# ---- block 1 ----
**config.mk**
```make
export PLATFORM = sky130hd
export DESIGN_NAME = regfile_param
export DESIGN_NICKNAME = d
export VERILOG_FILES = /design/src/rtl/regfile_param.sv
export SDC_FILE = /design/constraint.sdc
export NUM_CORES = 2
export LEC_CHECK = 0
export CAP_MARGIN = 20
export CELL_PAD_IN_SITES_DETAIL_PLACEMENT = 1
export CELL_PAD_IN_SITES_GLOBAL_PLACEMENT = 2
export CORE_AREA = 2 2 521 472
export DETAILED_ROUTE_END_ITERATION = 8
export DIE_AREA = 0 0 523 474
export GPL_TIMING_DRIVEN = 0
export HOLD_SLACK_MARGIN = 0.05
export PLACE_DENSITY = 0.64
export SKIP_LAST_GASP = 1
export SLEW_MARGIN = 10
export SYNTH_ARGS = -nofsm -noshare
export SYNTH_HDL_FRONTEND = slang
export SYNTH_SLANG_ARGS = --single-unit
```
**constraint.sdc**
```tcl
create_clock -name clk -period 5.2 [get_ports clk]
set_clock_uncertainty 0.05 [all_clocks]
set_input_delay 1.04 -clock clk [delete_from_list [all_inputs] [get_ports clk]]
set_output_delay 1.04 -clock clk [all_outputs]
set_load 0.01 [all_outputs]
```
**src/rtl/regfile_param.sv**
```systemverilog
// Purpose    : parametrised register file, 2 combinational read ports, 1 clocked write port,
//              optional hard-wired zero entry, optional write-to-read bypass, self-initialising.
// Latency    : reads 0 cycles (combinational); writes land on the next rising edge.
// Backpressure: none; producer must hold off writes until Ready=1 (writes during init are dropped).
//
// Ports:
//   clk        system clock, all state changes on the rising edge
//   reset      asynchronous active-high reset; restarts the init sequence
//   Clear      synchronous request (RUN only) to re-run the init sequence
//   RS1/RS2    read addresses
//   RD         write address; WriteData/RegWrite write data and enable
//   ReadData1/ReadData2  combinational read data (0 while not Ready)
//   Ready      contents valid, writes accepted
module regfile_param #(
    parameter int XLEN       = 64,
    parameter int DEPTH      = 32,
    parameter int ZERO_REG   = 1,
    parameter int BYPASS     = 1,
    parameter int INIT_INDEX = 1,
    localparam int AW        = $clog2(DEPTH)
) (
    input  logic            clk,
    input  logic            reset,
    input  logic            Clear,
    input  logic [AW-1:0]   RS1,
    input  logic [AW-1:0]   RS2,
    input  logic [AW-1:0]   RD,
    input  logic [XLEN-1:0] WriteData,
    input  logic            RegWrite,
    output logic [XLEN-1:0] ReadData1,
    output logic [XLEN-1:0] ReadData2,
    output logic            Ready
);

    typedef enum logic {
        ST_INIT = 1'b0,
        ST_RUN  = 1'b1
    } state_e;

    // One extra bit so that DEPTH itself is representable for the range check.
    localparam logic [AW:0]   DEPTH_W  = (AW+1)'(DEPTH);
    localparam logic [AW-1:0] LAST_IDX = AW'(DEPTH - 1);

    state_e          state_q, state_d;
    logic [AW-1:0]   cnt_q,   cnt_d;
    logic            ready_q, ready_d;

    logic [XLEN-1:0] regs_q [DEPTH];

    logic            wr_en;
    logic [AW-1:0]   wr_addr;
    logic [XLEN-1:0] wr_data;

    logic [XLEN-1:0] init_val;
    logic            rd_addr_ok;
    logic            run_wr;
    logic            bypass_ok;

    // ------------------------------------------------------------------
    // Init value: the counter is zero-extended into a wide vector first so
    // the same slice works whether XLEN is wider or narrower than AW
    // (narrow XLEN simply truncates the index).
    // ------------------------------------------------------------------
    always_comb begin
        logic [XLEN+AW-1:0] init_wide;
        init_wide = {{XLEN{1'b0}}, cnt_q};
        init_val  = '0;
        if (INIT_INDEX != 0) begin
            init_val = init_wide[XLEN-1:0];
        end
    end

    // ------------------------------------------------------------------
    // Write qualification. An RD that is out of range or hits the
    // hard-wired zero entry never writes and is never forwarded.
    // ------------------------------------------------------------------
    always_comb begin
        rd_addr_ok = ({1'b0, RD} < DEPTH_W);
        if ((ZERO_REG != 0) && (RD == '0)) begin
            rd_addr_ok = 1'b0;
        end
        // Clear takes priority over a coincident write.
        run_wr    = (state_q == ST_RUN) && RegWrite && !Clear && rd_addr_ok;
        // Ready is only high in RUN, so the read-side gate on Ready covers the state.
        bypass_ok = (BYPASS != 0) && RegWrite && !Clear && rd_addr_ok;
    end

    // ------------------------------------------------------------------
    // Write port mux: the init sequencer owns the array in INIT, the
    // external write port owns it in RUN.
    // ------------------------------------------------------------------
    always_comb begin
        wr_en   = 1'b0;
        wr_addr = cnt_q;
        wr_data = init_val;
        if (state_q == ST_INIT) begin
            wr_en = 1'b1;
        end else if (run_wr) begin
            wr_en   = 1'b1;
            wr_addr = RD;
            wr_data = WriteData;
        end
    end

    // The array itself has no reset; entries keep their values across a
    // reset until the sequencer overwrites them. Writes are held off while
    // reset is asserted so the array is untouched during reset.
    always_ff @(posedge clk) begin
        if (wr_en && !reset) begin
            regs_q[wr_addr] <= wr_data;
        end
    end

    // ------------------------------------------------------------------
    // Sequencer next-state logic.
    // ------------------------------------------------------------------
    always_comb begin
        state_d = state_q;
        cnt_d   = cnt_q;
        ready_d = ready_q;
        if (state_q == ST_INIT) begin
            if (cnt_q == LAST_IDX) begin
                // This edge writes the last entry, so contents are valid after it.
                state_d = ST_RUN;
                cnt_d   = '0;
                ready_d = 1'b1;
            end else begin
                cnt_d = cnt_q + 1'b1;
            end
        end else begin
            if (Clear) begin
                state_d = ST_INIT;
                cnt_d   = '0;
                ready_d = 1'b0;
            end
        end
    end

    always_ff @(posedge clk or posedge reset) begin
        if (reset) begin
            state_q <= ST_INIT;
            cnt_q   <= '0;
            ready_q <= 1'b0;
        end else begin
            state_q <= state_d;
            cnt_q   <= cnt_d;
            ready_q <= ready_d;
        end
    end

    assign Ready = ready_q;

    // ------------------------------------------------------------------
    // Read ports, in priority order: not ready, out of range, zero entry,
    // bypass from the write port, then the stored value.
    // ------------------------------------------------------------------
    always_comb begin
        ReadData1 = '0;
        if (!ready_q) begin
            ReadData1 = '0;
        end else if ({1'b0, RS1} >= DEPTH_W) begin
            ReadData1 = '0;
        end else if ((ZERO_REG != 0) && (RS1 == '0)) begin
            ReadData1 = '0;
        end else if (bypass_ok && (RS1 == RD)) begin
            ReadData1 = WriteData;
        end else begin
            ReadData1 = regs_q[RS1];
        end
    end

    always_comb begin
        ReadData2 = '0;
        if (!ready_q) begin
            ReadData2 = '0;
        end else if ({1'b0, RS2} >= DEPTH_W) begin
            ReadData2 = '0;
        end else if ((ZERO_REG != 0) && (RS2 == '0)) begin
            ReadData2 = '0;
        end else if (bypass_ok && (RS2 == RD)) begin
            ReadData2 = WriteData;
        end else begin
            ReadData2 = regs_q[RS2];
        end
    end

endmodule

```
Block 1, wiring by layer:
Scale: 1 px per um. Only two layers are drawn.
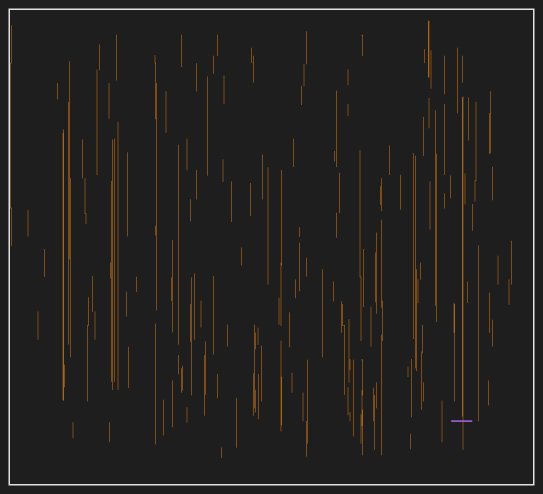
legend:
  M4:
    color: orange
    wire_length: 11100 um
  M5:
    color: purple
    wire_length: 19.3 um

Block 1, clock wiring as the flow saved it:
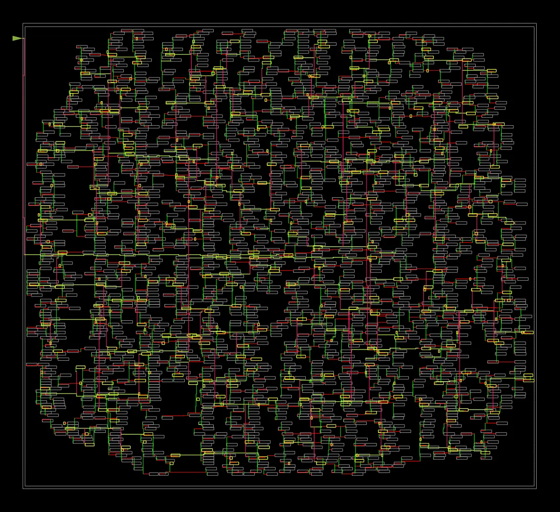
CTS Buf Count: 223
Latency at later pin: 0.88 ns

==> changes_impl.md <==
## Flow update

* Status: complete, but fails checks
* Failing checks: setup timing
* Peak supply drop at 0.308 mV
* Switching fraction of total power at 26.5%
* Largest net degree at the start of global routing at 33
* Smallest setup slack after layout at -0.0825 ns
* # clock sinks at 2055
* Sequential-cell power consumption at 19.7 mW
* Reg-to-Reg Start: state_q$_DFF_PP0_
* HPWL after DPL at 262000 um
* WP data arrival at 4.19 ns
* MI comb cells at 2500
* First-pass GRT wire length at 502000 um
* Number of port buffers at 206
* Routed Antenna Nets at 0
* Flop2flop setup slack at 1.35 ns
* Maxcap violations at 0
* Ports at 212
* CTS clk-pin slew, worst paths at 0.07 ns
* # setup viols final at 23
per-stage QoR:
stage	area (um^2)	hold WS (ns)	setup TNS [ns]	total power, mW
floorplan	96600	0.486	-367.10	23.3
global placement	103000	0.561	-	26.1
detailed placement	106000	0.572	-287.16	26.4
CTS	115000	0.389	-0.168	42.6
global route	115000	0.457	-0.243	43.6
finish	115000	0.435	-0.698	42.6
per-layer routing:
layer | GRT usage [%] | vias to the layer above | wire, um
met5 | 0 | - | 19
met4 | 8.56 | 2 | 11100
met3 | 5.01 | 432 | 29300
met2 | 45.2 | 2886 | 169000
met1 | 42.6 | 32198 | 156000
li1 | - | 22856 | -

# ---- block 2 ----
Block 2, close-up of the layout:
Region (115, 115) to (135, 135) um. Cells in gray, sequential cells in the stronger gray; small squares are vias.
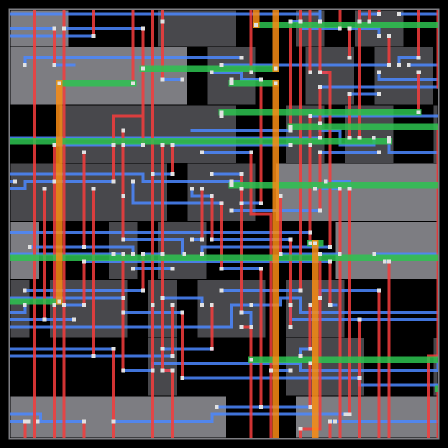
Block 2, I/O nets highlighted:
Scale: 2 px per um.
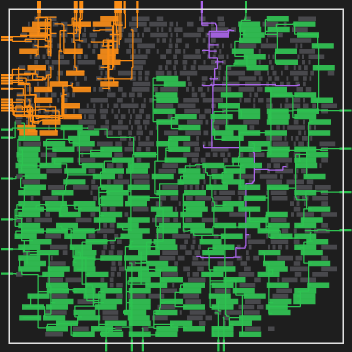
[src/rtl/ccd_pixel_sink.sv]
// ccd_pixel_sink: takes 16-bit CCD pixel words over the avail/accept level handshake and streams them out as little-endian bytes.
// Latency: the word is written 3 clk after data_avail rises; the first byte is valid 1 clk later; 2 clk per word at the byte port.
// Backpressure: a stall on out_ready fills the FIFO, data_accept is then withheld, and the readout stops clocking.
//
// Ports:
//   clk, rst_n        system clock, asynchronous active-low reset
//   clear             synchronous flush of the FIFO, counters, flags and handshake state
//   data_in           pixel word, stable for the whole data_avail window
//   data_avail        readout word-valid level (module_clk domain, synchronized here)
//   data_accept       registered acceptance level back to the readout
//   out_data          byte to host; out_valid/out_ready handshake
//   out_valid         out_data holds a byte for the host
//   out_ready         host takes the byte when both this and out_valid are high
//   fifo_level        words held, including the one being serialized
//   pixel_count       words written since reset/clear, wraps
//   overrun           sticky: a window closed before its word could be written
module ccd_pixel_sink #(
   parameter int FIFO_AW = 4,
   parameter int CNT_W   = 24
) (
   input  logic               clk,
   input  logic               rst_n,
   input  logic               clear,
   input  logic [15:0]        data_in,
   input  logic               data_avail,
   output logic               data_accept,
   output logic [7:0]         out_data,
   output logic               out_valid,
   input  logic               out_ready,
   output logic [FIFO_AW:0]   fifo_level,
   output logic [CNT_W-1:0]   pixel_count,
   output logic               overrun
);

   localparam int                 DEPTH    = 1 << FIFO_AW;
   localparam logic [FIFO_AW:0]   LVL_FULL = (FIFO_AW+1)'(DEPTH);
   localparam logic [FIFO_AW:0]   LVL_ONE  = (FIFO_AW+1)'(1);
   localparam logic [FIFO_AW:0]   LVL_TWO  = (FIFO_AW+1)'(2);
   localparam logic [FIFO_AW-1:0] PTR_ONE  = FIFO_AW'(1);
   localparam logic [CNT_W-1:0]   CNT_ONE  = CNT_W'(1);

   typedef enum logic [1:0] {
      S_IDLE = 2'd0,
      S_WAIT = 2'd1,
      S_HOLD = 2'd2
   } state_t;

   // ------------------------------------------------------------------
   // data_avail synchronizer and edge detect
   // ------------------------------------------------------------------
   logic av_meta;
   logic av_s;
   logic av_d;
   logic rise;

   // av_d follows av_s on every cycle, clear included: after a flush a
   // window that is already open looks like a steady level, not an edge.
   always_ff @(posedge clk or negedge rst_n) begin
      if (!rst_n) begin
         av_meta <= 1'b0;
         av_s    <= 1'b0;
         av_d    <= 1'b0;
      end else begin
         av_meta <= data_avail;
         av_s    <= av_meta;
         av_d    <= av_s;
      end
   end

   assign rise = av_s & ~av_d;

   // ------------------------------------------------------------------
   // Capture FSM
   // ------------------------------------------------------------------
   state_t state;
   state_t state_nxt;
   logic   wr_en;
   logic   ovr_set;
   logic   full;

   assign full = (fifo_level == LVL_FULL);

   always_ff @(posedge clk or negedge rst_n) begin
      if (!rst_n) begin
         state       <= S_IDLE;
         data_accept <= 1'b0;
      end else begin
         state       <= state_nxt;
         // Registered from the next state so accept is high exactly
         // while the state register reads HOLD.
         data_accept <= (state_nxt == S_HOLD);
      end
   end

   always_comb begin
      state_nxt = state;
      wr_en     = 1'b0;
      ovr_set   = 1'b0;
      case (state)
         S_IDLE: begin
            if (rise) begin
               if (!full) begin
                  wr_en     = 1'b1;
                  state_nxt = S_HOLD;
               end else begin
                  state_nxt = S_WAIT;
               end
            end
         end
         S_WAIT: begin
            // The window closed while we were still waiting for room:
            // the readout moved on without acceptance, so the word is gone.
            if (!av_s) begin
               ovr_set   = 1'b1;
               state_nxt = S_IDLE;
            end else if (!full) begin
               wr_en     = 1'b1;
               state_nxt = S_HOLD;
            end
         end
         S_HOLD: begin
            if (!av_s) begin
               state_nxt = S_IDLE;
            end
         end
         default: state_nxt = S_IDLE;
      endcase
      // clear wins over any capture or overrun decided above.
      if (clear) begin
         state_nxt = S_IDLE;
         wr_en     = 1'b0;
         ovr_set   = 1'b0;
      end
   end

   always_ff @(posedge clk or negedge rst_n) begin
      if (!rst_n) begin
         pixel_count <= '0;
         overrun     <= 1'b0;
      end else if (clear) begin
         pixel_count <= '0;
         overrun     <= 1'b0;
      end else begin
         if (wr_en) begin
            pixel_count <= pixel_count + CNT_ONE;
         end
         if (ovr_set) begin
            overrun <= 1'b1;
         end
      end
   end

   // ------------------------------------------------------------------
   // Word FIFO. The head word stays in storage while it is serialized
   // and is popped only when its high byte leaves.
   // ------------------------------------------------------------------
   logic [15:0]        mem [DEPTH];
   logic [FIFO_AW-1:0] wr_ptr;
   logic [FIFO_AW-1:0] rd_ptr;
   logic [FIFO_AW-1:0] rd_ptr_inc;
   logic [15:0]        head_word;
   logic [15:0]        next_word;
   logic               phase_hi;
   logic               pop;

   assign rd_ptr_inc = rd_ptr + PTR_ONE;
   assign head_word  = mem[rd_ptr];
   assign next_word  = mem[rd_ptr_inc];
   assign pop        = out_valid & out_ready & phase_hi & ~clear;

   always_ff @(posedge clk) begin
      if (wr_en) begin
         mem[wr_ptr] <= data_in;
      end
   end

   always_ff @(posedge clk or negedge rst_n) begin
      if (!rst_n) begin
         wr_ptr     <= '0;
         rd_ptr     <= '0;
         fifo_level <= '0;
      end else if (clear) begin
         wr_ptr     <= '0;
         rd_ptr     <= '0;
         fifo_level <= '0;
      end else begin
         if (wr_en) begin
            wr_ptr <= wr_ptr + PTR_ONE;
         end
         if (pop) begin
            rd_ptr <= rd_ptr_inc;
         end
         case ({wr_en, pop})
            2'b10:   fifo_level <= fifo_level + LVL_ONE;
            2'b01:   fifo_level <= fifo_level - LVL_ONE;
            default: fifo_level <= fifo_level;
         endcase
      end
   end

   // ------------------------------------------------------------------
   // Byte serializer: low byte, then high byte, of the head word.
   // ------------------------------------------------------------------
   always_ff @(posedge clk or negedge rst_n) begin
      if (!rst_n) begin
         out_valid <= 1'b0;
         out_data  <= '0;
         phase_hi  <= 1'b0;
      end else if (clear) begin
         out_valid <= 1'b0;
         phase_hi  <= 1'b0;
      end else if (!out_valid) begin
         // Only words already counted in the level are visible here; a
         // word being written this cycle is picked up next cycle.
         if (fifo_level != '0) begin
            out_valid <= 1'b1;
            out_data  <= head_word[7:0];
            phase_hi  <= 1'b0;
         end
      end else if (out_ready) begin
         if (!phase_hi) begin
            out_data <= head_word[15:8];
            phase_hi <= 1'b1;
         end else begin
            // Head is popped now; if another word sits behind it, show its
            // low byte straight away so a busy stream has no bubbles.
            phase_hi <= 1'b0;
            if (fifo_level >= LVL_TWO) begin
               out_data <= next_word[7:0];
            end else begin
               out_valid <= 1'b0;
            end
         end
      end
   end

endmodule

[config.mk]
export PLATFORM = sky130hd
export DESIGN_NAME = ccd_pixel_sink
export DESIGN_NICKNAME = d
export VERILOG_FILES = /design/src/rtl/ccd_pixel_sink.sv
export SDC_FILE = /design/constraint.sdc
export NUM_CORES = 1
export LEC_CHECK = 0
export ABC_CLOCK_PERIOD_IN_PS = 4200
export CELL_PAD_IN_SITES_DETAIL_PLACEMENT = 1
export CELL_PAD_IN_SITES_GLOBAL_PLACEMENT = 1
export CORE_MARGIN = 2
export CORE_UTILIZATION = 52
export DETAILED_ROUTE_END_ITERATION = 10
export PLACE_DENSITY_LB_ADDON = 0.1
export SETUP_SLACK_MARGIN = 0.5
export SLEW_MARGIN = 10
export SYNTH_ARGS = -nofsm -noshare
export SYNTH_HDL_FRONTEND = slang
export SYNTH_SLANG_ARGS = --single-unit
[constraint.sdc]
create_clock -name clk -period 4.2 [get_ports clk]
set_input_delay 0.84 -clock clk [delete_from_list [all_inputs] [get_ports clk]]
set_output_delay 0.84 -clock clk [all_outputs]
set_load 0.03 [all_outputs]
==> changes_impl.md <==
## Flow update

* Status: completed
* Clock-net power at 2.71 mW
* XOR-XNOR Cells, Area Fraction at 1.86%
* DR WL/cell at 28.4 um
* FFs w/ async S/R, synth at 17.4%
* Yosys synthesis chip area at 0.0137 mm^2
* Largest cell class by area: flip-flops and latches
* Synth Seq Share at 66.1%
* Final min period at 3.06 ns
* CTS clk-pin slew, worst paths at 0.06 ns
* RSZ-0062 raised after global routing: no
* Fin Hold WS at 0.364 ns
* Dominant comb cell: multiplexers
* Post-route cell area at 0.0158 mm^2
* CTS Hold Bufs at 0
* Post-Route M1 WL at 15000 um
* Gate Count Post-Synth at 848
* HPWL after DPL at 22600 um
* Internal at 5.09 mW
* Clk root buf: clkbuf_16
* Slowest CP cell: dfrtp_4
* Routed met3 length at 2260 um
* Adder Area Share at 0.732%
* Die area at 0.0276 mm^2
* MI comb cells at 476
About 'close-up of the layout' of block 2:
legend:
  M1:
    color: blue
  M4:
    color: orange
  M2:
    color: red
  M3:
    color: green
netlist names of flops here include: `mem` (3), `out_data` (1)
cells with their middle in the window: 24
most frequent: nand2_1 (4), edfxtp_1 (3)
sequential cells in the window: 4

About 'I/O nets highlighted' of block 2:
legend:
  `out_valid`:
    color: purple
    bits: 1
    direction: output
    end_cells: 1
    wire: 310 um
  `pixel_count`:
    color: orange
    bits: 24
    direction: output
    end_cells: 24
    wire: 1160 um
  `data_in`:
    color: green
    bits: 16
    direction: input
    end_cells: 256
    wire: 2770 um

-- final timing paths --
check | endpoint | slack [ns] | cells past startpoint
max reg2reg | out_data[3]$_DFFE_PN0P_ | 1.14 | 7
min reg2reg | av_s$_DFF_PN0_ | 0.36 | 0
max in group asynchronous | pixel_count[21]$_DFFE_PN0P_ | 2.95 | 2
min | av_s$_DFF_PN0_ | 0.36 | 0
min in group asynchronous | out_data[1]$_DFFE_PN0P_ | 0.38 | 1
max | out_data[3]$_DFFE_PN0P_ | 1.14 | 7

# ---- block 3 ----
--- config.mk ---
export PLATFORM = sky130hd
export DESIGN_NAME = vram_arbiter
export DESIGN_NICKNAME = d
export VERILOG_FILES = /design/src/rtl/vram_arbiter.sv
export SDC_FILE = /design/constraint.sdc
export NUM_CORES = 1
export LEC_CHECK = 0
export ABC_AREA = 1
export CAP_MARGIN = 20
export CORE_MARGIN = 1.5
export CORE_UTILIZATION = 53
export CTS_BUF_LIST = sky130_fd_sc_hd__clkbuf_16
export DETAILED_ROUTE_END_ITERATION = 10
export PLACE_DENSITY = 0.85
export SYNTH_ARGS = -nofsm -noshare
export SYNTH_HDL_FRONTEND = slang
export SYNTH_SLANG_ARGS = --single-unit
export TNS_END_PERCENT = 50
--- constraint.sdc ---
create_clock -name clk_25 -period 2.9 [get_ports clk_25]
set_clock_uncertainty 0.2 [all_clocks]
set_input_delay 0.29 -clock clk_25 [delete_from_list [all_inputs] [get_ports clk_25]]
set_output_delay 0.29 -clock clk_25 [all_outputs]
set_load 0.01 [all_outputs]
--- src/rtl/vram_arbiter.sv ---
// Single-port VRAM arbiter: VDG fetches on address change, CPU accesses fill idle slots with bounded wait.
// Read data returns two edges after issue; a 2-stage tag pipe routes ram_rdata to its requester.
module vram_arbiter #(
    parameter int ADDR_W   = 14,
    parameter int DATA_W   = 8,
    parameter int MAX_WAIT = 4
) (
    input  logic              clk_25,
    input  logic              reset_n,
    input  logic [ADDR_W-1:0] vdg_addr,
    output logic [DATA_W-1:0] vdg_data,
    input  logic              cpu_req,
    input  logic              cpu_we,
    input  logic [ADDR_W-1:0] cpu_addr,
    input  logic [DATA_W-1:0] cpu_wdata,
    output logic [DATA_W-1:0] cpu_rdata,
    output logic              cpu_ack,
    output logic [ADDR_W-1:0] ram_addr,
    output logic              ram_we,
    output logic [DATA_W-1:0] ram_wdata,
    input  logic [DATA_W-1:0] ram_rdata
);
    typedef enum logic [1:0] {TAG_NONE, TAG_VDG, TAG_CPU} tag_t;

    localparam logic [3:0] WAIT_MAX = 4'(MAX_WAIT);

    logic [DATA_W-1:0] vdg_data_q, vdg_data_d;
    logic [DATA_W-1:0] cpu_rdata_q, cpu_rdata_d;
    logic              cpu_ack_q, cpu_ack_d;
    logic [ADDR_W-1:0] ram_addr_q, ram_addr_d;
    logic              ram_we_q, ram_we_d;
    logic [DATA_W-1:0] ram_wdata_q, ram_wdata_d;
    logic [ADDR_W-1:0] fetched_addr_q, fetched_addr_d;
    logic              force_fetch_q, force_fetch_d;
    logic              cpu_busy_q, cpu_busy_d;
    logic [3:0]        wait_cnt_q, wait_cnt_d;
    tag_t              tag0_q, tag0_d;
    tag_t              tag1_q, tag1_d;

    logic cpu_ok, vdg_need, grant_cpu, grant_vdg;

    always_comb begin
        vdg_data_d     = vdg_data_q;
        cpu_rdata_d    = cpu_rdata_q;
        cpu_ack_d      = 1'b0;
        ram_addr_d     = ram_addr_q;
        ram_we_d       = 1'b0;
        ram_wdata_d    = ram_wdata_q;
        fetched_addr_d = fetched_addr_q;
        force_fetch_d  = force_fetch_q;
        cpu_busy_d     = cpu_busy_q;
        wait_cnt_d     = wait_cnt_q;
        tag0_d         = TAG_NONE;
        tag1_d         = tag0_q;

        cpu_ok    = cpu_req && !cpu_busy_q;
        vdg_need  = force_fetch_q || (vdg_addr != fetched_addr_q);
        grant_cpu = 1'b0;
        grant_vdg = 1'b0;
        if (cpu_ok && wait_cnt_q == WAIT_MAX) begin
            grant_cpu = 1'b1;
        end else if (vdg_need) begin
            grant_vdg = 1'b1;
        end else if (cpu_ok) begin
            grant_cpu = 1'b1;
        end

        // Data returning this edge was issued two edges ago.
        if (tag1_q == TAG_VDG) begin
            vdg_data_d = ram_rdata;
        end
        if (tag1_q == TAG_CPU) begin
            cpu_rdata_d = ram_rdata;
            cpu_ack_d   = 1'b1;
            cpu_busy_d  = 1'b0;
        end
        if (ram_we_q) begin
            cpu_ack_d  = 1'b1;
            cpu_busy_d = 1'b0;
            // Snoop overrides any stale VDG return of the same address.
            if (ram_addr_q == fetched_addr_q) begin
                vdg_data_d = ram_wdata_q;
            end
        end

        if (grant_vdg) begin
            ram_addr_d     = vdg_addr;
            fetched_addr_d = vdg_addr;
            force_fetch_d  = 1'b0;
            tag0_d         = TAG_VDG;
        end else if (grant_cpu) begin
            ram_addr_d = cpu_addr;
            ram_we_d   = cpu_we;
            cpu_busy_d = 1'b1;
            tag0_d     = cpu_we ? TAG_NONE : TAG_CPU;
            if (cpu_we) begin
                ram_wdata_d = cpu_wdata;
            end
        end

        if (!cpu_req || grant_cpu) begin
            wait_cnt_d = '0;
        end else if (cpu_ok && wait_cnt_q < WAIT_MAX) begin
            wait_cnt_d = wait_cnt_q + 4'd1;
        end
    end

    always_ff @(posedge clk_25) begin
        if (!reset_n) begin
            vdg_data_q     <= '0;
            cpu_rdata_q    <= '0;
            cpu_ack_q      <= 1'b0;
            ram_addr_q     <= '0;
            ram_we_q       <= 1'b0;
            ram_wdata_q    <= '0;
            fetched_addr_q <= '0;
            force_fetch_q  <= 1'b1;
            cpu_busy_q     <= 1'b0;
            wait_cnt_q     <= '0;
            tag0_q         <= TAG_NONE;
            tag1_q         <= TAG_NONE;
        end else begin
            vdg_data_q     <= vdg_data_d;
            cpu_rdata_q    <= cpu_rdata_d;
            cpu_ack_q      <= cpu_ack_d;
            ram_addr_q     <= ram_addr_d;
            ram_we_q       <= ram_we_d;
            ram_wdata_q    <= ram_wdata_d;
            fetched_addr_q <= fetched_addr_d;
            force_fetch_q  <= force_fetch_d;
            cpu_busy_q     <= cpu_busy_d;
            wait_cnt_q     <= wait_cnt_d;
            tag0_q         <= tag0_d;
            tag1_q         <= tag1_d;
        end
    end

    assign vdg_data  = vdg_data_q;
    assign cpu_rdata = cpu_rdata_q;
    assign cpu_ack   = cpu_ack_q;
    assign ram_addr  = ram_addr_q;
    assign ram_we    = ram_we_q;
    assign ram_wdata = ram_wdata_q;
endmodule

Block 3, metal 2:
Scale: 4 px per um.
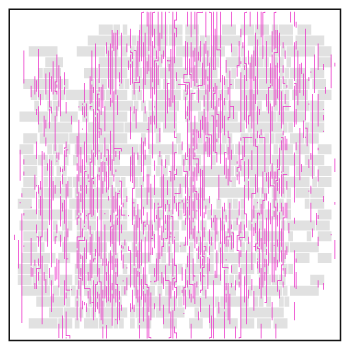
share of all routed wire: 47%
nets with wire on the layer: 521
longest straight run: 35.2 um
wire length on this layer: 4290 um
main direction: vertical

Block 3, clock wiring as the flow saved it:
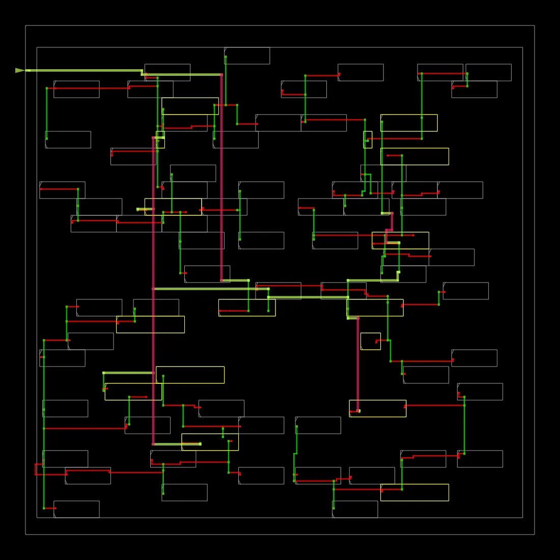
clock-net power: 1.31 mW
flop count: 64
Latency at later pin: 0.33 ns

==> changes_impl.md <==
## Flow update

* Status: completed
* Die Height at 82.4 um
* Top Consumer: clock
* Commonest Layout Cell: nand2_1
* Non-clk buf share at 20.1%
* Die area at 0.00679 mm^2
* Total track usage at 28.3%
* Diode count at 0
* Peak supply drop at 0.413 mV
* R2R Path End: ram_wdata[2]$_SDFFE_PN0P_
* First-pass detailed-route iteration total at 4
* HPWL after DPL at 6270 um
* Ys Warns at 0
* Final cell count without fillers at 696
* Largest net degree at the start of global routing at 31
* Post-Route WL at 9150 um
* Buffers, non-clock at 93
* Yosys synthesis chip area at 0.00334 mm^2
* Vias in the first global route at 3209
* Fraction of area in multi-input gates at 34.5%
* Pre-CTS setup slack at 0.489 ns
* Initial drt markers at 202
* Sequential-cell power consumption at 937 uW
* Met3 global-route usage at 6.70%
* Clk root buf: clkbuf_16
* Worst hold start: tag0_q[1]$_SDFF_PP0_
* Mapped Avg Cell Area at 6.28 um^2
* Cell Type Count at 27
* Max Fclk at 452 MHz
==> cell families after synthesis <==
group	Yosys count	share of synthesized area (%)
simple gates	296	36.8
buf+inv	116	13.9
flops	64	38.3
compound gates	44	7.15
mux	6	2.02
xor+xnor	4	1.05
fa+ha+maj	2	0.748
==> worst max-delay path, cell delays in order <==
cell	delay, ns
clkdlybuf4s50_1	0.54
inv_1	0.05
nand2_1	0.05
nand2_1	0.05
nor2_1	0.18
nand2_1	0.11
nor2_2	0.11
nand2_2	0.11
nand2_4	0.26
buf_12	0.21
nand4_1	0.11
nand2_1	0.10
nor2_1	0.04

# ---- block 4 ----
Block 4, close-up of the layout:
Region (46, 48) to (66, 68) um. Cells in gray, sequential cells in the stronger gray; small squares are vias.
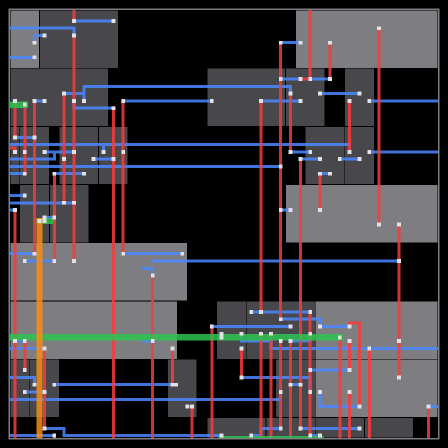
Block 4, wiring by layer:
Scale: 8 px per um. Only two layers are drawn.
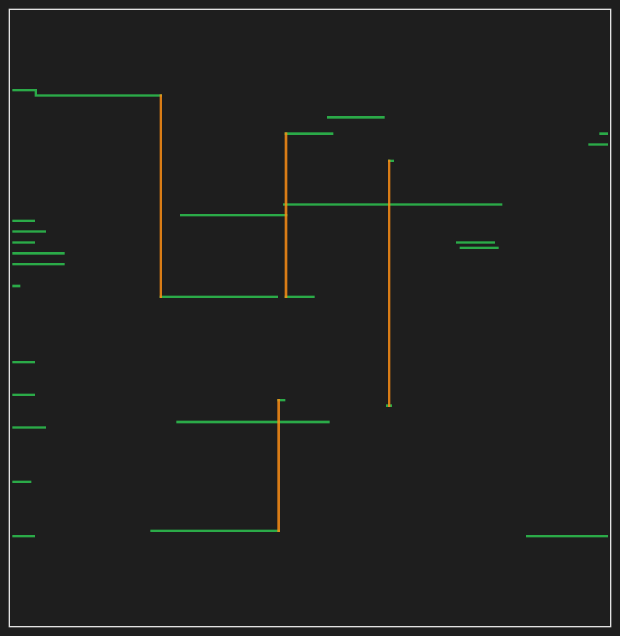
**src/rtl/addsub_pkg.sv**
```systemverilog
// Shared types and elaboration helpers for the digit-serial add/subtract unit.
package addsub_pkg;

  typedef enum logic [1:0] {
    IDLE = 2'd0,
    RUN  = 2'd1,
    DONE = 2'd2
  } state_t;

  localparam logic MODE_ADD = 1'b0;
  localparam logic MODE_SUB = 1'b1;

  // WIDTH must be at least 2 and split into a whole number of digits.
  function automatic bit width_ok(int unsigned w, int unsigned d);
    return (d != 0) && (w >= 2) && ((w % d) == 0);
  endfunction

  function automatic bit thresh_ok(int unsigned w, int unsigned t);
    return (w >= 32) || (t < (32'd1 << w));
  endfunction

endpackage

```
**src/rtl/digit_adder.sv**
```systemverilog
// DIGIT-wide combinational ripple-carry slice; also exposes the carry into its MSB.
module digit_adder #(
  parameter int unsigned DIGIT = 2
) (
  input  logic [DIGIT-1:0] a,
  input  logic [DIGIT-1:0] b,
  input  logic             cin,
  output logic [DIGIT-1:0] s,
  output logic             cout,
  output logic             c_msb
);

  logic [DIGIT:0] c;

  always_comb begin
    c    = '0;
    s    = '0;
    c[0] = cin;
    for (int i = 0; i < int'(DIGIT); i++) begin
      s[i]   = a[i] ^ b[i] ^ c[i];
      c[i+1] = (a[i] & b[i]) | (c[i] & (a[i] ^ b[i]));
    end
  end

  assign cout  = c[DIGIT];
  assign c_msb = c[DIGIT-1];

endmodule

```
**src/rtl/serial_addsub_cmp.sv**
```systemverilog
// Digit-serial add/subtract with carry, overflow and "result below THRESH" flags.
module serial_addsub_cmp
  import addsub_pkg::*;
#(
  parameter int unsigned WIDTH  = 8,
  parameter int unsigned DIGIT  = 2,
  parameter int unsigned THRESH = 5
) (
  input  logic             clk,
  input  logic             rst_n,
  input  logic             start,
  input  logic             mode,
  input  logic [WIDTH-1:0] a,
  input  logic [WIDTH-1:0] b,
  output logic             busy,
  output logic             done,
  output logic [WIDTH-1:0] y,
  output logic             cout,
  output logic             below,
  output logic             ovf
);

  localparam int unsigned N    = WIDTH / DIGIT;
  localparam int unsigned CW   = (N > 1) ? $clog2(N) : 1;
  localparam logic [CW-1:0] LAST = CW'(N - 1);

  if (!width_ok(WIDTH, DIGIT) || !thresh_ok(WIDTH, THRESH)) begin : g_param_err
    $error("serial_addsub_cmp: illegal WIDTH/DIGIT/THRESH combination");
  end

  state_t           state_q, state_d;
  logic             accept;
  logic             busy_d, done_d;
  logic [WIDTH-1:0] a_sh, b_sh, acc, y_full;
  logic             carry_q;
  logic [CW-1:0]    cnt_q;
  logic [DIGIT-1:0] slice_s;
  logic             slice_cout, slice_cmsb;
  logic             below_n;

  // Next-state and handshake decode.
  always_comb begin
    state_d = state_q;
    accept  = 1'b0;
    busy_d  = 1'b0;
    done_d  = 1'b0;
    case (state_q)
      IDLE: if (start) begin
        state_d = RUN;
        accept  = 1'b1;
      end
      RUN:  if (cnt_q == LAST) state_d = DONE;
      DONE: begin
        if (start) begin
          state_d = RUN;
          accept  = 1'b1;
        end else begin
          state_d = IDLE;
        end
      end
      default: state_d = IDLE;
    endcase
    busy_d = (state_d == RUN);
    done_d = (state_d == DONE);
  end

  always_ff @(posedge clk or negedge rst_n) begin
    if (!rst_n) begin
      state_q <= IDLE;
      busy    <= 1'b0;
      done    <= 1'b0;
    end else begin
      state_q <= state_d;
      busy    <= busy_d;
      done    <= done_d;
    end
  end

  digit_adder #(.DIGIT(DIGIT)) u_slice (
    .a     (a_sh[DIGIT-1:0]),
    .b     (b_sh[DIGIT-1:0]),
    .cin   (carry_q),
    .s     (slice_s),
    .cout  (slice_cout),
    .c_msb (slice_cmsb)
  );

  // Working result with the current digit merged in; published only on the last digit.
  always_comb begin
    y_full                      = acc;
    y_full[cnt_q*DIGIT +: DIGIT] = slice_s;
  end

  if (THRESH == 0) begin : g_no_thresh
    assign below_n = 1'b0;
  end else begin : g_thresh
    assign below_n = (y_full < WIDTH'(THRESH));
  end

  always_ff @(posedge clk or negedge rst_n) begin
    if (!rst_n) begin
      a_sh    <= '0;
      b_sh    <= '0;
      acc     <= '0;
      carry_q <= 1'b0;
      cnt_q   <= '0;
      y       <= '0;
      cout    <= 1'b0;
      below   <= 1'b0;
      ovf     <= 1'b0;
    end else if (accept) begin
      // Subtract is a + ~b + 1: invert b here and seed the carry with mode.
      a_sh    <= a;
      b_sh    <= (mode == MODE_SUB) ? ~b : b;
      carry_q <= mode;
      cnt_q   <= '0;
      acc     <= '0;
    end else if (state_q == RUN) begin
      a_sh    <= a_sh >> DIGIT;
      b_sh    <= b_sh >> DIGIT;
      carry_q <= slice_cout;
      cnt_q   <= cnt_q + 1'b1;
      acc     <= y_full;
      if (cnt_q == LAST) begin
        y     <= y_full;
        cout  <= slice_cout;
        ovf   <= slice_cout ^ slice_cmsb;
        below <= below_n;
      end
    end
  end

endmodule

```
**config.mk**
```make
export PLATFORM = sky130hd
export DESIGN_NAME = serial_addsub_cmp
export DESIGN_NICKNAME = d
export VERILOG_FILES = /design/src/rtl/addsub_pkg.sv /design/src/rtl/digit_adder.sv /design/src/rtl/serial_addsub_cmp.sv
export SDC_FILE = /design/constraint.sdc
export NUM_CORES = 1
export LEC_CHECK = 0
export ABC_AREA = 0
export CAP_MARGIN = 20
export CELL_PAD_IN_SITES_DETAIL_PLACEMENT = 0
export CELL_PAD_IN_SITES_GLOBAL_PLACEMENT = 1
export CORE_AREA = 2 2 73 75
export DETAILED_ROUTE_END_ITERATION = 12
export DIE_AREA = 0 0 75 77
export GPL_TIMING_DRIVEN = 0
export PLACE_DENSITY_LB_ADDON = 0.15
export SLEW_MARGIN = 20
export SYNTH_ARGS = -nofsm -noshare
export SYNTH_HDL_FRONTEND = slang
export SYNTH_HIERARCHICAL = 1
export SYNTH_SLANG_ARGS = --single-unit
```
**constraint.sdc**
```tcl
create_clock -name clk -period 2.85 [get_ports clk]
set_input_delay 0.285 -clock clk [delete_from_list [all_inputs] [get_ports clk]]
set_output_delay 0.285 -clock clk [all_outputs]
set_load 0.01 [all_outputs]
```
==> changes_impl.md <==
## Flow update

* Critical path depth in cells at 5
* Status: completed
* Largest cell class by area: flip-flops and latches
* Fraction of area in multi-input gates at 34.7%
* Remaining DRCs at 0
* WS Path Type: register to register
* Worst hold start: y[1]$_DFFE_PN0P_
* Power Density at 1050 mW/mm^2
* Crit path largest cell delay at 0.65 ns
* Lkg Pwr at 1.15 nW
* Worst-case clock skew at 0.00665 ns
* Placed cell area at 0.00242 mm^2
* Latency at later pin at 0.29 ns
* GR Util met1 at 21.9%
* Max Fclk at 391 MHz
About 'close-up of the layout' of block 4:
legend:
  M2:
    color: red
  M4:
    color: orange
  M1:
    color: blue
  M3:
    color: green
most frequent: nand2_1 (6), dfrtp_1 (6), o21ai_0 (5)
sequential cells in the window: 6
cells with their middle in the window: 24
netlist names of flops here include: `acc` (3), `y` (3)

About 'wiring by layer' of block 4:
legend:
  M4:
    color: orange
    wire_length: 92.5 um
  M3:
    color: green
    wire_length: 184 um

[what timing repair did]
item	CTS	global route
hold buffers	1	0
setup endpoints to repair	0	0
hold endpoints to repair	20	0
[placed cells by master, fill, tap and decap left out, types with 2 or more instances in the layout]
cell type	instances
o21bai_1	2
fa_1	2
o21ai_0	23
clkdlybuf4s50_1	30
dfrtp_1	42
nor2b_1	6
mux2_2	2
mux2i_1	8
clkbuf_8	5
buf_2	6
nand2_1	37
a31oi_1	4
inv_1	7
ha_1	6
a22oi_1	6
clkbuf_1	5
xor2_1	8
a22o_1	5

# ---- block 5 ----
File: src/rtl/bus_arbiter_32.sv
// bus_arbiter_32: round-robin arbiter for 32 bus sources with a hold-time limit,
// a one-cycle turnaround between owners and a preempt pulse on forced release.
module bus_arbiter_32 #(
    parameter int HOLD_MAX = 16
) (
    input  logic        clock,
    input  logic        clear,
    input  logic [31:0] req,
    input  logic        done,
    output logic [31:0] grant,
    output logic [4:0]  grant_idx,
    output logic        grant_valid,
    output logic        preempt
);
    typedef enum logic [1:0] {IDLE, GRANT, TURN} state_t;
    localparam logic [7:0] HOLD_LAST = 8'(HOLD_MAX - 1);
    state_t     r_state;
    logic [4:0] r_last;
    logic [7:0] r_hold;
    logic [4:0] w_winner;
    logic       w_release;
    // Scan offsets from far to near so the closest requester after r_last wins.
    always_comb begin
        w_winner = '0;
        for (int k = 31; k >= 0; k--)
            if (req[5'(r_last + 5'd1 + 5'(k))]) w_winner = 5'(r_last + 5'd1 + 5'(k));
    end
    assign w_release = done || !req[grant_idx] || (r_hold == HOLD_LAST);
    always_ff @(posedge clock) begin
        if (clear) begin
            r_state     <= IDLE;
            grant       <= '0;
            grant_idx   <= '0;
            grant_valid <= 1'b0;
            preempt     <= 1'b0;
            r_hold      <= '0;
            r_last      <= 5'd31;
        end else if (r_state == GRANT) begin
            // grant_idx doubles as the owner register while in GRANT.
            if (w_release) begin
                r_state     <= TURN;
                grant       <= '0;
                grant_idx   <= '0;
                grant_valid <= 1'b0;
                r_last      <= grant_idx;
                preempt     <= !done && req[grant_idx];
            end else begin
                r_hold  <= r_hold + 8'd1;
                preempt <= 1'b0;
            end
        end else begin
            preempt <= 1'b0;
            if (|req) begin
                r_state     <= GRANT;
                grant       <= 32'd1 << w_winner;
                grant_idx   <= w_winner;
                grant_valid <= 1'b1;
                r_hold      <= '0;
            end else begin
                r_state <= IDLE;
            end
        end
    end
endmodule

File: config.mk
export PLATFORM = sky130hd
export DESIGN_NAME = bus_arbiter_32
export DESIGN_NICKNAME = d
export VERILOG_FILES = /design/src/rtl/bus_arbiter_32.sv
export SDC_FILE = /design/constraint.sdc
export NUM_CORES = 1
export LEC_CHECK = 0
export ABC_AREA = 1
export CORE_UTILIZATION = 28
export CTS_BUF_LIST = sky130_fd_sc_hd__clkbuf_8
export CTS_CLUSTER_DIAMETER = 200
export DETAILED_ROUTE_END_ITERATION = 6
export PLACE_DENSITY_LB_ADDON = 0.15
export SYNTH_ARGS = -nofsm -noshare
export SYNTH_HDL_FRONTEND = slang
export SYNTH_SLANG_ARGS = --single-unit
File: constraint.sdc
create_clock -name clock -period 5.9 [get_ports clock]
set_clock_uncertainty 0.15 [all_clocks]
set_input_delay 1.77 -clock clock [delete_from_list [all_inputs] [get_ports clock]]
set_output_delay 1.77 -clock clock [all_outputs]
set_load 0.05 [all_outputs]
Block 5, I/O nets highlighted:
Scale: 2 px per um.
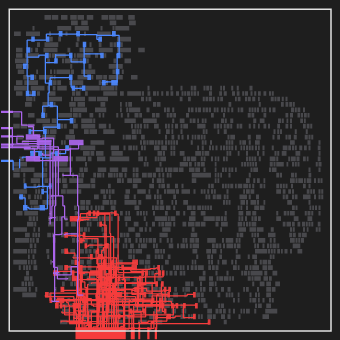
legend:
  `grant_idx`:
    color: purple
    bits: 5
    direction: output
    end_cells: 5
    wire: 551 um
  `clear`:
    color: blue
    bits: 1
    direction: input
    end_cells: 43
    wire: 409 um
  `req`:
    color: red
    bits: 32
    direction: input
    end_cells: 90
    wire: 2550 um

==> changes_impl.md <==
## Flow update

* Final slew viol count at 0
* Cells on worst reg2reg path at 46
* First-pass GRT wire length at 45000 um
* P&R area growth vs syn at 36.5%
* Met3 global-route usage at 1.38%
* Status: completed
* Core Area at 0.0244 mm^2
* Maxcap violations at 0
* Ys flop type: dfxtp_1
* Non-clk buf share at 21.2%
* Post-Route M1 WL at 14300 um
* Min-Delay Endpoint: grant[13]$_SDFFE_PP0P_
* Multi-input logic area at 0.00548 mm^2
* Most frequent cell on the critical path: nand2_1
* Gate Count Post-Synth at 1308
* Area contributors post-synth: nand2_1, dfxtp_1, a21oi_1
* Synth Seq Share at 15.4%
* CTS tree: built
* Tcrit/Tclk final at 92.0%
* Post-cts repair resize count at 1
Block 5, clock wiring as the flow saved it:
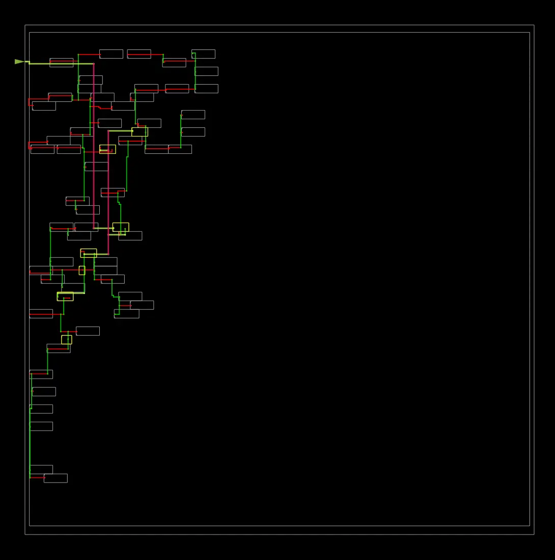
# clock sinks: 54
flop count: 54
clkbuf count: 5

-- cells by family after synthesis --
| family | synth area share (%) |
|---|---|
| simple gates | 47.2 |
| flops | 15.4 |
| compound gates | 21.5 |
| xor+xnor | 2.02 |
| buf+inv | 11.7 |
| fa+ha+maj | 2.15 |
-- per-stage QoR --
step	instance area [um^2]	worst slack, ns	TNS (ns)	std cells
2_1_floorplan	7000	0.312	0	1308
3_3_place_gp	8900	-0.333	-9.20	1795
5_1_grt	9550	-0.0439	-0.147	1814
6_report	9550	0.473	0	1814
4_1_cts	8980	0.0421	0	1802
3_5_place_dp	8900	-0.358	-9.52	1795

# ---- block 6 ----
Block 6, metal 2:
Scale: 4 px per um.
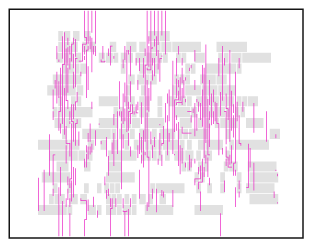
Block 6, close-up of the layout:
Region (45, 33) to (65, 53) um. Cells in gray, sequential cells in the stronger gray; small squares are vias.
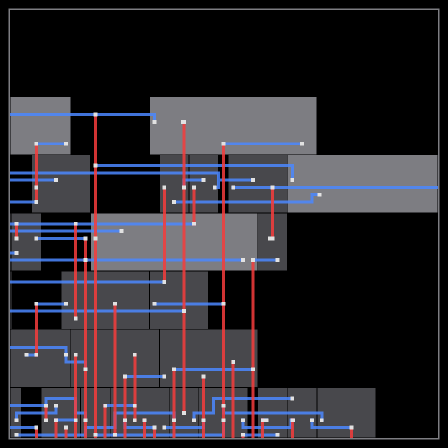
File: config.mk
export PLATFORM = sky130hd
export DESIGN_NAME = lru_tracker
export DESIGN_NICKNAME = d
export VERILOG_FILES = /design/src/rtl/lru_pkg.sv /design/src/rtl/lru_stack.sv /design/src/rtl/lru_tracker.sv
export SDC_FILE = /design/constraint.sdc
export NUM_CORES = 1
export LEC_CHECK = 0
export ABC_AREA = 1
export CORE_ASPECT_RATIO = 0.75
export CORE_MARGIN = 4
export CORE_UTILIZATION = 41
export CTS_BUF_LIST = sky130_fd_sc_hd__clkbuf_8 sky130_fd_sc_hd__clkbuf_16
export CTS_CLUSTER_SIZE = 10
export DETAILED_ROUTE_END_ITERATION = 12
export DONT_BUFFER_PORTS = 1
export PLACE_DENSITY = 0.54
export SLEW_MARGIN = 20
export SYNTH_ARGS = -nofsm -noshare
export SYNTH_HDL_FRONTEND = slang
export SYNTH_HIERARCHICAL = 1
export SYNTH_SLANG_ARGS = --single-unit
File: constraint.sdc
create_clock -name timedClk -period 1.56 [get_ports timedClk]
set_input_delay 0.156 -clock timedClk [delete_from_list [all_inputs] [get_ports timedClk]]
set_output_delay 0.156 -clock timedClk [all_outputs]
set_load 0.03 [all_outputs]
File: src/rtl/lru_pkg.sv
// -----------------------------------------------------------------------------
// lru_pkg
// Shared definitions for the LRU key tracker.
//   lru_state_e : tracker FSM states (IDLE, ACCESS, HOLD)
//   EMPTY_IDX   : key index stored in an unused stack entry
//   MAX_KEYS    : widest key vector the helpers accept
//   lowest_key  : index (1-based) of the lowest set bit, 0 when none is set
// No ports; imported by lru_stack and lru_tracker.
// -----------------------------------------------------------------------------
package lru_pkg;

  typedef enum logic [1:0] {
    IDLE   = 2'd0,
    ACCESS = 2'd1,
    HOLD   = 2'd2
  } lru_state_e;

  localparam int MAX_KEYS  = 15;
  localparam int EMPTY_IDX = 0;

  // Lowest index wins, so simultaneous presses resolve to the smallest key.
  function automatic logic [3:0] lowest_key(input logic [MAX_KEYS-1:0] req);
    lowest_key = 4'd0;
    for (int i = MAX_KEYS - 1; i >= 0; i--) begin
      if (req[i]) lowest_key = 4'(i + 1);
    end
  endfunction

endpackage

File: src/rtl/lru_stack.sv
// -----------------------------------------------------------------------------
// lru_stack
// True-LRU recency stack; entry 0 is the most recently used key.
// Parameters: NUM_KEYS (keys tracked), DEPTH (stack entries).
// Ports:
//   timedClk    in   block clock
//   rst         in   synchronous active-high reset
//   access      in   one-cycle strobe: apply sel to the stack this edge
//   sel         in   [IDX_W] key index to access (never 0 while access is high)
//   entries     out  [DEPTH][IDX_W] registered stack contents
//   count       out  [CNT_W] number of valid entries
//   hit         out  pulse: the last access found its key resident
//   evict_valid out  pulse: an entry was dropped by the last access
//   evict_idx   out  [IDX_W] dropped key while evict_valid, else 0
// -----------------------------------------------------------------------------
module lru_stack
  import lru_pkg::*;
#(
  parameter int NUM_KEYS = 4,
  parameter int DEPTH    = 3,
  localparam int IDX_W   = $clog2(NUM_KEYS + 1),
  localparam int CNT_W   = $clog2(DEPTH + 1)
) (
  input  logic                        timedClk,
  input  logic                        rst,
  input  logic                        access,
  input  logic [IDX_W-1:0]            sel,
  output logic [DEPTH-1:0][IDX_W-1:0] entries,
  output logic [CNT_W-1:0]            count,
  output logic                        hit,
  output logic                        evict_valid,
  output logic [IDX_W-1:0]            evict_idx
);

  logic                        found;
  int                          pos;
  int                          limit;
  logic                        is_full;
  logic [DEPTH-1:0][IDX_W-1:0] nxt;

  // Search, then shift every entry at or above "limit" down one slot and
  // insert sel on top. limit is the hit position, or the first empty slot
  // on a miss, or the last slot (which falls off) when the stack is full.
  always_comb begin
    found = 1'b0;
    pos   = 0;
    for (int p = 0; p < DEPTH; p++) begin
      if (!found && (p < int'(count)) && (entries[p] == sel)) begin
        found = 1'b1;
        pos   = p;
      end
    end
    is_full = (int'(count) == DEPTH);
    if (found)        limit = pos;
    else if (is_full) limit = DEPTH - 1;
    else              limit = int'(count);
    nxt    = entries;
    nxt[0] = sel;
    for (int i = 1; i < DEPTH; i++) begin
      if (i <= limit) nxt[i] = entries[i-1];
    end
  end

  always_ff @(posedge timedClk) begin
    if (rst) begin
      entries     <= '0;
      count       <= '0;
      hit         <= 1'b0;
      evict_valid <= 1'b0;
      evict_idx   <= IDX_W'(EMPTY_IDX);
    end else if (access) begin
      entries     <= nxt;
      if (!found && !is_full) count <= count + 1'b1;
      hit         <= found;
      evict_valid <= !found && is_full;
      evict_idx   <= (!found && is_full) ? entries[DEPTH-1] : IDX_W'(EMPTY_IDX);
    end else begin
      hit         <= 1'b0;
      evict_valid <= 1'b0;
      evict_idx   <= IDX_W'(EMPTY_IDX);
    end
  end

endmodule

File: src/rtl/lru_tracker.sv
// -----------------------------------------------------------------------------
// lru_tracker
// LRU tracker for NUM_KEYS push-buttons. Each press (rising from all-released)
// produces exactly one access to an LRU stack of DEPTH entries; one LED per
// resident key. Optional macro LRU_STATS_EN adds saturating hit/miss counters.
// Parameters: NUM_KEYS (2..15), DEPTH (1..NUM_KEYS).
// Ports:
//   timedClk    in   divided block clock
//   rst         in   synchronous active-high reset
//   key_req     in   [NUM_KEYS] button levels, bit k = key k+1
//   leds        out  [NUM_KEYS] bit k high iff key k+1 is resident
//   mru_idx     out  [IDX_W] most recent key, 0 when empty
//   lru_idx     out  [IDX_W] least recent key, 0 when empty
//   count       out  [CNT_W] valid entries
//   full        out  count == DEPTH
//   hit         out  pulse: last access was a hit
//   evict_valid out  pulse: an entry was dropped
//   evict_idx   out  [IDX_W] dropped key while evict_valid, else 0
//   hit_cnt     out  [16] saturating hit count   (LRU_STATS_EN only)
//   miss_cnt    out  [16] saturating miss count  (LRU_STATS_EN only)
//   state_dbg   out  [2] current FSM state (IDLE=0, ACCESS=1, HOLD=2)
// -----------------------------------------------------------------------------
module lru_tracker
  import lru_pkg::*;
#(
  parameter int NUM_KEYS = 4,
  parameter int DEPTH    = 3,
  localparam int IDX_W   = $clog2(NUM_KEYS + 1),
  localparam int CNT_W   = $clog2(DEPTH + 1)
) (
  input  logic                timedClk,
  input  logic                rst,
  input  logic [NUM_KEYS-1:0] key_req,
  output logic [NUM_KEYS-1:0] leds,
  output logic [IDX_W-1:0]    mru_idx,
  output logic [IDX_W-1:0]    lru_idx,
  output logic [CNT_W-1:0]    count,
  output logic                full,
  output logic                hit,
  output logic                evict_valid,
  output logic [IDX_W-1:0]    evict_idx,
`ifdef LRU_STATS_EN
  output logic [15:0]         hit_cnt,
  output logic [15:0]         miss_cnt,
`endif
  output logic [1:0]          state_dbg
);

  if (NUM_KEYS < 2 || NUM_KEYS > MAX_KEYS || DEPTH < 1 || DEPTH > NUM_KEYS) begin : g_bad_param
    $error("lru_tracker: NUM_KEYS must be 2..15 and DEPTH 1..NUM_KEYS");
  end

  localparam logic [1:0] ST_IDLE   = 2'(IDLE);
  localparam logic [1:0] ST_ACCESS = 2'(ACCESS);
  localparam logic [1:0] ST_HOLD   = 2'(HOLD);

  logic [1:0]                  state;
  logic [IDX_W-1:0]            sel_q;
  logic                        access_q;
  logic [MAX_KEYS-1:0]         req_ext;
  logic [IDX_W-1:0]            next_sel;
  logic [DEPTH-1:0][IDX_W-1:0] entries;

  always_comb begin
    req_ext                 = '0;
    req_ext[NUM_KEYS-1:0]   = key_req;
  end
  assign next_sel = IDX_W'(lowest_key(req_ext));

  // Handshake to the stack: access_q is a one-cycle valid carrying sel_q;
  // the stack is always ready and consumes it on the same edge. The strobe
  // is registered out of ACCESS, so a reset during ACCESS kills it.
  always_ff @(posedge timedClk) begin
    if (rst) begin
      state    <= ST_IDLE;
      sel_q    <= '0;
      access_q <= 1'b0;
    end else begin
      access_q <= (state == ST_ACCESS);
      case (state)
        ST_IDLE: begin
          if (|key_req) begin
            sel_q <= next_sel;
            state <= ST_ACCESS;
          end
        end
        ST_ACCESS: state <= ST_HOLD;
        ST_HOLD:   if (key_req == '0) state <= ST_IDLE;
        default:   state <= ST_IDLE;
      endcase
    end
  end

  assign state_dbg = state;

  lru_stack #(
    .NUM_KEYS (NUM_KEYS),
    .DEPTH    (DEPTH)
  ) u_stack (
    .timedClk    (timedClk),
    .rst         (rst),
    .access      (access_q),
    .sel         (sel_q),
    .entries     (entries),
    .count       (count),
    .hit         (hit),
    .evict_valid (evict_valid),
    .evict_idx   (evict_idx)
  );

  // Empty entries hold 0 and k+1 is never 0, so they cannot light an LED.
  always_comb begin
    leds = '0;
    for (int i = 0; i < DEPTH; i++) begin
      for (int k = 0; k < NUM_KEYS; k++) begin
        if (entries[i] == IDX_W'(k + 1)) leds[k] = 1'b1;
      end
    end
  end

  always_comb begin
    lru_idx = IDX_W'(EMPTY_IDX);
    for (int i = 0; i < DEPTH; i++) begin
      if (int'(count) == i + 1) lru_idx = entries[i];
    end
  end

  assign mru_idx = entries[0];
  assign full    = (int'(count) == DEPTH);

`ifdef LRU_STATS_EN
  logic        access_d;
  logic [15:0] hit_cnt_r;
  logic [15:0] miss_cnt_r;

  // The hit flag of an access is registered alongside the stack, so the
  // counters classify it one cycle after the strobe.
  always_ff @(posedge timedClk) begin
    if (rst) begin
      access_d   <= 1'b0;
      hit_cnt_r  <= '0;
      miss_cnt_r <= '0;
    end else begin
      access_d <= access_q;
      if (access_d) begin
        if (hit) begin
          if (hit_cnt_r != 16'hFFFF) hit_cnt_r <= hit_cnt_r + 16'd1;
        end else begin
          if (miss_cnt_r != 16'hFFFF) miss_cnt_r <= miss_cnt_r + 16'd1;
        end
      end
    end
  end

  assign hit_cnt  = hit_cnt_r;
  assign miss_cnt = miss_cnt_r;
`endif

endmodule
==> changes_impl.md <==
## Flow update

* MI comb cells at 142
* CP startpoint: u_stack/count[0]$_SDFFE_PP0P_
* Final hold viol count at 0
* Most numerous logic cells after layout: nand2_1, nor2_1, inv_1
* Hold path cells at 2
* Core Area at 0.00300 mm^2
* Via Count at 1266
* Comb power frac at 25.5%
* Latency at later pin at 0.26 ns
* Lkg Pwr at 0.669 nW
* Worst path cell trace: ha_1 -> nor2_1 -> nand3_1 -> nand2_4 -> inv_2 -> nor2_1 -> nor2_1
* Multi-input logic area at 726 um^2
* Status: completed
* Clock-net power at 408 uW
* Smallest setup slack after layout at 0.113 ns
* Internal at 945 uW
* Reg-to-Reg Start: u_stack/count[0]$_SDFFE_PP0P_
* Slew headroom at 72.8%
* Top-area cell type share of the netlist area at 33.8%
About 'metal 2' of block 6:
nets with wire on the layer: 176
main direction: vertical
share of all routed wire: 44%
longest straight run: 24.5 um
wire length on this layer: 1370 um

About 'close-up of the layout' of block 6:
legend:
  M1:
    color: blue
  M2:
    color: red
cells with their middle in the window: 22
sequential cells in the window: 3
most frequent: nor2_1 (5), buf_4 (4)
netlist names of flops here include: `u_stack/entries` (2), `u_stack/count` (1)

## cell families after synthesis
group           synth area share, %
flops                          33.8
compound gates                 8.17
fa+ha+maj                      3.84
buf+inv                        11.5
simple gates                   42.7
## routing by layer
metal,vias up,track usage (%),routed length (um)
met2,24,23.7,1370
met4,0,3.42,12
li1,668,-,-
met3,2,4.29,161
met1,572,23.0,1600
met5,-,0,0
## state kept, by name, summed over array words and instances (netlist names)
register             count
u_stack/evict_idx        3
access_q                 1
u_stack/entries          9
u_stack/hit              1
sel_q                    3
u_stack/evict_valid      1
state_dbg                2
u_stack/count            2

# ---- block 7 ----
Block 7, close-up of the layout:
Region (137, 165) to (157, 185) um. Cells in gray, sequential cells in the stronger gray; small squares are vias.
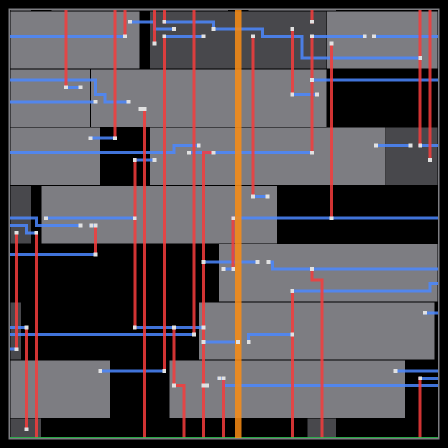
Block 7, clock wiring as the flow saved it:
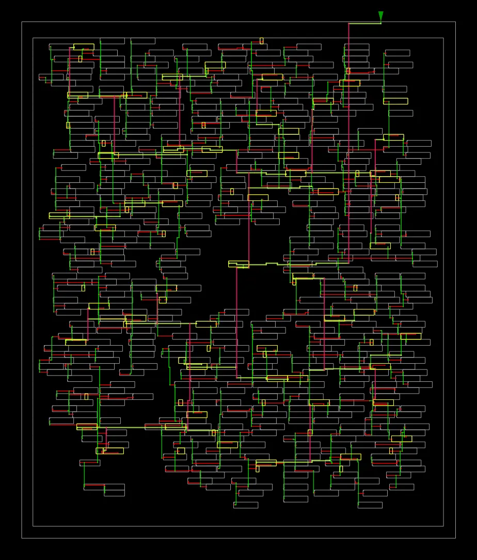
$ cat config.mk
export PLATFORM = sky130hd
export DESIGN_NAME = elastic_fifo
export DESIGN_NICKNAME = d
export VERILOG_FILES = /design/src/rtl/elastic_fifo.sv
export SDC_FILE = /design/constraint.sdc
export NUM_CORES = 1
export LEC_CHECK = 0
export CAP_MARGIN = 15
export CORE_ASPECT_RATIO = 1.2
export CORE_MARGIN = 5
export CORE_UTILIZATION = 49
export DETAILED_ROUTE_END_ITERATION = 8
export PLACE_DENSITY = 0.71
export SYNTH_ARGS = -nofsm -noshare
export SYNTH_HDL_FRONTEND = slang
export SYNTH_SLANG_ARGS = --single-unit
$ cat constraint.sdc
create_clock -name clk -period 5.95 [get_ports clk]
set_input_delay 1.19 -clock clk [delete_from_list [all_inputs] [get_ports clk]]
set_output_delay 1.19 -clock clk [all_outputs]
set_load 0.03 [all_outputs]
$ cat src/rtl/elastic_fifo.sv
// Show-ahead synchronous FIFO with valid/ready on both sides, runtime almost-full/empty
// thresholds, an occupancy count and a clearable high-watermark.
module elastic_fifo #(
    parameter int WIDTH = 64,
    parameter int SIZE  = 8,
    localparam int CNT_W = $clog2(SIZE) + 1
) (
    input  logic             clk,
    input  logic             reset_n,
    input  logic             flush_en,
    input  logic             enq_valid,
    output logic             enq_ready,
    input  logic [WIDTH-1:0] enq_data,
    output logic             deq_valid,
    input  logic             deq_ready,
    output logic [WIDTH-1:0] deq_data,
    input  logic [CNT_W-1:0] af_thresh,
    input  logic [CNT_W-1:0] ae_thresh,
    output logic             almost_full,
    output logic             almost_empty,
    output logic [CNT_W-1:0] count,
    output logic [CNT_W-1:0] high_water,
    input  logic             wm_clear
);
    localparam int ADDR = $clog2(SIZE);

    logic [WIDTH-1:0] r_mem [SIZE];
    logic [ADDR-1:0]  r_head;
    logic [ADDR-1:0]  r_tail;
    logic [CNT_W-1:0] r_count;
    logic [CNT_W-1:0] r_high_water;

    logic             w_full;
    logic             w_empty;
    logic             w_enq_fire;
    logic             w_deq_fire;
    logic [CNT_W-1:0] w_count_next;

    // Full/empty come only from the count, so pointers can wrap freely.
    assign w_full       = (r_count == CNT_W'(SIZE));
    assign w_empty      = (r_count == '0);
    assign enq_ready    = !w_full;
    assign deq_valid    = !w_empty;
    assign w_enq_fire   = enq_valid && enq_ready;
    assign w_deq_fire   = deq_valid && deq_ready;
    assign almost_full  = (r_count >= af_thresh);
    assign almost_empty = (r_count <= ae_thresh);
    assign count        = r_count;
    assign high_water   = r_high_water;
    assign deq_data     = r_mem[r_head];

    always_comb begin
        w_count_next = r_count;
        if (w_enq_fire && !w_deq_fire) begin
            w_count_next = r_count + CNT_W'(1);
        end else if (w_deq_fire && !w_enq_fire) begin
            w_count_next = r_count - CNT_W'(1);
        end
    end

    always_ff @(posedge clk or negedge reset_n) begin
        if (!reset_n) begin
            r_head       <= '0;
            r_tail       <= '0;
            r_count      <= '0;
            r_high_water <= '0;
        end else if (flush_en) begin
            r_head       <= '0;
            r_tail       <= '0;
            r_count      <= '0;
            r_high_water <= '0;
        end else begin
            if (w_enq_fire) begin
                r_tail <= r_tail + ADDR'(1);
            end
            if (w_deq_fire) begin
                r_head <= r_head + ADDR'(1);
            end
            r_count <= w_count_next;
            if (wm_clear || (w_count_next > r_high_water)) begin
                r_high_water <= w_count_next;
            end
        end
    end

    // Storage is not reset; contents are only observable once count is non-zero.
    always_ff @(posedge clk) begin
        if (w_enq_fire && !flush_en) begin
            r_mem[r_tail] <= enq_data;
        end
    end

`ifndef SYNTHESIS
    a_count_bound: assert property (@(posedge clk) disable iff (!reset_n)
        r_count <= CNT_W'(SIZE));
    a_enq_not_full: assert property (@(posedge clk) disable iff (!reset_n)
        w_enq_fire |-> !w_full);
`endif

endmodule
==> changes_impl.md <==
## Flow update

* Gpl congestion at 0.685
* Final slew viol count at 0
* GR Util met1 at 22.4%
* Initial drt markers at 563
* Vias in the first global route at 10079
* Die Height at 233 um
* Status: completed
* Min-Delay Endpoint: high_water[3]$_DFFE_PN0P_
* Tcrit/Tclk final at 78.2%
* Lkg Pwr at 7.51 nW
* Largest cell class by area: flip-flops and latches
* Compound Share, Synth at 0.856%
* First-pass detailed-route iteration total at 5
* CTS tree: built
* Synthesized flop and latch total at 526
* Register share of total power at 45.7%
* Mapped Avg Cell Area at 23.1 um^2
* WS Path Type: register to primary output
* P&R area growth vs syn at 18.7%
## Picture notes: 'close-up of the layout' of block 7
legend:
  M1:
    color: blue
  M3:
    color: green
  M2:
    color: red
  M4:
    color: orange
netlist names of flops here include: `r_mem` (7)
sequential cells in the window: 7
cells with their middle in the window: 8
most frequent: edfxtp_1 (7), mux4_2 (1)

## Picture notes: 'clock wiring as the flow saved it' of block 7
worst-case clock skew: 0.0121 ns
# clock sinks: 526
clkbuf count: 67
flop count: 526

## critical path, delay by kind of cell (launching register included)
family                 cells  cell delay [ns]
buffers and inverters      2             1.09
DFF                        1             0.81
muxes                      2             0.88
## per-stage QoR
stage                     instance area, um^2  worst slack (ns)  std cells  utilization, %
after CTS                               24100              1.22       1635            59.0
final                                   24100              1.30       1636            59.0
after global placement                  22600              1.53       1549            55.5
after global routing                    24100              1.11       1635            59.0
after floorplan                         20300             0.822        879               -
after detailed placement                22600              1.53       1549            55.5

# ---- block 8 ----
### config.mk
export PLATFORM = sky130hd
export DESIGN_NAME = mips_multseq
export DESIGN_NICKNAME = d
export VERILOG_FILES = /design/src/rtl/mips_pkg.sv /design/src/rtl/mips_mult.sv /design/src/rtl/mips_multseq.sv
export SDC_FILE = /design/constraint.sdc
export NUM_CORES = 2
export LEC_CHECK = 0
export ABC_AREA = 1
export CORE_UTILIZATION = 60
export DETAILED_ROUTE_END_ITERATION = 10
export GPL_TIMING_DRIVEN = 0
export PLACE_DENSITY = 0.8
export SYNTH_ARGS = -nofsm -noshare
export SYNTH_HDL_FRONTEND = slang
export SYNTH_SLANG_ARGS = --single-unit
### constraint.sdc
create_clock -name clk -period 9.7 [get_ports clk]
set_input_delay 1.94 -clock clk [delete_from_list [all_inputs] [get_ports clk]]
set_output_delay 1.94 -clock clk [all_outputs]
set_load 0.01 [all_outputs]
### src/rtl/mips_pkg.sv
// Shared definitions for the sequential MIPS multiplier.
// Holds the FSM state encoding and the fixed datapath widths:
//   DataW - operand / HI / LO width
//   PartW - 16x32 partial product width
//   ProdW - full HI:LO product width
package mips_pkg;

  localparam int unsigned DataW = 32;
  localparam int unsigned PartW = 48;
  localparam int unsigned ProdW = 64;

  typedef enum logic [1:0] {
    StIdle = 2'd0,
    StPlo  = 2'd1,
    StPhi  = 2'd2,
    StFin  = 2'd3
  } mult_state_e;

endpackage

### src/rtl/mips_mult.sv
// Combinational 16x32 multiply stage plus final product assembly.
// Ports:
//   acompl, bcompl - operand sign flags; the product is negated when they differ
//   a, b           - 16-bit slice of |rs| and full |rt| for this pass
//   partprod_h/_l  - registered partial products of the upper / lower pass
//   partproduct    - a * b (unsigned, 48 bits)
//   product        - ((partprod_h << 16) + partprod_l), sign-corrected
module mips_mult
  import mips_pkg::*;
(
  input  logic             acompl,
  input  logic             bcompl,
  input  logic [15:0]      a,
  input  logic [DataW-1:0] b,
  input  logic [PartW-1:0] partprod_h,
  input  logic [PartW-1:0] partprod_l,
  output logic [PartW-1:0] partproduct,
  output logic [ProdW-1:0] product
);

  logic [ProdW-1:0] mag_sum;

  always_comb begin
    partproduct = {32'd0, a} * {16'd0, b};
    mag_sum     = {partprod_h, 16'd0} + {16'd0, partprod_l};
    product     = (acompl ^ bcompl) ? -mag_sum : mag_sum;
  end

endmodule

### src/rtl/mips_multseq.sv
// Sequential MULT/MULTU unit with HI/LO registers.
// Operands are reduced to magnitudes at start, multiplied in two 16x32 passes
// (PLO, PHI), then combined and sign-corrected in FIN.
// Ports:
//   clk, rst        - clock, asynchronous active-high reset
//   start, sgn      - begin a multiply (sampled in idle); 1 = signed
//   rs, rt          - operands, sampled with start
//   hi_we, lo_we    - MTHI/MTLO strobes (idle only), data on wdata
//   busy, done      - op in flight; one-cycle pulse when the product appears
//   hi, lo          - HI/LO registers (show the product during the done cycle)
module mips_multseq
  import mips_pkg::*;
(
  input  logic             clk,
  input  logic             rst,
  input  logic             start,
  input  logic             sgn,
  input  logic [DataW-1:0] rs,
  input  logic [DataW-1:0] rt,
  input  logic             hi_we,
  input  logic             lo_we,
  input  logic [DataW-1:0] wdata,
  output logic             busy,
  output logic             done,
  output logic [DataW-1:0] hi,
  output logic [DataW-1:0] lo
);

  mult_state_e      state_q, state_d;
  logic             acompl_q, acompl_d;
  logic             bcompl_q, bcompl_d;
  logic [DataW-1:0] amag_q, amag_d;
  logic [DataW-1:0] bmag_q, bmag_d;
  logic [PartW-1:0] pp_l_q, pp_l_d;
  logic [PartW-1:0] pp_h_q, pp_h_d;
  logic [DataW-1:0] hi_q, hi_d;
  logic [DataW-1:0] lo_q, lo_d;

  logic [15:0]      stage_a;
  logic [PartW-1:0] partproduct;
  logic [ProdW-1:0] product;

  mips_mult u_mult (
    .acompl     (acompl_q),
    .bcompl     (bcompl_q),
    .a          (stage_a),
    .b          (bmag_q),
    .partprod_h (pp_h_q),
    .partprod_l (pp_l_q),
    .partproduct(partproduct),
    .product    (product)
  );

  always_comb begin
    state_d  = state_q;
    acompl_d = acompl_q;
    bcompl_d = bcompl_q;
    amag_d   = amag_q;
    bmag_d   = bmag_q;
    pp_l_d   = pp_l_q;
    pp_h_d   = pp_h_q;
    hi_d     = hi_q;
    lo_d     = lo_q;
    stage_a  = '0;
    unique case (state_q)
      StIdle: begin
        // A write together with start still lands; FIN overwrites it later.
        if (hi_we) hi_d = wdata;
        if (lo_we) lo_d = wdata;
        if (start) begin
          acompl_d = sgn & rs[DataW-1];
          bcompl_d = sgn & rt[DataW-1];
          // Negating 0x80000000 yields itself, which is the correct unsigned magnitude.
          amag_d   = acompl_d ? -rs : rs;
          bmag_d   = bcompl_d ? -rt : rt;
          state_d  = StPlo;
        end
      end
      StPlo: begin
        stage_a = amag_q[15:0];
        pp_l_d  = partproduct;
        state_d = StPhi;
      end
      StPhi: begin
        stage_a = amag_q[31:16];
        pp_h_d  = partproduct;
        state_d = StFin;
      end
      StFin: begin
        {hi_d, lo_d} = product;
        state_d      = StIdle;
      end
      default: state_d = StIdle;
    endcase
  end

  always_ff @(posedge clk or posedge rst) begin
    if (rst) begin
      state_q  <= StIdle;
      acompl_q <= 1'b0;
      bcompl_q <= 1'b0;
      amag_q   <= '0;
      bmag_q   <= '0;
      pp_l_q   <= '0;
      pp_h_q   <= '0;
      hi_q     <= '0;
      lo_q     <= '0;
    end else begin
      state_q  <= state_d;
      acompl_q <= acompl_d;
      bcompl_q <= bcompl_d;
      amag_q   <= amag_d;
      bmag_q   <= bmag_d;
      pp_l_q   <= pp_l_d;
      pp_h_q   <= pp_h_d;
      hi_q     <= hi_d;
      lo_q     <= lo_d;
    end
  end

  // The product is visible on hi/lo in the FIN cycle itself, before it is registered.
  always_comb begin
    busy = (state_q != StIdle);
    done = (state_q == StFin);
    hi   = done ? product[63:32] : hi_q;
    lo   = done ? product[31:0]  : lo_q;
  end

endmodule

Block 8, metal 2:
Scale: 1.5 px per um.
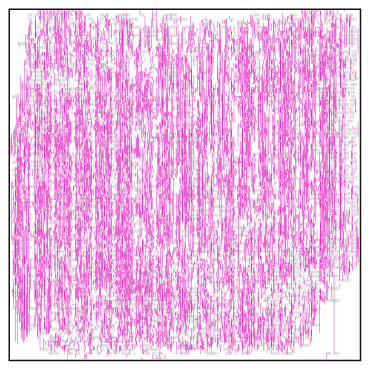
longest straight run: 87.4 um
main direction: vertical
wire length on this layer: 47.6 mm

Block 8, I/O nets highlighted:
Scale: 1.5 px per um.
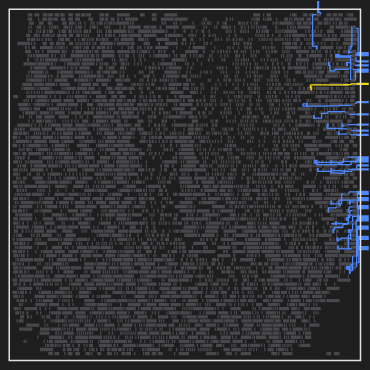
legend:
  `lo`:
    color: blue
    bits: 32
    direction: output
    end_cells: 32
    wire: 667 um
  `hi_we`:
    color: yellow
    bits: 1
    direction: input
    end_cells: 1
    wire: 38.5 um

Block 8, close-up of the layout:
Region (165, 165) to (185, 185) um. Cells in gray, sequential cells in the stronger gray; small squares are vias.
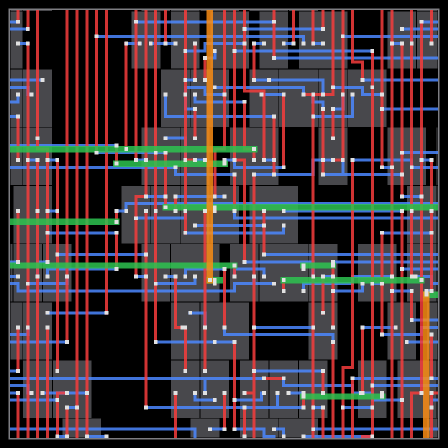
legend:
  M3:
    color: green
  M2:
    color: red
  M1:
    color: blue
  M4:
    color: orange
sequential cells in the window: 0
cells with their middle in the window: 49
most frequent: nand2_1 (19), inv_1 (8), nand3_1 (8)

## placed cells by master, fill, tap and decap left out, types with 12 or more instances in the layout
master           count
clkbuf_16           29
fa_1               419
nor2_1             520
nor3_1              19
nand2_1           1233
nor4_1              12
xnor2_1             29
xor2_1              55
nor2_2              20
or2_2               14
dfrtp_1            228
o21ai_0            244
clkdlybuf4s50_1    167
nand3_1            202
ha_1               160
a22o_1              12
nand4_1             31
a31oi_1             58
nand2_2             35
inv_2               15
clkbuf_1           141
nand3_2             20
a21oi_1            135
inv_1              777
==> changes_impl.md <==
## Flow update

* Post-route cell area at 0.0356 mm^2
* Critical Path Fanout Max at 10
* Routed Antenna Nets at 0
* Via Count at 30498
* Lkg Pwr at 17.9 nW
* Maximum clock insertion buffer count at 3
* WS Path Type: register to register
* Flop count at 228
* Final hold viol count at 0
* Vias per inst at 5.66
* XOR-XNOR Cells, Area Fraction at 2.35%
* EDFF count, synth at 0
* Initial drt markers at 2725
* WP buf/inv at 7
* Slew headroom at 31.1%
* Largest area contributor in the netlist: fa_1
* Status: completed
* FFs w/ async S/R, synth at 100%
* Buffers, non-clock at 321
* First-pass GRT wire length at 164000 um

# ---- block 9 ----
Block 9, metal 2:
Scale: 4 px per um.
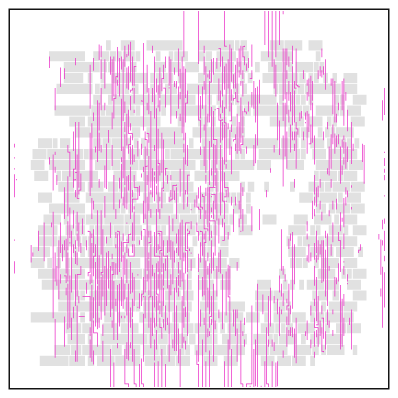
Block 9, close-up of the layout:
Region (61, 61) to (81, 81) um. Cells in gray, sequential cells in the stronger gray; small squares are vias.
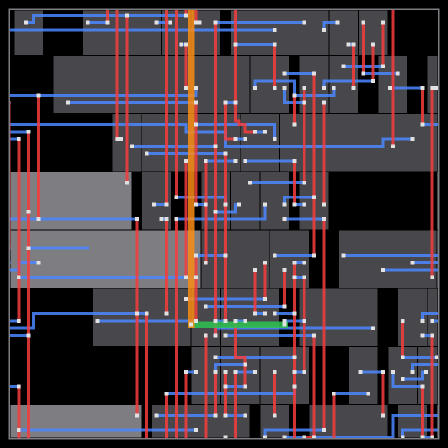
$ cat config.mk
export PLATFORM = sky130hd
export DESIGN_NAME = batcharger_ctrl
export DESIGN_NICKNAME = d
export VERILOG_FILES = /design/src/rtl/batcharger_ctrl.sv
export SDC_FILE = /design/constraint.sdc
export NUM_CORES = 1
export LEC_CHECK = 0
export ABC_AREA = 1
export CAP_MARGIN = 30
export CORE_MARGIN = 5
export CORE_UTILIZATION = 45
export DETAILED_ROUTE_END_ITERATION = 8
export PLACE_DENSITY = 0.81
export SKIP_CTS_REPAIR_TIMING = 1
export SYNTH_ARGS = -nofsm -noshare
export SYNTH_HDL_FRONTEND = slang
export SYNTH_SLANG_ARGS = --single-unit
$ cat constraint.sdc
create_clock -name clk -period 2.5 [get_ports clk]
set_input_delay 0.5 -clock clk [delete_from_list [all_inputs] [get_ports clk]]
set_output_delay 0.5 -clock clk [all_outputs]
set_load 0.01 [all_outputs]
$ cat src/rtl/batcharger_ctrl.sv
// Battery charger mode sequencer: trickle / constant-current / constant-voltage
// charging with debounced transitions, a CV timeout timer and a temperature fault.
module batcharger_ctrl #(
    parameter int DEB     = 4,
    parameter int CLK_DIV = 1000,
    parameter int VHYST   = 8
) (
    input  logic       clk,
    input  logic       rst,
    input  logic       en,
    input  logic [7:0] vbat,
    input  logic [7:0] ibat,
    input  logic [7:0] vtemp,
    input  logic [7:0] vcutoff,
    input  logic [7:0] vpreset,
    input  logic [7:0] iend,
    input  logic [7:0] tempmin,
    input  logic [7:0] tempmax,
    input  logic [7:0] tmax,
    output logic       tc,
    output logic       cc,
    output logic       cv,
    output logic       done,
    output logic [2:0] state
);

    // state  | meaning
    // IDLE   | waiting for enable and valid temperature
    // TC     | trickle charge, battery below vcutoff
    // CC     | constant current, battery below vpreset
    // CV     | constant voltage, waiting for end current or timeout
    // END    | charge complete, waiting for discharge below hysteresis
    // TFAULT | temperature out of window while charging

    typedef enum logic [2:0] {
        IDLE   = 3'd0,
        TC     = 3'd1,
        CC     = 3'd2,
        CV     = 3'd3,
        END    = 3'd4,
        TFAULT = 3'd5
    } state_t;

    localparam int PW = (CLK_DIV > 1) ? $clog2(CLK_DIV) : 1;

    state_t     state_q, state_nx;
    logic [3:0] deb_cnt;
    logic [PW-1:0] presc;
    logic [7:0] timer;
    logic       tick;
    logic       tok;
    logic       cond;
    state_t     target;
    logic [8:0] rearm_lvl;

    assign tok  = (vtemp >= tempmin) && (vtemp <= tempmax);
    assign tick = (presc == PW'(CLK_DIV - 1));

    // Saturating re-arm level: vpreset below VHYST clamps to 0, which never re-arms.
    assign rearm_lvl = ({1'b0, vpreset} >= 9'(VHYST)) ? ({1'b0, vpreset} - 9'(VHYST)) : 9'd0;

    always_comb begin
        cond   = 1'b0;
        target = state_q;
        case (state_q)
            IDLE: begin
                cond = en && tok;
                if (vbat < vcutoff)
                    target = TC;
                else if (vbat < vpreset)
                    target = CC;
                else
                    target = END;
            end
            TC: begin
                cond   = (vbat >= vcutoff);
                target = CC;
            end
            CC: begin
                cond   = (vbat >= vpreset);
                target = CV;
            end
            CV: begin
                cond   = (ibat < iend) || (timer >= tmax);
                target = END;
            end
            END: begin
                cond   = ({1'b0, vbat} < rearm_lvl);
                target = IDLE;
            end
            TFAULT: begin
                cond   = tok;
                target = IDLE;
            end
            default: begin
                cond   = 1'b1;
                target = IDLE;
            end
        endcase
    end

    always_comb begin
        state_nx = state_q;
        if (!en)
            state_nx = IDLE;
        else if (!tok && (state_q == TC || state_q == CC || state_q == CV))
            state_nx = TFAULT;
        else if (cond && deb_cnt == 4'(DEB - 1))
            state_nx = target;
    end

    always_ff @(posedge clk or posedge rst) begin
        if (rst) begin
            state_q <= IDLE;
            deb_cnt <= 4'd0;
            tc      <= 1'b0;
            cc      <= 1'b0;
            cv      <= 1'b0;
            done    <= 1'b0;
        end else begin
            state_q <= state_nx;
            tc      <= (state_nx == TC);
            cc      <= (state_nx == CC);
            cv      <= (state_nx == CV);
            done    <= (state_nx == END);
            if (!en || state_nx != state_q || !cond)
                deb_cnt <= 4'd0;
            else
                deb_cnt <= deb_cnt + 4'd1;
        end
    end

    // Prescaler and timer only run while in CV, so they are already clear on entry.
    always_ff @(posedge clk or posedge rst) begin
        if (rst) begin
            presc <= '0;
            timer <= 8'd0;
        end else if (!en || state_q != CV) begin
            presc <= '0;
            timer <= 8'd0;
        end else begin
            presc <= tick ? '0 : presc + PW'(1);
            if (tick && timer != 8'hFF)
                timer <= timer + 8'd1;
        end
    end

    assign state = state_q;

endmodule

==> changes_impl.md <==
## Flow update

* Fraction of area in multi-input gates at 50.0%
* Placed cell area at 0.00446 mm^2
* Maximum clock insertion buffer count at 2
* Worst hold start: deb_cnt[0]$_DFF_PP0_
* Min-Delay Endpoint: deb_cnt[0]$_DFF_PP0_
* Internal at 933 uW
* Total power at 1.36 mW
* Failing checks: setup timing
* Crit path largest cell delay at 0.22 ns
* Smallest setup slack after layout at -0.200 ns
* Synth Seq Share at 22.6%
* # setup viols final at 10
* CTS clk-pin slew, worst paths at 0.06 ns
* Worst-case clock skew at 0.00644 ns
* Status: complete, but fails checks
Notes on 'metal 2' of block 9 above:
nets with wire on the layer: 606
longest straight run: 26.5 um
share of all routed wire: 48%
wire length on this layer: 4410 um

Notes on 'close-up of the layout' of block 9 above:
legend:
  M2:
    color: red
  M1:
    color: blue
  M4:
    color: orange
  M3:
    color: green
most frequent: nand2_1 (12), inv_1 (10), ha_1 (5)
netlist names of flops here include: `timer` (3)
sequential cells in the window: 3
cells with their middle in the window: 42

power by group through the flow:
stage,clock [mW],sequential [mW],combinational (mW)
floorplan,0,0.480,0.222
global placement,0,0.480,0.425
detailed placement,0,0.480,0.443
CTS,0.382,0.472,0.446
global route,0.407,0.472,0.577
finish,0.373,0.472,0.518
layer usage:
metal  vias up  track usage [%]  part of all wire (%)
met5         -                0                     0
met1      1560             24.0                    43
met3        24             3.35                   6.0
met2       115             33.0                    48
met4         0             4.21                   2.6
li1       1729                -                     -
state kept, by name, indices dropped and copies added, names as in the netlist:
register  flops
tc            1
state         3
presc        10
timer         8
done          1
deb_cnt       4
cv            1
cc            1

# ---- block 10 ----
`src/rtl/id_ex_stage_reg.sv`:
```
// id_ex_stage_reg
// ---------------------------------------------------------------------------
// ID/EX pipeline stage register with valid/ready handshaking. The stage holds
// up to two entries: a main register that drives the outputs, and a skid
// register that catches one extra entry when the consumer stalls.
//
// in_ready_o comes straight from a flop, so there is no combinational path
// from any input to in_ready_o or to any payload output. flush_i drops every
// held entry and any entry offered in the same cycle. Control outputs
// (wb/mem/ex) are forced to zero whenever out_valid_o is low, so a bubble
// never writes the register file or memory. A saturating counter records
// cycles in which a valid entry waited on out_ready_i.
//
// Ports:
//   clk_i, rst_n_i            clock (rising edge), asynchronous active-low reset
//   flush_i                   synchronous flush (bubble insertion)
//   in_valid_i / in_ready_o   upstream handshake (decode stage)
//   wb_i, mem_i, ex_i         control fields in
//   pc_i, rsdata_i, rtdata_i, imm_i, rsaddr_i, rtaddr_i, rdaddr_i  payload in
//   out_valid_o / out_ready_i downstream handshake (execute stage)
//   wb_o, mem_o, ex_o         control fields out, gated by out_valid_o
//   pc_o, rsdata_o, rtdata_o, imm_o, funct_o, rsaddr_o, rtaddr_o, rdaddr_o
//                             payload out from the main register
//   stall_cnt_o, stall_clr_i  saturating stall counter and its clear
// ---------------------------------------------------------------------------
module id_ex_stage_reg #(
  parameter int DATA_W = 32,
  parameter int ADDR_W = 5,
  parameter int WB_W   = 2,
  parameter int MEM_W  = 2,
  parameter int EX_W   = 4,
  parameter int CNT_W  = 16
) (
  input  logic              clk_i,
  input  logic              rst_n_i,
  input  logic              flush_i,
  // upstream
  input  logic              in_valid_i,
  output logic              in_ready_o,
  input  logic [WB_W-1:0]   wb_i,
  input  logic [MEM_W-1:0]  mem_i,
  input  logic [EX_W-1:0]   ex_i,
  input  logic [DATA_W-1:0] pc_i,
  input  logic [DATA_W-1:0] rsdata_i,
  input  logic [DATA_W-1:0] rtdata_i,
  input  logic [DATA_W-1:0] imm_i,
  input  logic [ADDR_W-1:0] rsaddr_i,
  input  logic [ADDR_W-1:0] rtaddr_i,
  input  logic [ADDR_W-1:0] rdaddr_i,
  // downstream
  output logic              out_valid_o,
  input  logic              out_ready_i,
  output logic [WB_W-1:0]   wb_o,
  output logic [MEM_W-1:0]  mem_o,
  output logic [EX_W-1:0]   ex_o,
  output logic [DATA_W-1:0] pc_o,
  output logic [DATA_W-1:0] rsdata_o,
  output logic [DATA_W-1:0] rtdata_o,
  output logic [DATA_W-1:0] imm_o,
  output logic [5:0]        funct_o,
  output logic [ADDR_W-1:0] rsaddr_o,
  output logic [ADDR_W-1:0] rtaddr_o,
  output logic [ADDR_W-1:0] rdaddr_o,
  // performance debug
  output logic [CNT_W-1:0]  stall_cnt_o,
  input  logic              stall_clr_i
);

  localparam int CTRL_W = WB_W + MEM_W + EX_W;
  localparam int PAY_W  = CTRL_W + 4 * DATA_W + 3 * ADDR_W;

  // State encoding is {skid_valid, main_valid}; 2'b10 is unreachable.
  localparam logic [1:0] ST_EMPTY = 2'b00;
  localparam logic [1:0] ST_ONE   = 2'b01;
  localparam logic [1:0] ST_FULL  = 2'b11;

  localparam logic [CNT_W-1:0] CNT_MAX = {CNT_W{1'b1}};
  localparam logic [CNT_W-1:0] CNT_ONE = {{(CNT_W-1){1'b0}}, 1'b1};

  logic             main_valid_q, main_valid_d;
  logic             skid_valid_q, skid_valid_d;
  logic [PAY_W-1:0] main_q, main_d;
  logic [PAY_W-1:0] skid_q, skid_d;
  logic [PAY_W-1:0] in_pay;
  logic [CNT_W-1:0] stall_cnt_q, stall_cnt_d;
  logic             acc;
  logic             fire;

  assign in_pay = {wb_i, mem_i, ex_i, pc_i, rsdata_i, rtdata_i, imm_i,
                   rsaddr_i, rtaddr_i, rdaddr_i};

  // Ready depends only on the skid flop: the stage can always take one more
  // entry unless the skid slot is already occupied.
  assign in_ready_o  = ~skid_valid_q;
  assign out_valid_o = main_valid_q;
  assign acc         = in_valid_i & ~skid_valid_q;
  assign fire        = main_valid_q & out_ready_i;

  // -------------------------------------------------------------------------
  // Next-state / payload steering
  // -------------------------------------------------------------------------
  always_comb begin
    main_valid_d = main_valid_q;
    skid_valid_d = skid_valid_q;
    main_d       = main_q;
    skid_d       = skid_q;

    if (flush_i) begin
      // Drop everything, including an entry offered this cycle. Payload
      // registers keep stale data; outputs are gated by the valid bit.
      main_valid_d = 1'b0;
      skid_valid_d = 1'b0;
    end else begin
      case ({skid_valid_q, main_valid_q})
        ST_EMPTY: begin
          if (acc) begin
            main_valid_d = 1'b1;
            main_d       = in_pay;
          end
        end
        ST_ONE: begin
          if (acc && fire) begin
            main_d = in_pay;
          end else if (acc) begin
            // Consumer stalled: new (younger) entry parks in the skid slot.
            skid_valid_d = 1'b1;
            skid_d       = in_pay;
          end else if (fire) begin
            main_valid_d = 1'b0;
          end
        end
        ST_FULL: begin
          // acc is impossible here since in_ready_o is low.
          if (fire) begin
            main_d       = skid_q;
            skid_valid_d = 1'b0;
          end
        end
        default: begin
          // Unreachable encoding: recover to EMPTY.
          main_valid_d = 1'b0;
          skid_valid_d = 1'b0;
        end
      endcase
    end
  end

  // -------------------------------------------------------------------------
  // Stall counter: counts cycles a valid entry waits on the consumer.
  // Clear beats increment; saturates instead of wrapping; ignores flush.
  // -------------------------------------------------------------------------
  always_comb begin
    stall_cnt_d = stall_cnt_q;
    if (stall_clr_i) begin
      stall_cnt_d = '0;
    end else if (main_valid_q && !out_ready_i && (stall_cnt_q != CNT_MAX)) begin
      stall_cnt_d = stall_cnt_q + CNT_ONE;
    end
  end

  always_ff @(posedge clk_i or negedge rst_n_i) begin
    if (!rst_n_i) begin
      main_valid_q <= 1'b0;
      skid_valid_q <= 1'b0;
      main_q       <= '0;
      skid_q       <= '0;
      stall_cnt_q  <= '0;
    end else begin
      main_valid_q <= main_valid_d;
      skid_valid_q <= skid_valid_d;
      main_q       <= main_d;
      skid_q       <= skid_d;
      stall_cnt_q  <= stall_cnt_d;
    end
  end

  // -------------------------------------------------------------------------
  // Outputs
  // -------------------------------------------------------------------------
  logic [CTRL_W-1:0] ctrl_raw;
  logic [CTRL_W-1:0] ctrl_gated;

  assign {ctrl_raw, pc_o, rsdata_o, rtdata_o, imm_o,
          rsaddr_o, rtaddr_o, rdaddr_o} = main_q;

  // Bubble gating: control bits are forced low when no valid entry is held.
  generate
    for (genvar gi = 0; gi < CTRL_W; gi++) begin : g_ctrl_gate
      assign ctrl_gated[gi] = ctrl_raw[gi] & main_valid_q;
    end
  endgenerate

  assign {wb_o, mem_o, ex_o} = ctrl_gated;
  assign funct_o             = imm_o[5:0];
  assign stall_cnt_o         = stall_cnt_q;

endmodule
```
`config.mk`:
```
export PLATFORM = sky130hd
export DESIGN_NAME = id_ex_stage_reg
export DESIGN_NICKNAME = d
export VERILOG_FILES = /design/src/rtl/id_ex_stage_reg.sv
export SDC_FILE = /design/constraint.sdc
export NUM_CORES = 1
export LEC_CHECK = 0
export CELL_PAD_IN_SITES_DETAIL_PLACEMENT = 1
export CELL_PAD_IN_SITES_GLOBAL_PLACEMENT = 1
export CORE_UTILIZATION = 30
export CTS_CLUSTER_SIZE = 14
export DETAILED_ROUTE_END_ITERATION = 10
export PLACE_DENSITY_LB_ADDON = 0.1
export SLEW_MARGIN = 25
export SYNTH_ARGS = -nofsm -noshare
export SYNTH_HDL_FRONTEND = slang
export SYNTH_SLANG_ARGS = --single-unit
```
`constraint.sdc`:
```
create_clock -name clk_i -period 2.88 [get_ports clk_i]
set_input_delay 0.576 -clock clk_i [delete_from_list [all_inputs] [get_ports clk_i]]
set_output_delay 0.576 -clock clk_i [all_outputs]
set_load 0.02 [all_outputs]
```
Block 10, clock wiring as the flow saved it:
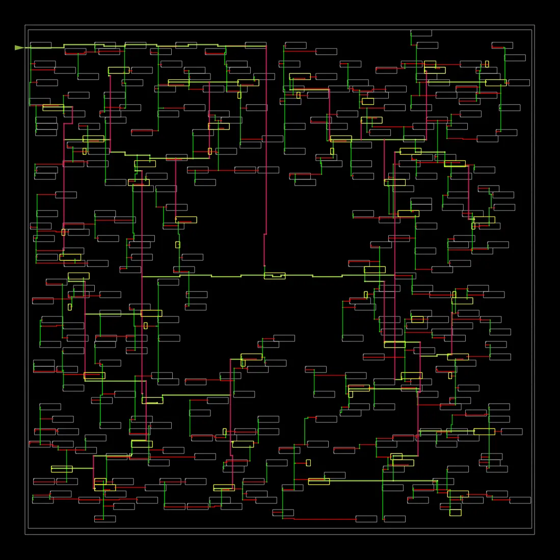
clkbuf count: 61
CTS Buf Count: 40
Latency at later pin: 0.54 ns
worst-case clock skew: 0.00886 ns

Block 10, metal 2:
Scale: 1.5 px per um.
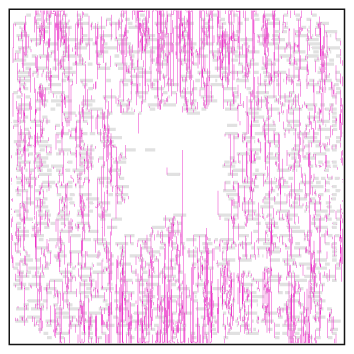
nets with wire on the layer: 1444
main direction: vertical

==> changes_impl.md <==
## Flow update

* Status: completed
* Power Density at 698 mW/mm^2
* MI comb cells at 695
* Busiest grt layer: met2
* Core Area at 0.0478 mm^2
* Total track usage at 15.8%
* CTS clk-pin slew, worst paths at 0.05 ns
* Ys flop type: dfrtp_1
* Non-clk buf share at 20.2%
* Slew headroom at 54.0%
* Synth Seq Share at 54.9%
* Crit path largest cell delay at 0.68 ns
* FFs w/ async S/R, synth at 100%
* Antenna violations before repair at 8
* Flop2flop setup slack at 0.82 ns
* Diode count at 2
* Internal at 9.59 mW
* Die area at 0.0495 mm^2
* Mapped Avg Cell Area at 11.8 um^2
* Die Height at 222 um
* Mapped Area at 0.0146 mm^2
* DR WL/cell at 18.3 um
* Vias in the first global route at 10306
* RSZ-0062 raised after global routing: no
Block 10, I/O nets highlighted:
Scale: 1.5 px per um.
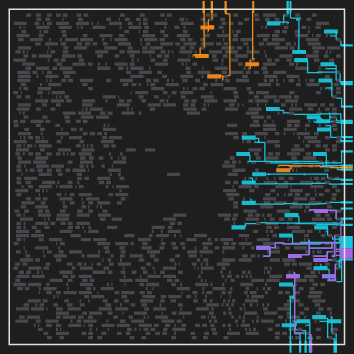
legend:
  `rtaddr_o`:
    color: orange
    bits: 5
    direction: output
    end_cells: 5
    wire: 200 um
  `funct_o`:
    color: purple
    bits: 6
    direction: output
    end_cells: 6
    wire: 269 um
  `imm_o`:
    color: cyan
    bits: 32
    direction: output
    end_cells: 32
    wire: 1190 um

==> flip-flops by register name (all words and copies together), names as in the netlist <==
register,count
stall_cnt_o,16
skid_q,151
skid_valid_q,1
main_q,151
out_valid_o,1
==> through the flow <==
stage	setup slack (ns)	utilization, %	area [um^2]	power [mW]	cells
after floorplan	0.967	-	14600	7.73	1240
after global placement	0.338	37.1	17700	8.62	2003
after detailed placement	0.329	37.1	17700	8.71	2003
after CTS	0.294	39.5	18900	13.5	2068
after global routing	0.216	39.6	18900	13.9	2069
final	0.363	39.6	18900	13.2	2070

# ---- block 11 ----
Block 11, close-up of the layout:
Region (39, 39) to (59, 59) um. Cells in gray, sequential cells in the stronger gray; small squares are vias.
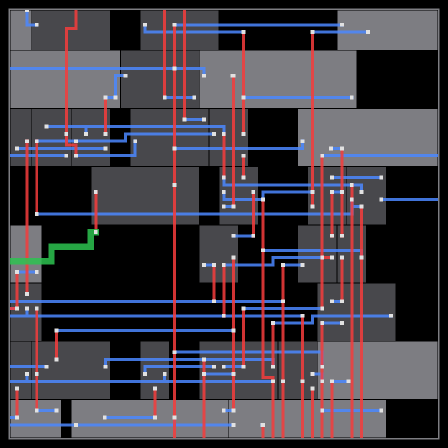
===== src/rtl/uart_rx.sv =====
// uart_rx: 8N1 serial receiver with a 2-FF synchronizer and 3-sample majority vote.
// Emits one-cycle byte strobes or framing-error strobes. There is no backpressure.
module uart_rx #(
   parameter int unsigned CLKS_PER_BIT = 868
) (
   input  logic       clk,
   input  logic       reset,
   input  logic       rx,
   output logic [7:0] uart_data,
   output logic       uart_data_valid,
   output logic       framing_error,
   output logic       busy
);

   localparam int unsigned CW   = $clog2(CLKS_PER_BIT);
   localparam int unsigned HALF = CLKS_PER_BIT / 2;

   typedef enum logic [2:0] {
      S_IDLE       = 3'd0,
      S_START      = 3'd1,
      S_DATA       = 3'd2,
      S_STOP       = 3'd3,
      S_BREAK_WAIT = 3'd4
   } state_t;

   state_t          r_state;
   state_t          w_state_nxt;
   logic            r_sync1;
   logic            r_rx_s;
   logic [2:0]      r_hist;
   logic [CW-1:0]   r_cnt;
   logic [2:0]      r_bit_idx;
   logic [7:0]      r_shift;

   logic            w_maj;
   logic            w_last;
   logic            w_half;
   logic            w_cnt_clr;
   logic            w_sample;
   logic            w_load;
   logic            w_ferr;

   assign w_maj  = (r_hist[0] & r_hist[1]) | (r_hist[0] & r_hist[2]) | (r_hist[1] & r_hist[2]);
   assign w_last = (r_cnt == CW'(CLKS_PER_BIT - 1));
   assign w_half = (r_cnt == CW'(HALF - 1));

   // Input synchronizer and sample history; idles high so reset does not look like a start bit.
   always_ff @(posedge clk) begin
      if (!reset) begin
         r_sync1 <= 1'b1;
         r_rx_s  <= 1'b1;
         r_hist  <= 3'b111;
      end else begin
         r_sync1 <= rx;
         r_rx_s  <= r_sync1;
         r_hist  <= {r_hist[1:0], r_rx_s};
      end
   end

   // State register.
   always_ff @(posedge clk) begin
      if (!reset) begin
         r_state <= S_IDLE;
      end else begin
         r_state <= w_state_nxt;
      end
   end

   // Next-state logic and per-cycle control strobes.
   always_comb begin
      w_state_nxt = r_state;
      w_cnt_clr   = 1'b0;
      w_sample    = 1'b0;
      w_load      = 1'b0;
      w_ferr      = 1'b0;
      unique case (r_state)
         S_IDLE: begin
            w_cnt_clr = 1'b1;
            if (!r_rx_s) begin
               w_state_nxt = S_START;
            end
         end
         S_START: begin
            if (w_half) begin
               w_cnt_clr   = 1'b1;
               w_state_nxt = w_maj ? S_IDLE : S_DATA;
            end
         end
         S_DATA: begin
            if (w_last) begin
               w_cnt_clr = 1'b1;
               w_sample  = 1'b1;
               if (r_bit_idx == 3'd7) begin
                  w_state_nxt = S_STOP;
               end
            end
         end
         S_STOP: begin
            if (w_last) begin
               w_cnt_clr = 1'b1;
               if (w_maj) begin
                  w_load      = 1'b1;
                  w_state_nxt = S_IDLE;
               end else begin
                  w_ferr      = 1'b1;
                  w_state_nxt = S_BREAK_WAIT;
               end
            end
         end
         S_BREAK_WAIT: begin
            w_cnt_clr = 1'b1;
            if (r_rx_s) begin
               w_state_nxt = S_IDLE;
            end
         end
         default: begin
            w_cnt_clr   = 1'b1;
            w_state_nxt = S_IDLE;
         end
      endcase
   end

   // Bit timing counter, bit index and LSB-first shift register.
   always_ff @(posedge clk) begin
      if (!reset) begin
         r_cnt     <= '0;
         r_bit_idx <= 3'd0;
         r_shift   <= 8'd0;
      end else begin
         r_cnt <= w_cnt_clr ? '0 : r_cnt + CW'(1);
         if (r_state != S_DATA) begin
            r_bit_idx <= 3'd0;
         end else if (w_sample) begin
            r_bit_idx <= r_bit_idx + 3'd1;
         end
         if (w_sample) begin
            r_shift <= {w_maj, r_shift[7:1]};
         end
      end
   end

   // Registered outputs: data holds between strobes, strobes last one cycle.
   always_ff @(posedge clk) begin
      if (!reset) begin
         uart_data       <= 8'd0;
         uart_data_valid <= 1'b0;
         framing_error   <= 1'b0;
         busy            <= 1'b0;
      end else begin
         if (w_load) begin
            uart_data <= r_shift;
         end
         uart_data_valid <= w_load;
         framing_error   <= w_ferr;
         busy            <= (w_state_nxt != S_IDLE);
      end
   end

endmodule


===== config.mk =====
export PLATFORM = sky130hd
export DESIGN_NAME = uart_rx
export DESIGN_NICKNAME = d
export VERILOG_FILES = /design/src/rtl/uart_rx.sv
export SDC_FILE = /design/constraint.sdc
export NUM_CORES = 1
export LEC_CHECK = 0
export CAP_MARGIN = 20
export CORE_MARGIN = 2
export CORE_UTILIZATION = 45
export DETAILED_ROUTE_END_ITERATION = 16
export PLACE_DENSITY_LB_ADDON = 0.12
export SLEW_MARGIN = 20
export SYNTH_ARGS = -nofsm -noshare
export SYNTH_HDL_FRONTEND = slang
export SYNTH_SLANG_ARGS = --single-unit

===== constraint.sdc =====
create_clock -name clk -period 4.6 [get_ports clk]
set_input_delay 1.38 -clock clk [delete_from_list [all_inputs] [get_ports clk]]
set_output_delay 1.38 -clock clk [all_outputs]
set_load 0.03 [all_outputs]

==> changes_impl.md <==
## Flow update

* R2R Path End: r_shift[0]$_SDFFE_PN0P_
* Actual slew at the worst max-slew pin at 0.726 ns
* Final min period at 2.83 ns
* Buffers, non-clock at 14
* Post-Route M1 WL at 1450 um
* Max Fclk at 354 MHz
* EDFF count, synth at 0
* Commonest Layout Cell: dfxtp_1
* Routed met3 length at 101 um
* Flop count at 40
* Status: completed
* Fin Hold WS at 0.408 ns
* # fillers at 343
* Crit path largest cell delay at 0.61 ns
* Pre-CTS setup slack at 1.43 ns
* Power Density at 308 mW/mm^2
* CP startpoint: reset
About 'close-up of the layout' of block 11:
legend:
  M2:
    color: red
  M1:
    color: blue
  M3:
    color: green
most frequent: dfxtp_1 (7), nand3_1 (4), clkdlybuf4s50_1 (4)
cells with their middle in the window: 29
sequential cells in the window: 7
netlist names of flops here include: `uart_data` (4), `r_shift` (3)

-- sequential cells by signal, indices dropped and copies added, names as in the netlist --
signal,cells
busy,1
r_state,3
uart_data,8
uart_data_valid,1
framing_error,1
r_rx_s,1
r_hist,3
r_sync1,1
r_shift,8
r_cnt,10
r_bit_idx,3
-- Yosys cell counts, types with 4 or more instances --
master and number:
o21ai_0 9, xnor2_1 8, nand2_1 4, dfxtp_1 40, clkbuf_1 4, nand2b_1 6
nor2_1 32, nand3_1 11, mux2i_1 10, ha_1 4, a21oi_1 9

# ---- block 12 ----
$ cat config.mk
export PLATFORM = sky130hd
export DESIGN_NAME = seg7_scan
export DESIGN_NICKNAME = d
export VERILOG_FILES = /design/src/rtl/seg7_scan_pkg.sv /design/src/rtl/seg7_scan_hex_to_seg7.sv /design/src/rtl/seg7_scan.sv
export SDC_FILE = /design/constraint.sdc
export NUM_CORES = 1
export LEC_CHECK = 0
export CAP_MARGIN = 10
export CORE_UTILIZATION = 53
export DETAILED_ROUTE_END_ITERATION = 16
export GPL_TIMING_DRIVEN = 0
export PLACE_DENSITY_LB_ADDON = 0.15
export SLEW_MARGIN = 10
export SYNTH_ARGS = -nofsm -noshare
export SYNTH_HDL_FRONTEND = slang
export SYNTH_HIERARCHICAL = 1
export SYNTH_SLANG_ARGS = --single-unit
$ cat constraint.sdc
create_clock -name clk -period 2.49 [get_ports clk]
set_input_delay 0.249 -clock clk [delete_from_list [all_inputs] [get_ports clk]]
set_output_delay 0.249 -clock clk [all_outputs]
set_load 0.03 [all_outputs]
$ cat src/rtl/seg7_scan_pkg.sv
// seg7_scan_pkg: shared 7-segment display constants and hex decode table.
package seg7_scan_pkg;
    localparam logic [6:0] SEG_BLANK = 7'b1111111;
    // Active-low {g..a} patterns, entry n at bits [7n +: 7].
    localparam logic [16*7-1:0] HEX_SEG = {
        7'b0001110, 7'b0000110, 7'b0100001, 7'b1000110,
        7'b0000011, 7'b0001000, 7'b0010000, 7'b0000000,
        7'b1111000, 7'b0000010, 7'b0010010, 7'b0011001,
        7'b0110000, 7'b0100100, 7'b1111001, 7'b1000000
    };
    localparam int STROBE_PERIOD = 2**17;
endpackage

$ cat src/rtl/seg7_scan_hex_to_seg7.sv
// hex_to_seg7: combinational nibble to active-low 7-segment decoder.
module hex_to_seg7
    import seg7_scan_pkg::*;
(
    input  logic [3:0] nibble,
    output logic [6:0] seg
);
    assign seg = HEX_SEG[nibble*7 +: 7];
endmodule

$ cat src/rtl/seg7_scan.sv
// seg7_scan: multiplexed hex display driver with frame-latched inputs,
// leading-zero blanking and blink.
module seg7_scan
    import seg7_scan_pkg::*;
#(
    parameter int NUM_DIGITS  = 4,
    parameter int BLINK_TICKS = 381
) (
    input  logic                    clk,
    input  logic                    clr,
    input  logic                    seg_tick,
    input  logic [4*NUM_DIGITS-1:0] value,
    input  logic [NUM_DIGITS-1:0]   dp_in,
    input  logic                    blank_lz,
    input  logic                    blink,
    output logic [NUM_DIGITS-1:0]   an,
    output logic [6:0]              seg,
    output logic                    dp,
    output logic                    frame
);
    localparam int IW = NUM_DIGITS > 1 ? $clog2(NUM_DIGITS) : 1;
    localparam int BW = $clog2(BLINK_TICKS + 1);
    logic [IW-1:0] idx;
    logic [BW-1:0] bcnt;
    logic running, hidden, blank_sh, blink_sh, wrap, bwrap, off;
    logic [4*NUM_DIGITS-1:0] value_sh;
    logic [NUM_DIGITS-1:0] dp_sh;
    logic [6:0] hex;
    assign wrap  = idx == IW'(NUM_DIGITS - 1);
    assign bwrap = bcnt == BW'(BLINK_TICKS - 1);
    // A digit is dark before the first frame, as a leading zero, or in the hidden blink phase.
    assign off = !running || (blank_sh && idx != '0 && (value_sh >> (4*idx)) == '0) || (blink_sh && hidden);
    hex_to_seg7 dec (.nibble(value_sh[4*idx +: 4]), .seg(hex));
    always_ff @(posedge clk or posedge clr) begin
        if (clr) begin
            idx      <= IW'(NUM_DIGITS - 1);
            running  <= 1'b0;
            value_sh <= '0;
            dp_sh    <= '0;
            blank_sh <= 1'b0;
            blink_sh <= 1'b0;
            bcnt     <= '0;
            hidden   <= 1'b0;
            frame    <= 1'b0;
            an       <= '1;
            seg      <= SEG_BLANK;
            dp       <= 1'b1;
        end else begin
            frame <= seg_tick && wrap;
            an    <= off ? '1 : ~(NUM_DIGITS'(1) << idx);
            seg   <= off ? SEG_BLANK : hex;
            dp    <= off | ~dp_sh[idx];
            if (seg_tick) begin
                idx    <= wrap ? '0 : idx + 1'b1;
                bcnt   <= bwrap ? '0 : bcnt + 1'b1;
                hidden <= hidden ^ bwrap;
                if (wrap) begin
                    value_sh <= value;
                    dp_sh    <= dp_in;
                    blank_sh <= blank_lz;
                    blink_sh <= blink;
                    running  <= 1'b1;
                end
            end
        end
    end
endmodule

Block 12, I/O nets highlighted:
Scale: 6 px per um.
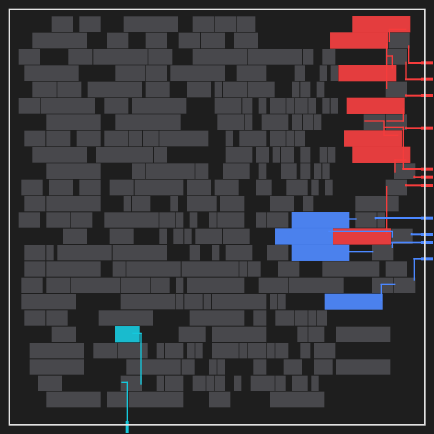
legend:
  `seg`:
    color: red
    bits: 7
    direction: output
    end_cells: 7
    wire: 72.6 um
  `an`:
    color: blue
    bits: 4
    direction: output
    end_cells: 4
    wire: 42.1 um
  `blink`:
    color: cyan
    bits: 1
    direction: input
    end_cells: 1
    wire: 17.4 um

Block 12, clock wiring as the flow saved it:
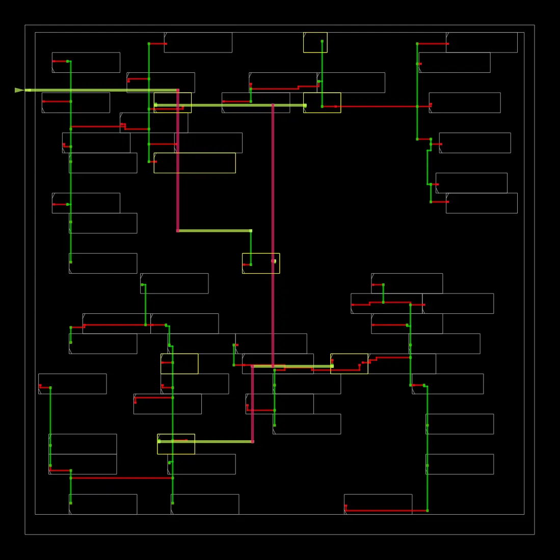
flop count: 48
worst-case clock skew: 0.00612 ns
CTS Buf Count: 5
Latency at later pin: 0.30 ns
# clock sinks: 48

==> changes_impl.md <==
## Flow update

* Fin util at 68.4%
* Post-Route M1 WL at 1910 um
* Core Area at 0.00432 mm^2
* DR top layer: met4
* Crit path largest cell delay at 0.58 ns
* Setup TNS at 0 ns
* Critical Path Sink: seg[3]$_DFF_PP1_
* Ys flop type: dfrtp_1
* Number of port buffers at 37
* Switching fraction of total power at 37.7%
* Cell row count at 24
* Placed cell area at 0.00284 mm^2
* Commonest Layout Cell: clkdlybuf4s50_1
* Internal at 2.51 mW
* Total congestion overflow at 0
* CTS tree: built
* Largest registers: value_sh x16, bcnt x9, seg x7
* Routed wl met2 at 1890 um
* Status: completed
* Ys cells at 200
* Final hold viol count at 0
* Max reg flops at 16
* # setup viols final at 0
* CP startpoint: idx[0]$_DFFE_PP1P_
* Mapped Nets at 238
* Maxcap violations at 0
* Worst Hold Class: input port to asynchronous set/reset pin
==> logic make-up (layout without fill, tap and decap cells) <==
logic type / after synthesis / after routing / synth area share (%)
AND/OR/NAND/NOR: 59 / 59 / 12.1
flip-flops: 48 / 48 / 51.2
multiplexers: 31 / 31 / 17.1
AND-OR/OR-AND: 25 / 25 / 6.68
buffers and inverters: 18 / 64 / 3.84
adder cells (fa/ha/maj): 13 / 13 / 6.84
XOR/XNOR: 6 / 6 / 2.21

# ---- block 13 ----
Block 13, I/O nets highlighted:
Scale: 4 px per um.
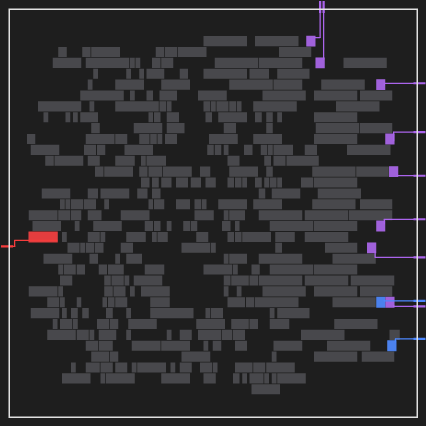
--- config.mk ---
export PLATFORM = sky130hd
export DESIGN_NAME = ps2_rx_buffered
export DESIGN_NICKNAME = d
export VERILOG_FILES = /design/src/rtl/ps2_pkg.sv /design/src/rtl/ps2_rx_fifo.sv /design/src/rtl/ps2_rx_buffered.sv
export SDC_FILE = /design/constraint.sdc
export NUM_CORES = 1
export LEC_CHECK = 0
export CAP_MARGIN = 15
export CELL_PAD_IN_SITES_DETAIL_PLACEMENT = 0
export CELL_PAD_IN_SITES_GLOBAL_PLACEMENT = 1
export CORE_MARGIN = 4
export CORE_UTILIZATION = 45
export DETAILED_ROUTE_END_ITERATION = 6
export DONT_BUFFER_PORTS = 1
export PLACE_DENSITY_LB_ADDON = 0.1
export SYNTH_ARGS = -nofsm -noshare
export SYNTH_HDL_FRONTEND = slang
export SYNTH_SLANG_ARGS = --single-unit
--- constraint.sdc ---
create_clock -name CLK -period 3.2 [get_ports CLK]
set_input_delay 0.8 -clock CLK [delete_from_list [all_inputs] [get_ports CLK]]
set_output_delay 0.8 -clock CLK [all_outputs]
set_load 0.05 [all_outputs]
--- src/rtl/ps2_pkg.sv ---
// Shared definitions for the PS/2 receive path: FSM states, error-flag layout and FIFO entry width.
package ps2_pkg;

  localparam int BYTE_W  = 8;
  localparam int ERR_W   = 2;
  localparam int FRAME_W = BYTE_W + ERR_W;

  localparam int ERR_PARITY = 0;
  localparam int ERR_STOP   = 1;

  typedef enum logic [2:0] {
    ST_IDLE,
    ST_DATA,
    ST_PARITY,
    ST_STOP,
    ST_PUSH
  } state_t;

endpackage

--- src/rtl/ps2_rx_fifo.sv ---
// Synchronous show-ahead FIFO; the head entry is visible on rd_data whenever the FIFO is not empty.
module ps2_rx_fifo
  import ps2_pkg::*;
#(
  parameter int unsigned WIDTH = FRAME_W,
  parameter int unsigned DEPTH = 4
) (
  input  logic             CLK,
  input  logic             RESET,
  input  logic             wr_en,
  input  logic [WIDTH-1:0] wr_data,
  input  logic             rd_en,
  output logic [WIDTH-1:0] rd_data,
  output logic             full,
  output logic             empty
);

  localparam int unsigned AW = (DEPTH > 1) ? $clog2(DEPTH) : 1;

  logic [WIDTH-1:0] mem [DEPTH];
  logic [AW:0]      wr_ptr;
  logic [AW:0]      rd_ptr;
  logic             do_wr;
  logic             do_rd;

  // Extra pointer MSB tells a full FIFO apart from an empty one.
  assign empty = (wr_ptr == rd_ptr);
  assign full  = (wr_ptr[AW] != rd_ptr[AW]) && (wr_ptr[AW-1:0] == rd_ptr[AW-1:0]);

  // A write into a full FIFO is accepted when the head is popped in the same cycle.
  assign do_rd = rd_en && !empty;
  assign do_wr = wr_en && (!full || do_rd);

  assign rd_data = empty ? '0 : mem[rd_ptr[AW-1:0]];

  // NOTE: the storage array has no reset; only the pointers define which entries are valid.
  always_ff @(posedge CLK) begin
    if (do_wr) begin
      mem[wr_ptr[AW-1:0]] <= wr_data;
    end
  end

  // NOTE: sequential state uses non-blocking assignments so every register samples pre-edge values.
  always_ff @(posedge CLK) begin
    if (RESET) begin
      wr_ptr <= '0;
      rd_ptr <= '0;
    end else begin
      if (do_wr) wr_ptr <= wr_ptr + 1'b1;
      if (do_rd) rd_ptr <= rd_ptr + 1'b1;
    end
  end

endmodule

--- src/rtl/ps2_rx_buffered.sv ---
// PS/2 device-to-host frame receiver: pin synchronisers, glitch filters, framing FSM with timeout,
// and a receive FIFO carrying per-byte parity/stop error flags.
module ps2_rx_buffered
  import ps2_pkg::*;
#(
  parameter int unsigned TIMEOUT_CYC = 100000,
  parameter int unsigned FILT_LEN    = 4,
  parameter int unsigned FIFO_DEPTH  = 4,
  parameter bit          ODD_PARITY  = 1'b1
) (
  input  logic              CLK,
  input  logic              RESET,
  input  logic              PS2_CLK,
  input  logic              PS2_DATA,
  input  logic              RX_ENABLE,
  input  logic              RD_EN,
  output logic              RD_VALID,
  output logic [BYTE_W-1:0] RD_DATA,
  output logic [ERR_W-1:0]  RD_ERR,
  output logic              FIFO_FULL,
  output logic              OVERFLOW,
  output logic              TIMEOUT
);

  localparam int unsigned FCW  = (FILT_LEN > 1) ? $clog2(FILT_LEN) : 1;
  localparam int unsigned TO_W = $clog2(TIMEOUT_CYC + 1);

  // Index 0 is the PS/2 clock, index 1 the PS/2 data line.
  logic [1:0]     sync_0;
  logic [1:0]     sync_1;
  logic [1:0]     filt;
  logic [FCW-1:0] fcnt [2];
  logic           clk_prev;
  logic           fall;
  logic           data_f;

  state_t              state;
  state_t              state_n;
  logic [2:0]          bit_cnt;
  logic [BYTE_W-1:0]   shreg;
  logic [ERR_W-1:0]    err;
  logic [TO_W-1:0]     to_cnt;
  logic                to_hit;
  logic                abort;
  logic                start;

  logic                push_req;
  logic                fifo_full;
  logic                fifo_empty;
  logic [FRAME_W-1:0]  fifo_rd_data;

  always_ff @(posedge CLK) begin
    if (RESET) begin
      sync_0 <= 2'b11;
      sync_1 <= 2'b11;
    end else begin
      sync_0 <= {PS2_DATA, PS2_CLK};
      sync_1 <= sync_0;
    end
  end

  // Filtered output only flips after FILT_LEN consecutive samples disagree with it.
  always_ff @(posedge CLK) begin
    if (RESET) begin
      filt <= 2'b11;
      for (int i = 0; i < 2; i++) fcnt[i] <= '0;
    end else begin
      for (int i = 0; i < 2; i++) begin
        if (sync_1[i] == filt[i]) begin
          fcnt[i] <= '0;
        end else if (fcnt[i] == FCW'(FILT_LEN - 1)) begin
          filt[i] <= sync_1[i];
          fcnt[i] <= '0;
        end else begin
          fcnt[i] <= fcnt[i] + 1'b1;
        end
      end
    end
  end

  always_ff @(posedge CLK) begin
    if (RESET) clk_prev <= 1'b1;
    else       clk_prev <= filt[0];
  end

  assign fall   = clk_prev && !filt[0];
  assign data_f = filt[1];
  assign to_hit = (to_cnt == TO_W'(TIMEOUT_CYC - 1));
  assign start  = fall && RX_ENABLE && !data_f;

  always_ff @(posedge CLK) begin
    if (RESET) state <= ST_IDLE;
    else       state <= state_n;
  end

  // NOTE: every signal driven here gets a default first, so no path leaves it unassigned (no latch).
  always_comb begin
    state_n  = state;
    abort    = 1'b0;
    push_req = 1'b0;
    unique case (state)
      ST_IDLE: begin
        if (start) state_n = ST_DATA;
      end
      ST_DATA: begin
        if (fall) begin
          if (bit_cnt == 3'd7) state_n = ST_PARITY;
        end else if (to_hit) begin
          state_n = ST_IDLE;
          abort   = 1'b1;
        end
      end
      ST_PARITY: begin
        if (fall) begin
          state_n = ST_STOP;
        end else if (to_hit) begin
          state_n = ST_IDLE;
          abort   = 1'b1;
        end
      end
      ST_STOP: begin
        if (fall) begin
          state_n = ST_PUSH;
        end else if (to_hit) begin
          state_n = ST_IDLE;
          abort   = 1'b1;
        end
      end
      ST_PUSH: begin
        push_req = 1'b1;
        state_n  = ST_IDLE;
      end
      default: state_n = ST_IDLE;
    endcase
  end

  always_ff @(posedge CLK) begin
    if (RESET) begin
      bit_cnt <= '0;
      shreg   <= '0;
      err     <= '0;
    end else begin
      unique case (state)
        ST_IDLE: begin
          if (start) begin
            bit_cnt <= '0;
            err     <= '0;
          end
        end
        ST_DATA: begin
          if (fall) begin
            shreg   <= {data_f, shreg[BYTE_W-1:1]};
            bit_cnt <= bit_cnt + 1'b1;
          end
        end
        ST_PARITY: begin
          if (fall) err[ERR_PARITY] <= ((^shreg) ^ data_f) != ODD_PARITY;
        end
        ST_STOP: begin
          if (fall) err[ERR_STOP] <= !data_f;
        end
        default: ;
      endcase
    end
  end

  // Measures idle time since the last falling edge; saturates rather than wrapping.
  always_ff @(posedge CLK) begin
    if (RESET || state == ST_IDLE || fall) begin
      to_cnt <= '0;
    end else if (to_cnt != '1) begin
      to_cnt <= to_cnt + 1'b1;
    end
  end

  always_ff @(posedge CLK) begin
    if (RESET) begin
      TIMEOUT  <= 1'b0;
      OVERFLOW <= 1'b0;
    end else begin
      TIMEOUT <= abort;
      if (push_req && fifo_full && !(RD_EN && !fifo_empty)) OVERFLOW <= 1'b1;
    end
  end

  ps2_rx_fifo #(
    .WIDTH (FRAME_W),
    .DEPTH (FIFO_DEPTH)
  ) u_fifo (
    .CLK     (CLK),
    .RESET   (RESET),
    .wr_en   (push_req),
    .wr_data ({err, shreg}),
    .rd_en   (RD_EN),
    .rd_data (fifo_rd_data),
    .full    (fifo_full),
    .empty   (fifo_empty)
  );

  assign RD_VALID  = !fifo_empty;
  assign RD_DATA   = fifo_rd_data[BYTE_W-1:0];
  assign RD_ERR    = fifo_rd_data[FRAME_W-1:BYTE_W];
  assign FIFO_FULL = fifo_full;

endmodule

==> changes_impl.md <==
## Flow update

* CTS tree: built
* Crit path required time at 2.40 ns
* Critical Path Fanout Max at 10
* # fillers at 764
* Max Fclk at 350 MHz
* Mapped Avg Cell Area at 12.1 um^2
* Power Density at 500 mW/mm^2
* Status: completed
* # clock sinks at 94
* Area contributors post-synth: edfxtp_1, dfxtp_1, mux4_2
* Hold path cells at 1
* Synthesized flop and latch total at 94
* Flop2flop setup slack at 0.79 ns
* Total congestion overflow at 0
* Gate Count Post-Synth at 326
* Buffers, non-clock at 3
* Synth Seq Share at 58.9%
* Setup TNS at 0 ns
* Synth cell count leaders: dfxtp_1, edfxtp_1, nor2_1
* Maximum clock insertion buffer count at 2
* Cell Type Count at 46
* Sequential share of cell area at 54.4%
* Post-Route WL at 6310 um
* Routed Antenna Nets at 0
* Clock-net power at 857 uW
Notes on 'I/O nets highlighted' of block 13 above:
legend:
  `RD_ERR`:
    color: blue
    bits: 2
    direction: output
    end_cells: 2
    wire: 13.5 um
  `TIMEOUT`:
    color: red
    bits: 1
    direction: output
    end_cells: 1
    wire: 12.8 um
  `RD_DATA`:
    color: purple
    bits: 8
    direction: output
    end_cells: 8
    wire: 66.1 um

kinds of logic after synthesis:
group / synth area share (%)
AND/OR/NAND/NOR: 16.9
flip-flops: 58.9
XOR/XNOR: 7.23
AND-OR/OR-AND: 4.35
buffers and inverters: 2.25
multiplexers: 6.76
adder cells (fa/ha/maj): 3.49
other: 0.0951
how the worst max path moves through the flow:
stage	end	cells after the start	slack, ns
floorplan	RD_DATA[0]	4	0.57
global placement	RD_ERR[1]	2	0.69
detailed placement	RD_ERR[1]	2	0.67
CTS	RD_ERR[1]	2	0.27
global route	RD_ERR[1]	2	0.17
finish	RD_ERR[1]	2	0.34


==> notes/layouts.md <==
Pictures saved along the way, in no particular order.

Clock wiring as the flow saved it.
picture 1
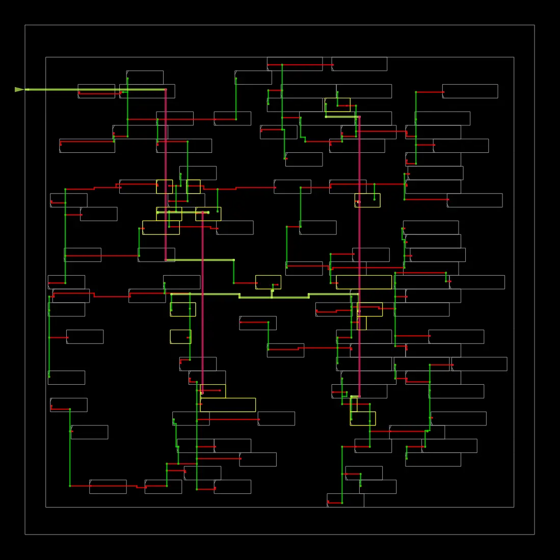
picture 2
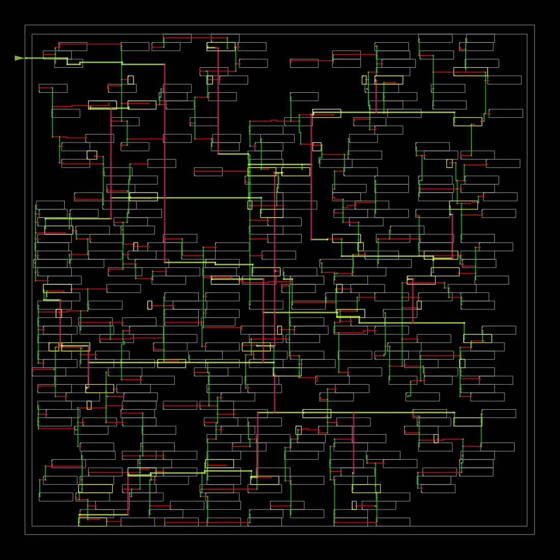
picture 3
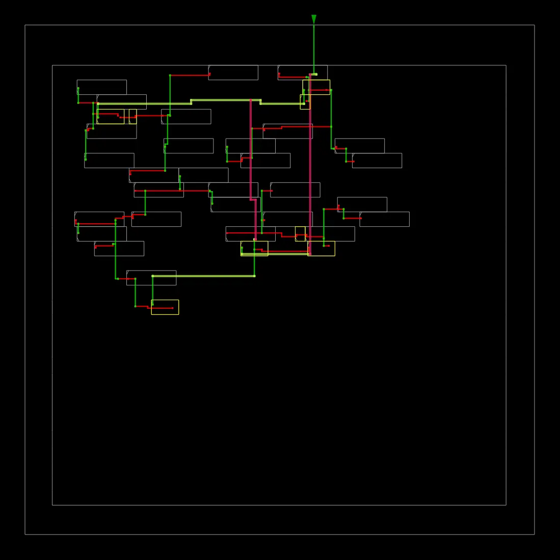
picture 4
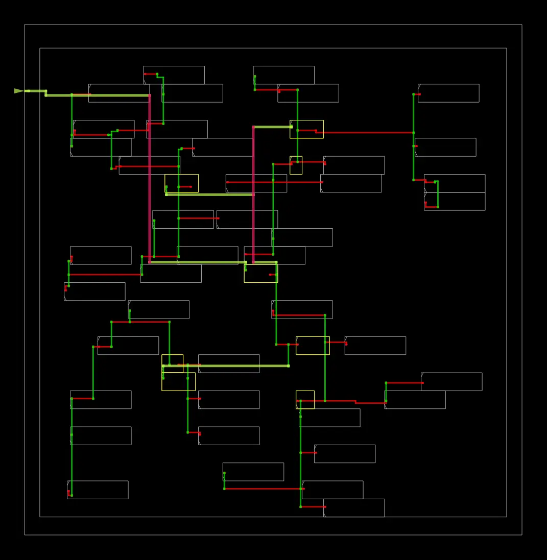
picture 5
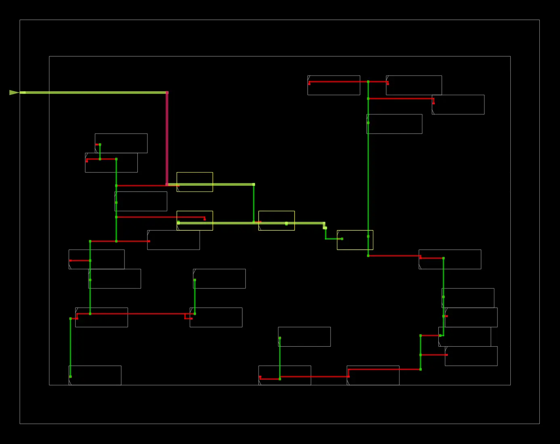
picture 6
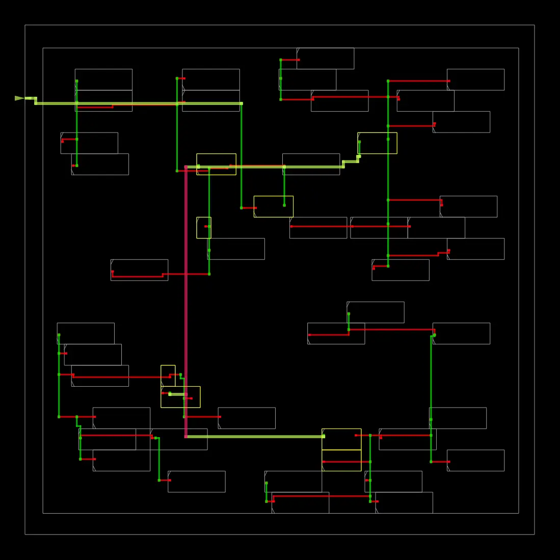
block 13 -> picture 1
block 6 -> picture 5
block 11 -> picture 6
block 2 -> picture 2
block 9 -> picture 3
block 4 -> picture 4
The one with the most sequential cells is picture 2.


==> gallery <==
Wiring by layer.
Plate I
Scale: 8 px per um. Only two layers are drawn.
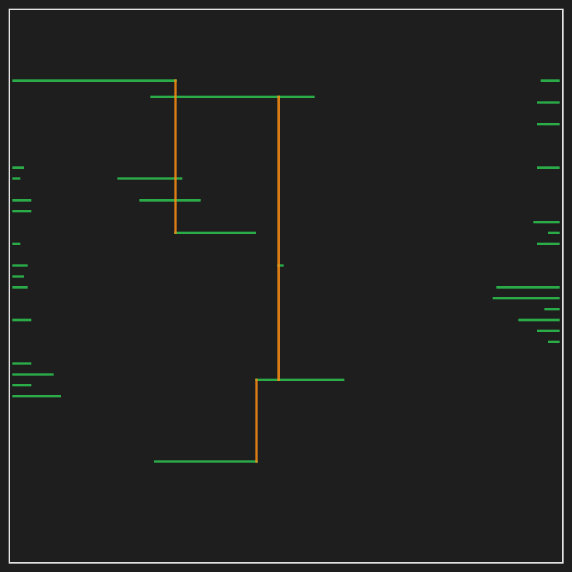
Plate II
Scale: 2 px per um. Only two layers are drawn.
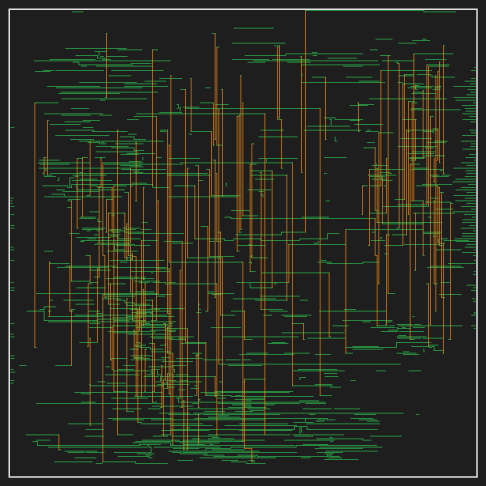
Plate III
Scale: 8 px per um. Only two layers are drawn.
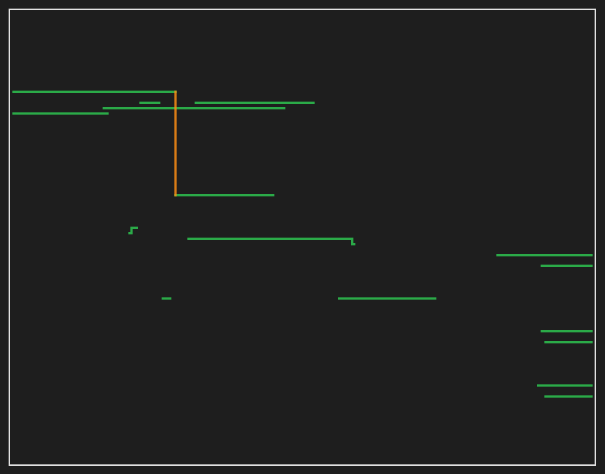
Plate IV
Scale: 6 px per um. Only two layers are drawn.
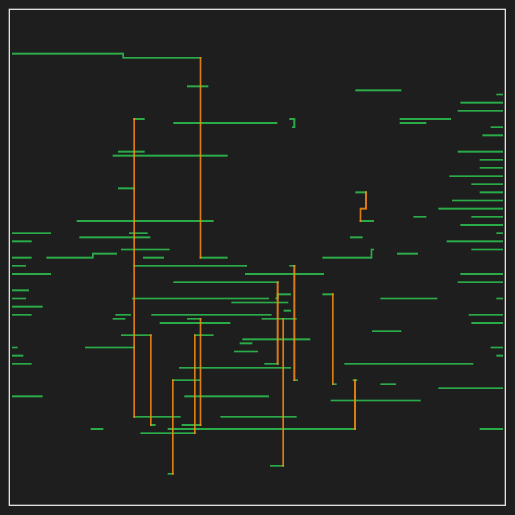
Plate V
Scale: 2 px per um. Only two layers are drawn.
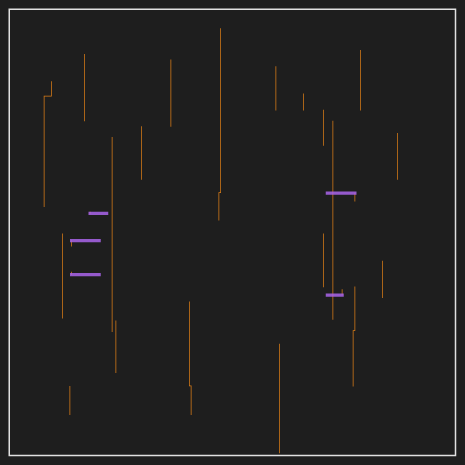
Plate VI
Scale: 2 px per um. Only two layers are drawn.
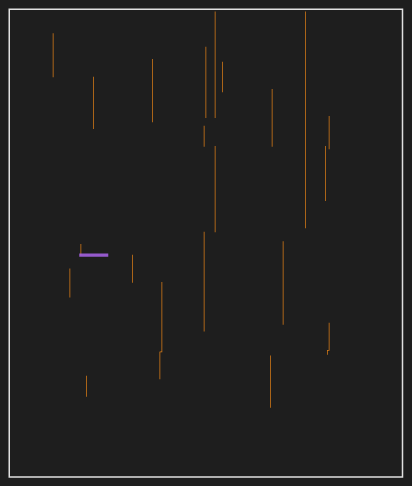
Of these, most wire: Plate II
Of these, least wire: Plate III
block 7 -> Plate VI
block 8 -> Plate II
block 6 -> Plate III
block 10 -> Plate V
block 12 -> Plate I
block 3 -> Plate IV

Power figures rest on the tool's default switching activity, not on a simulated workload.
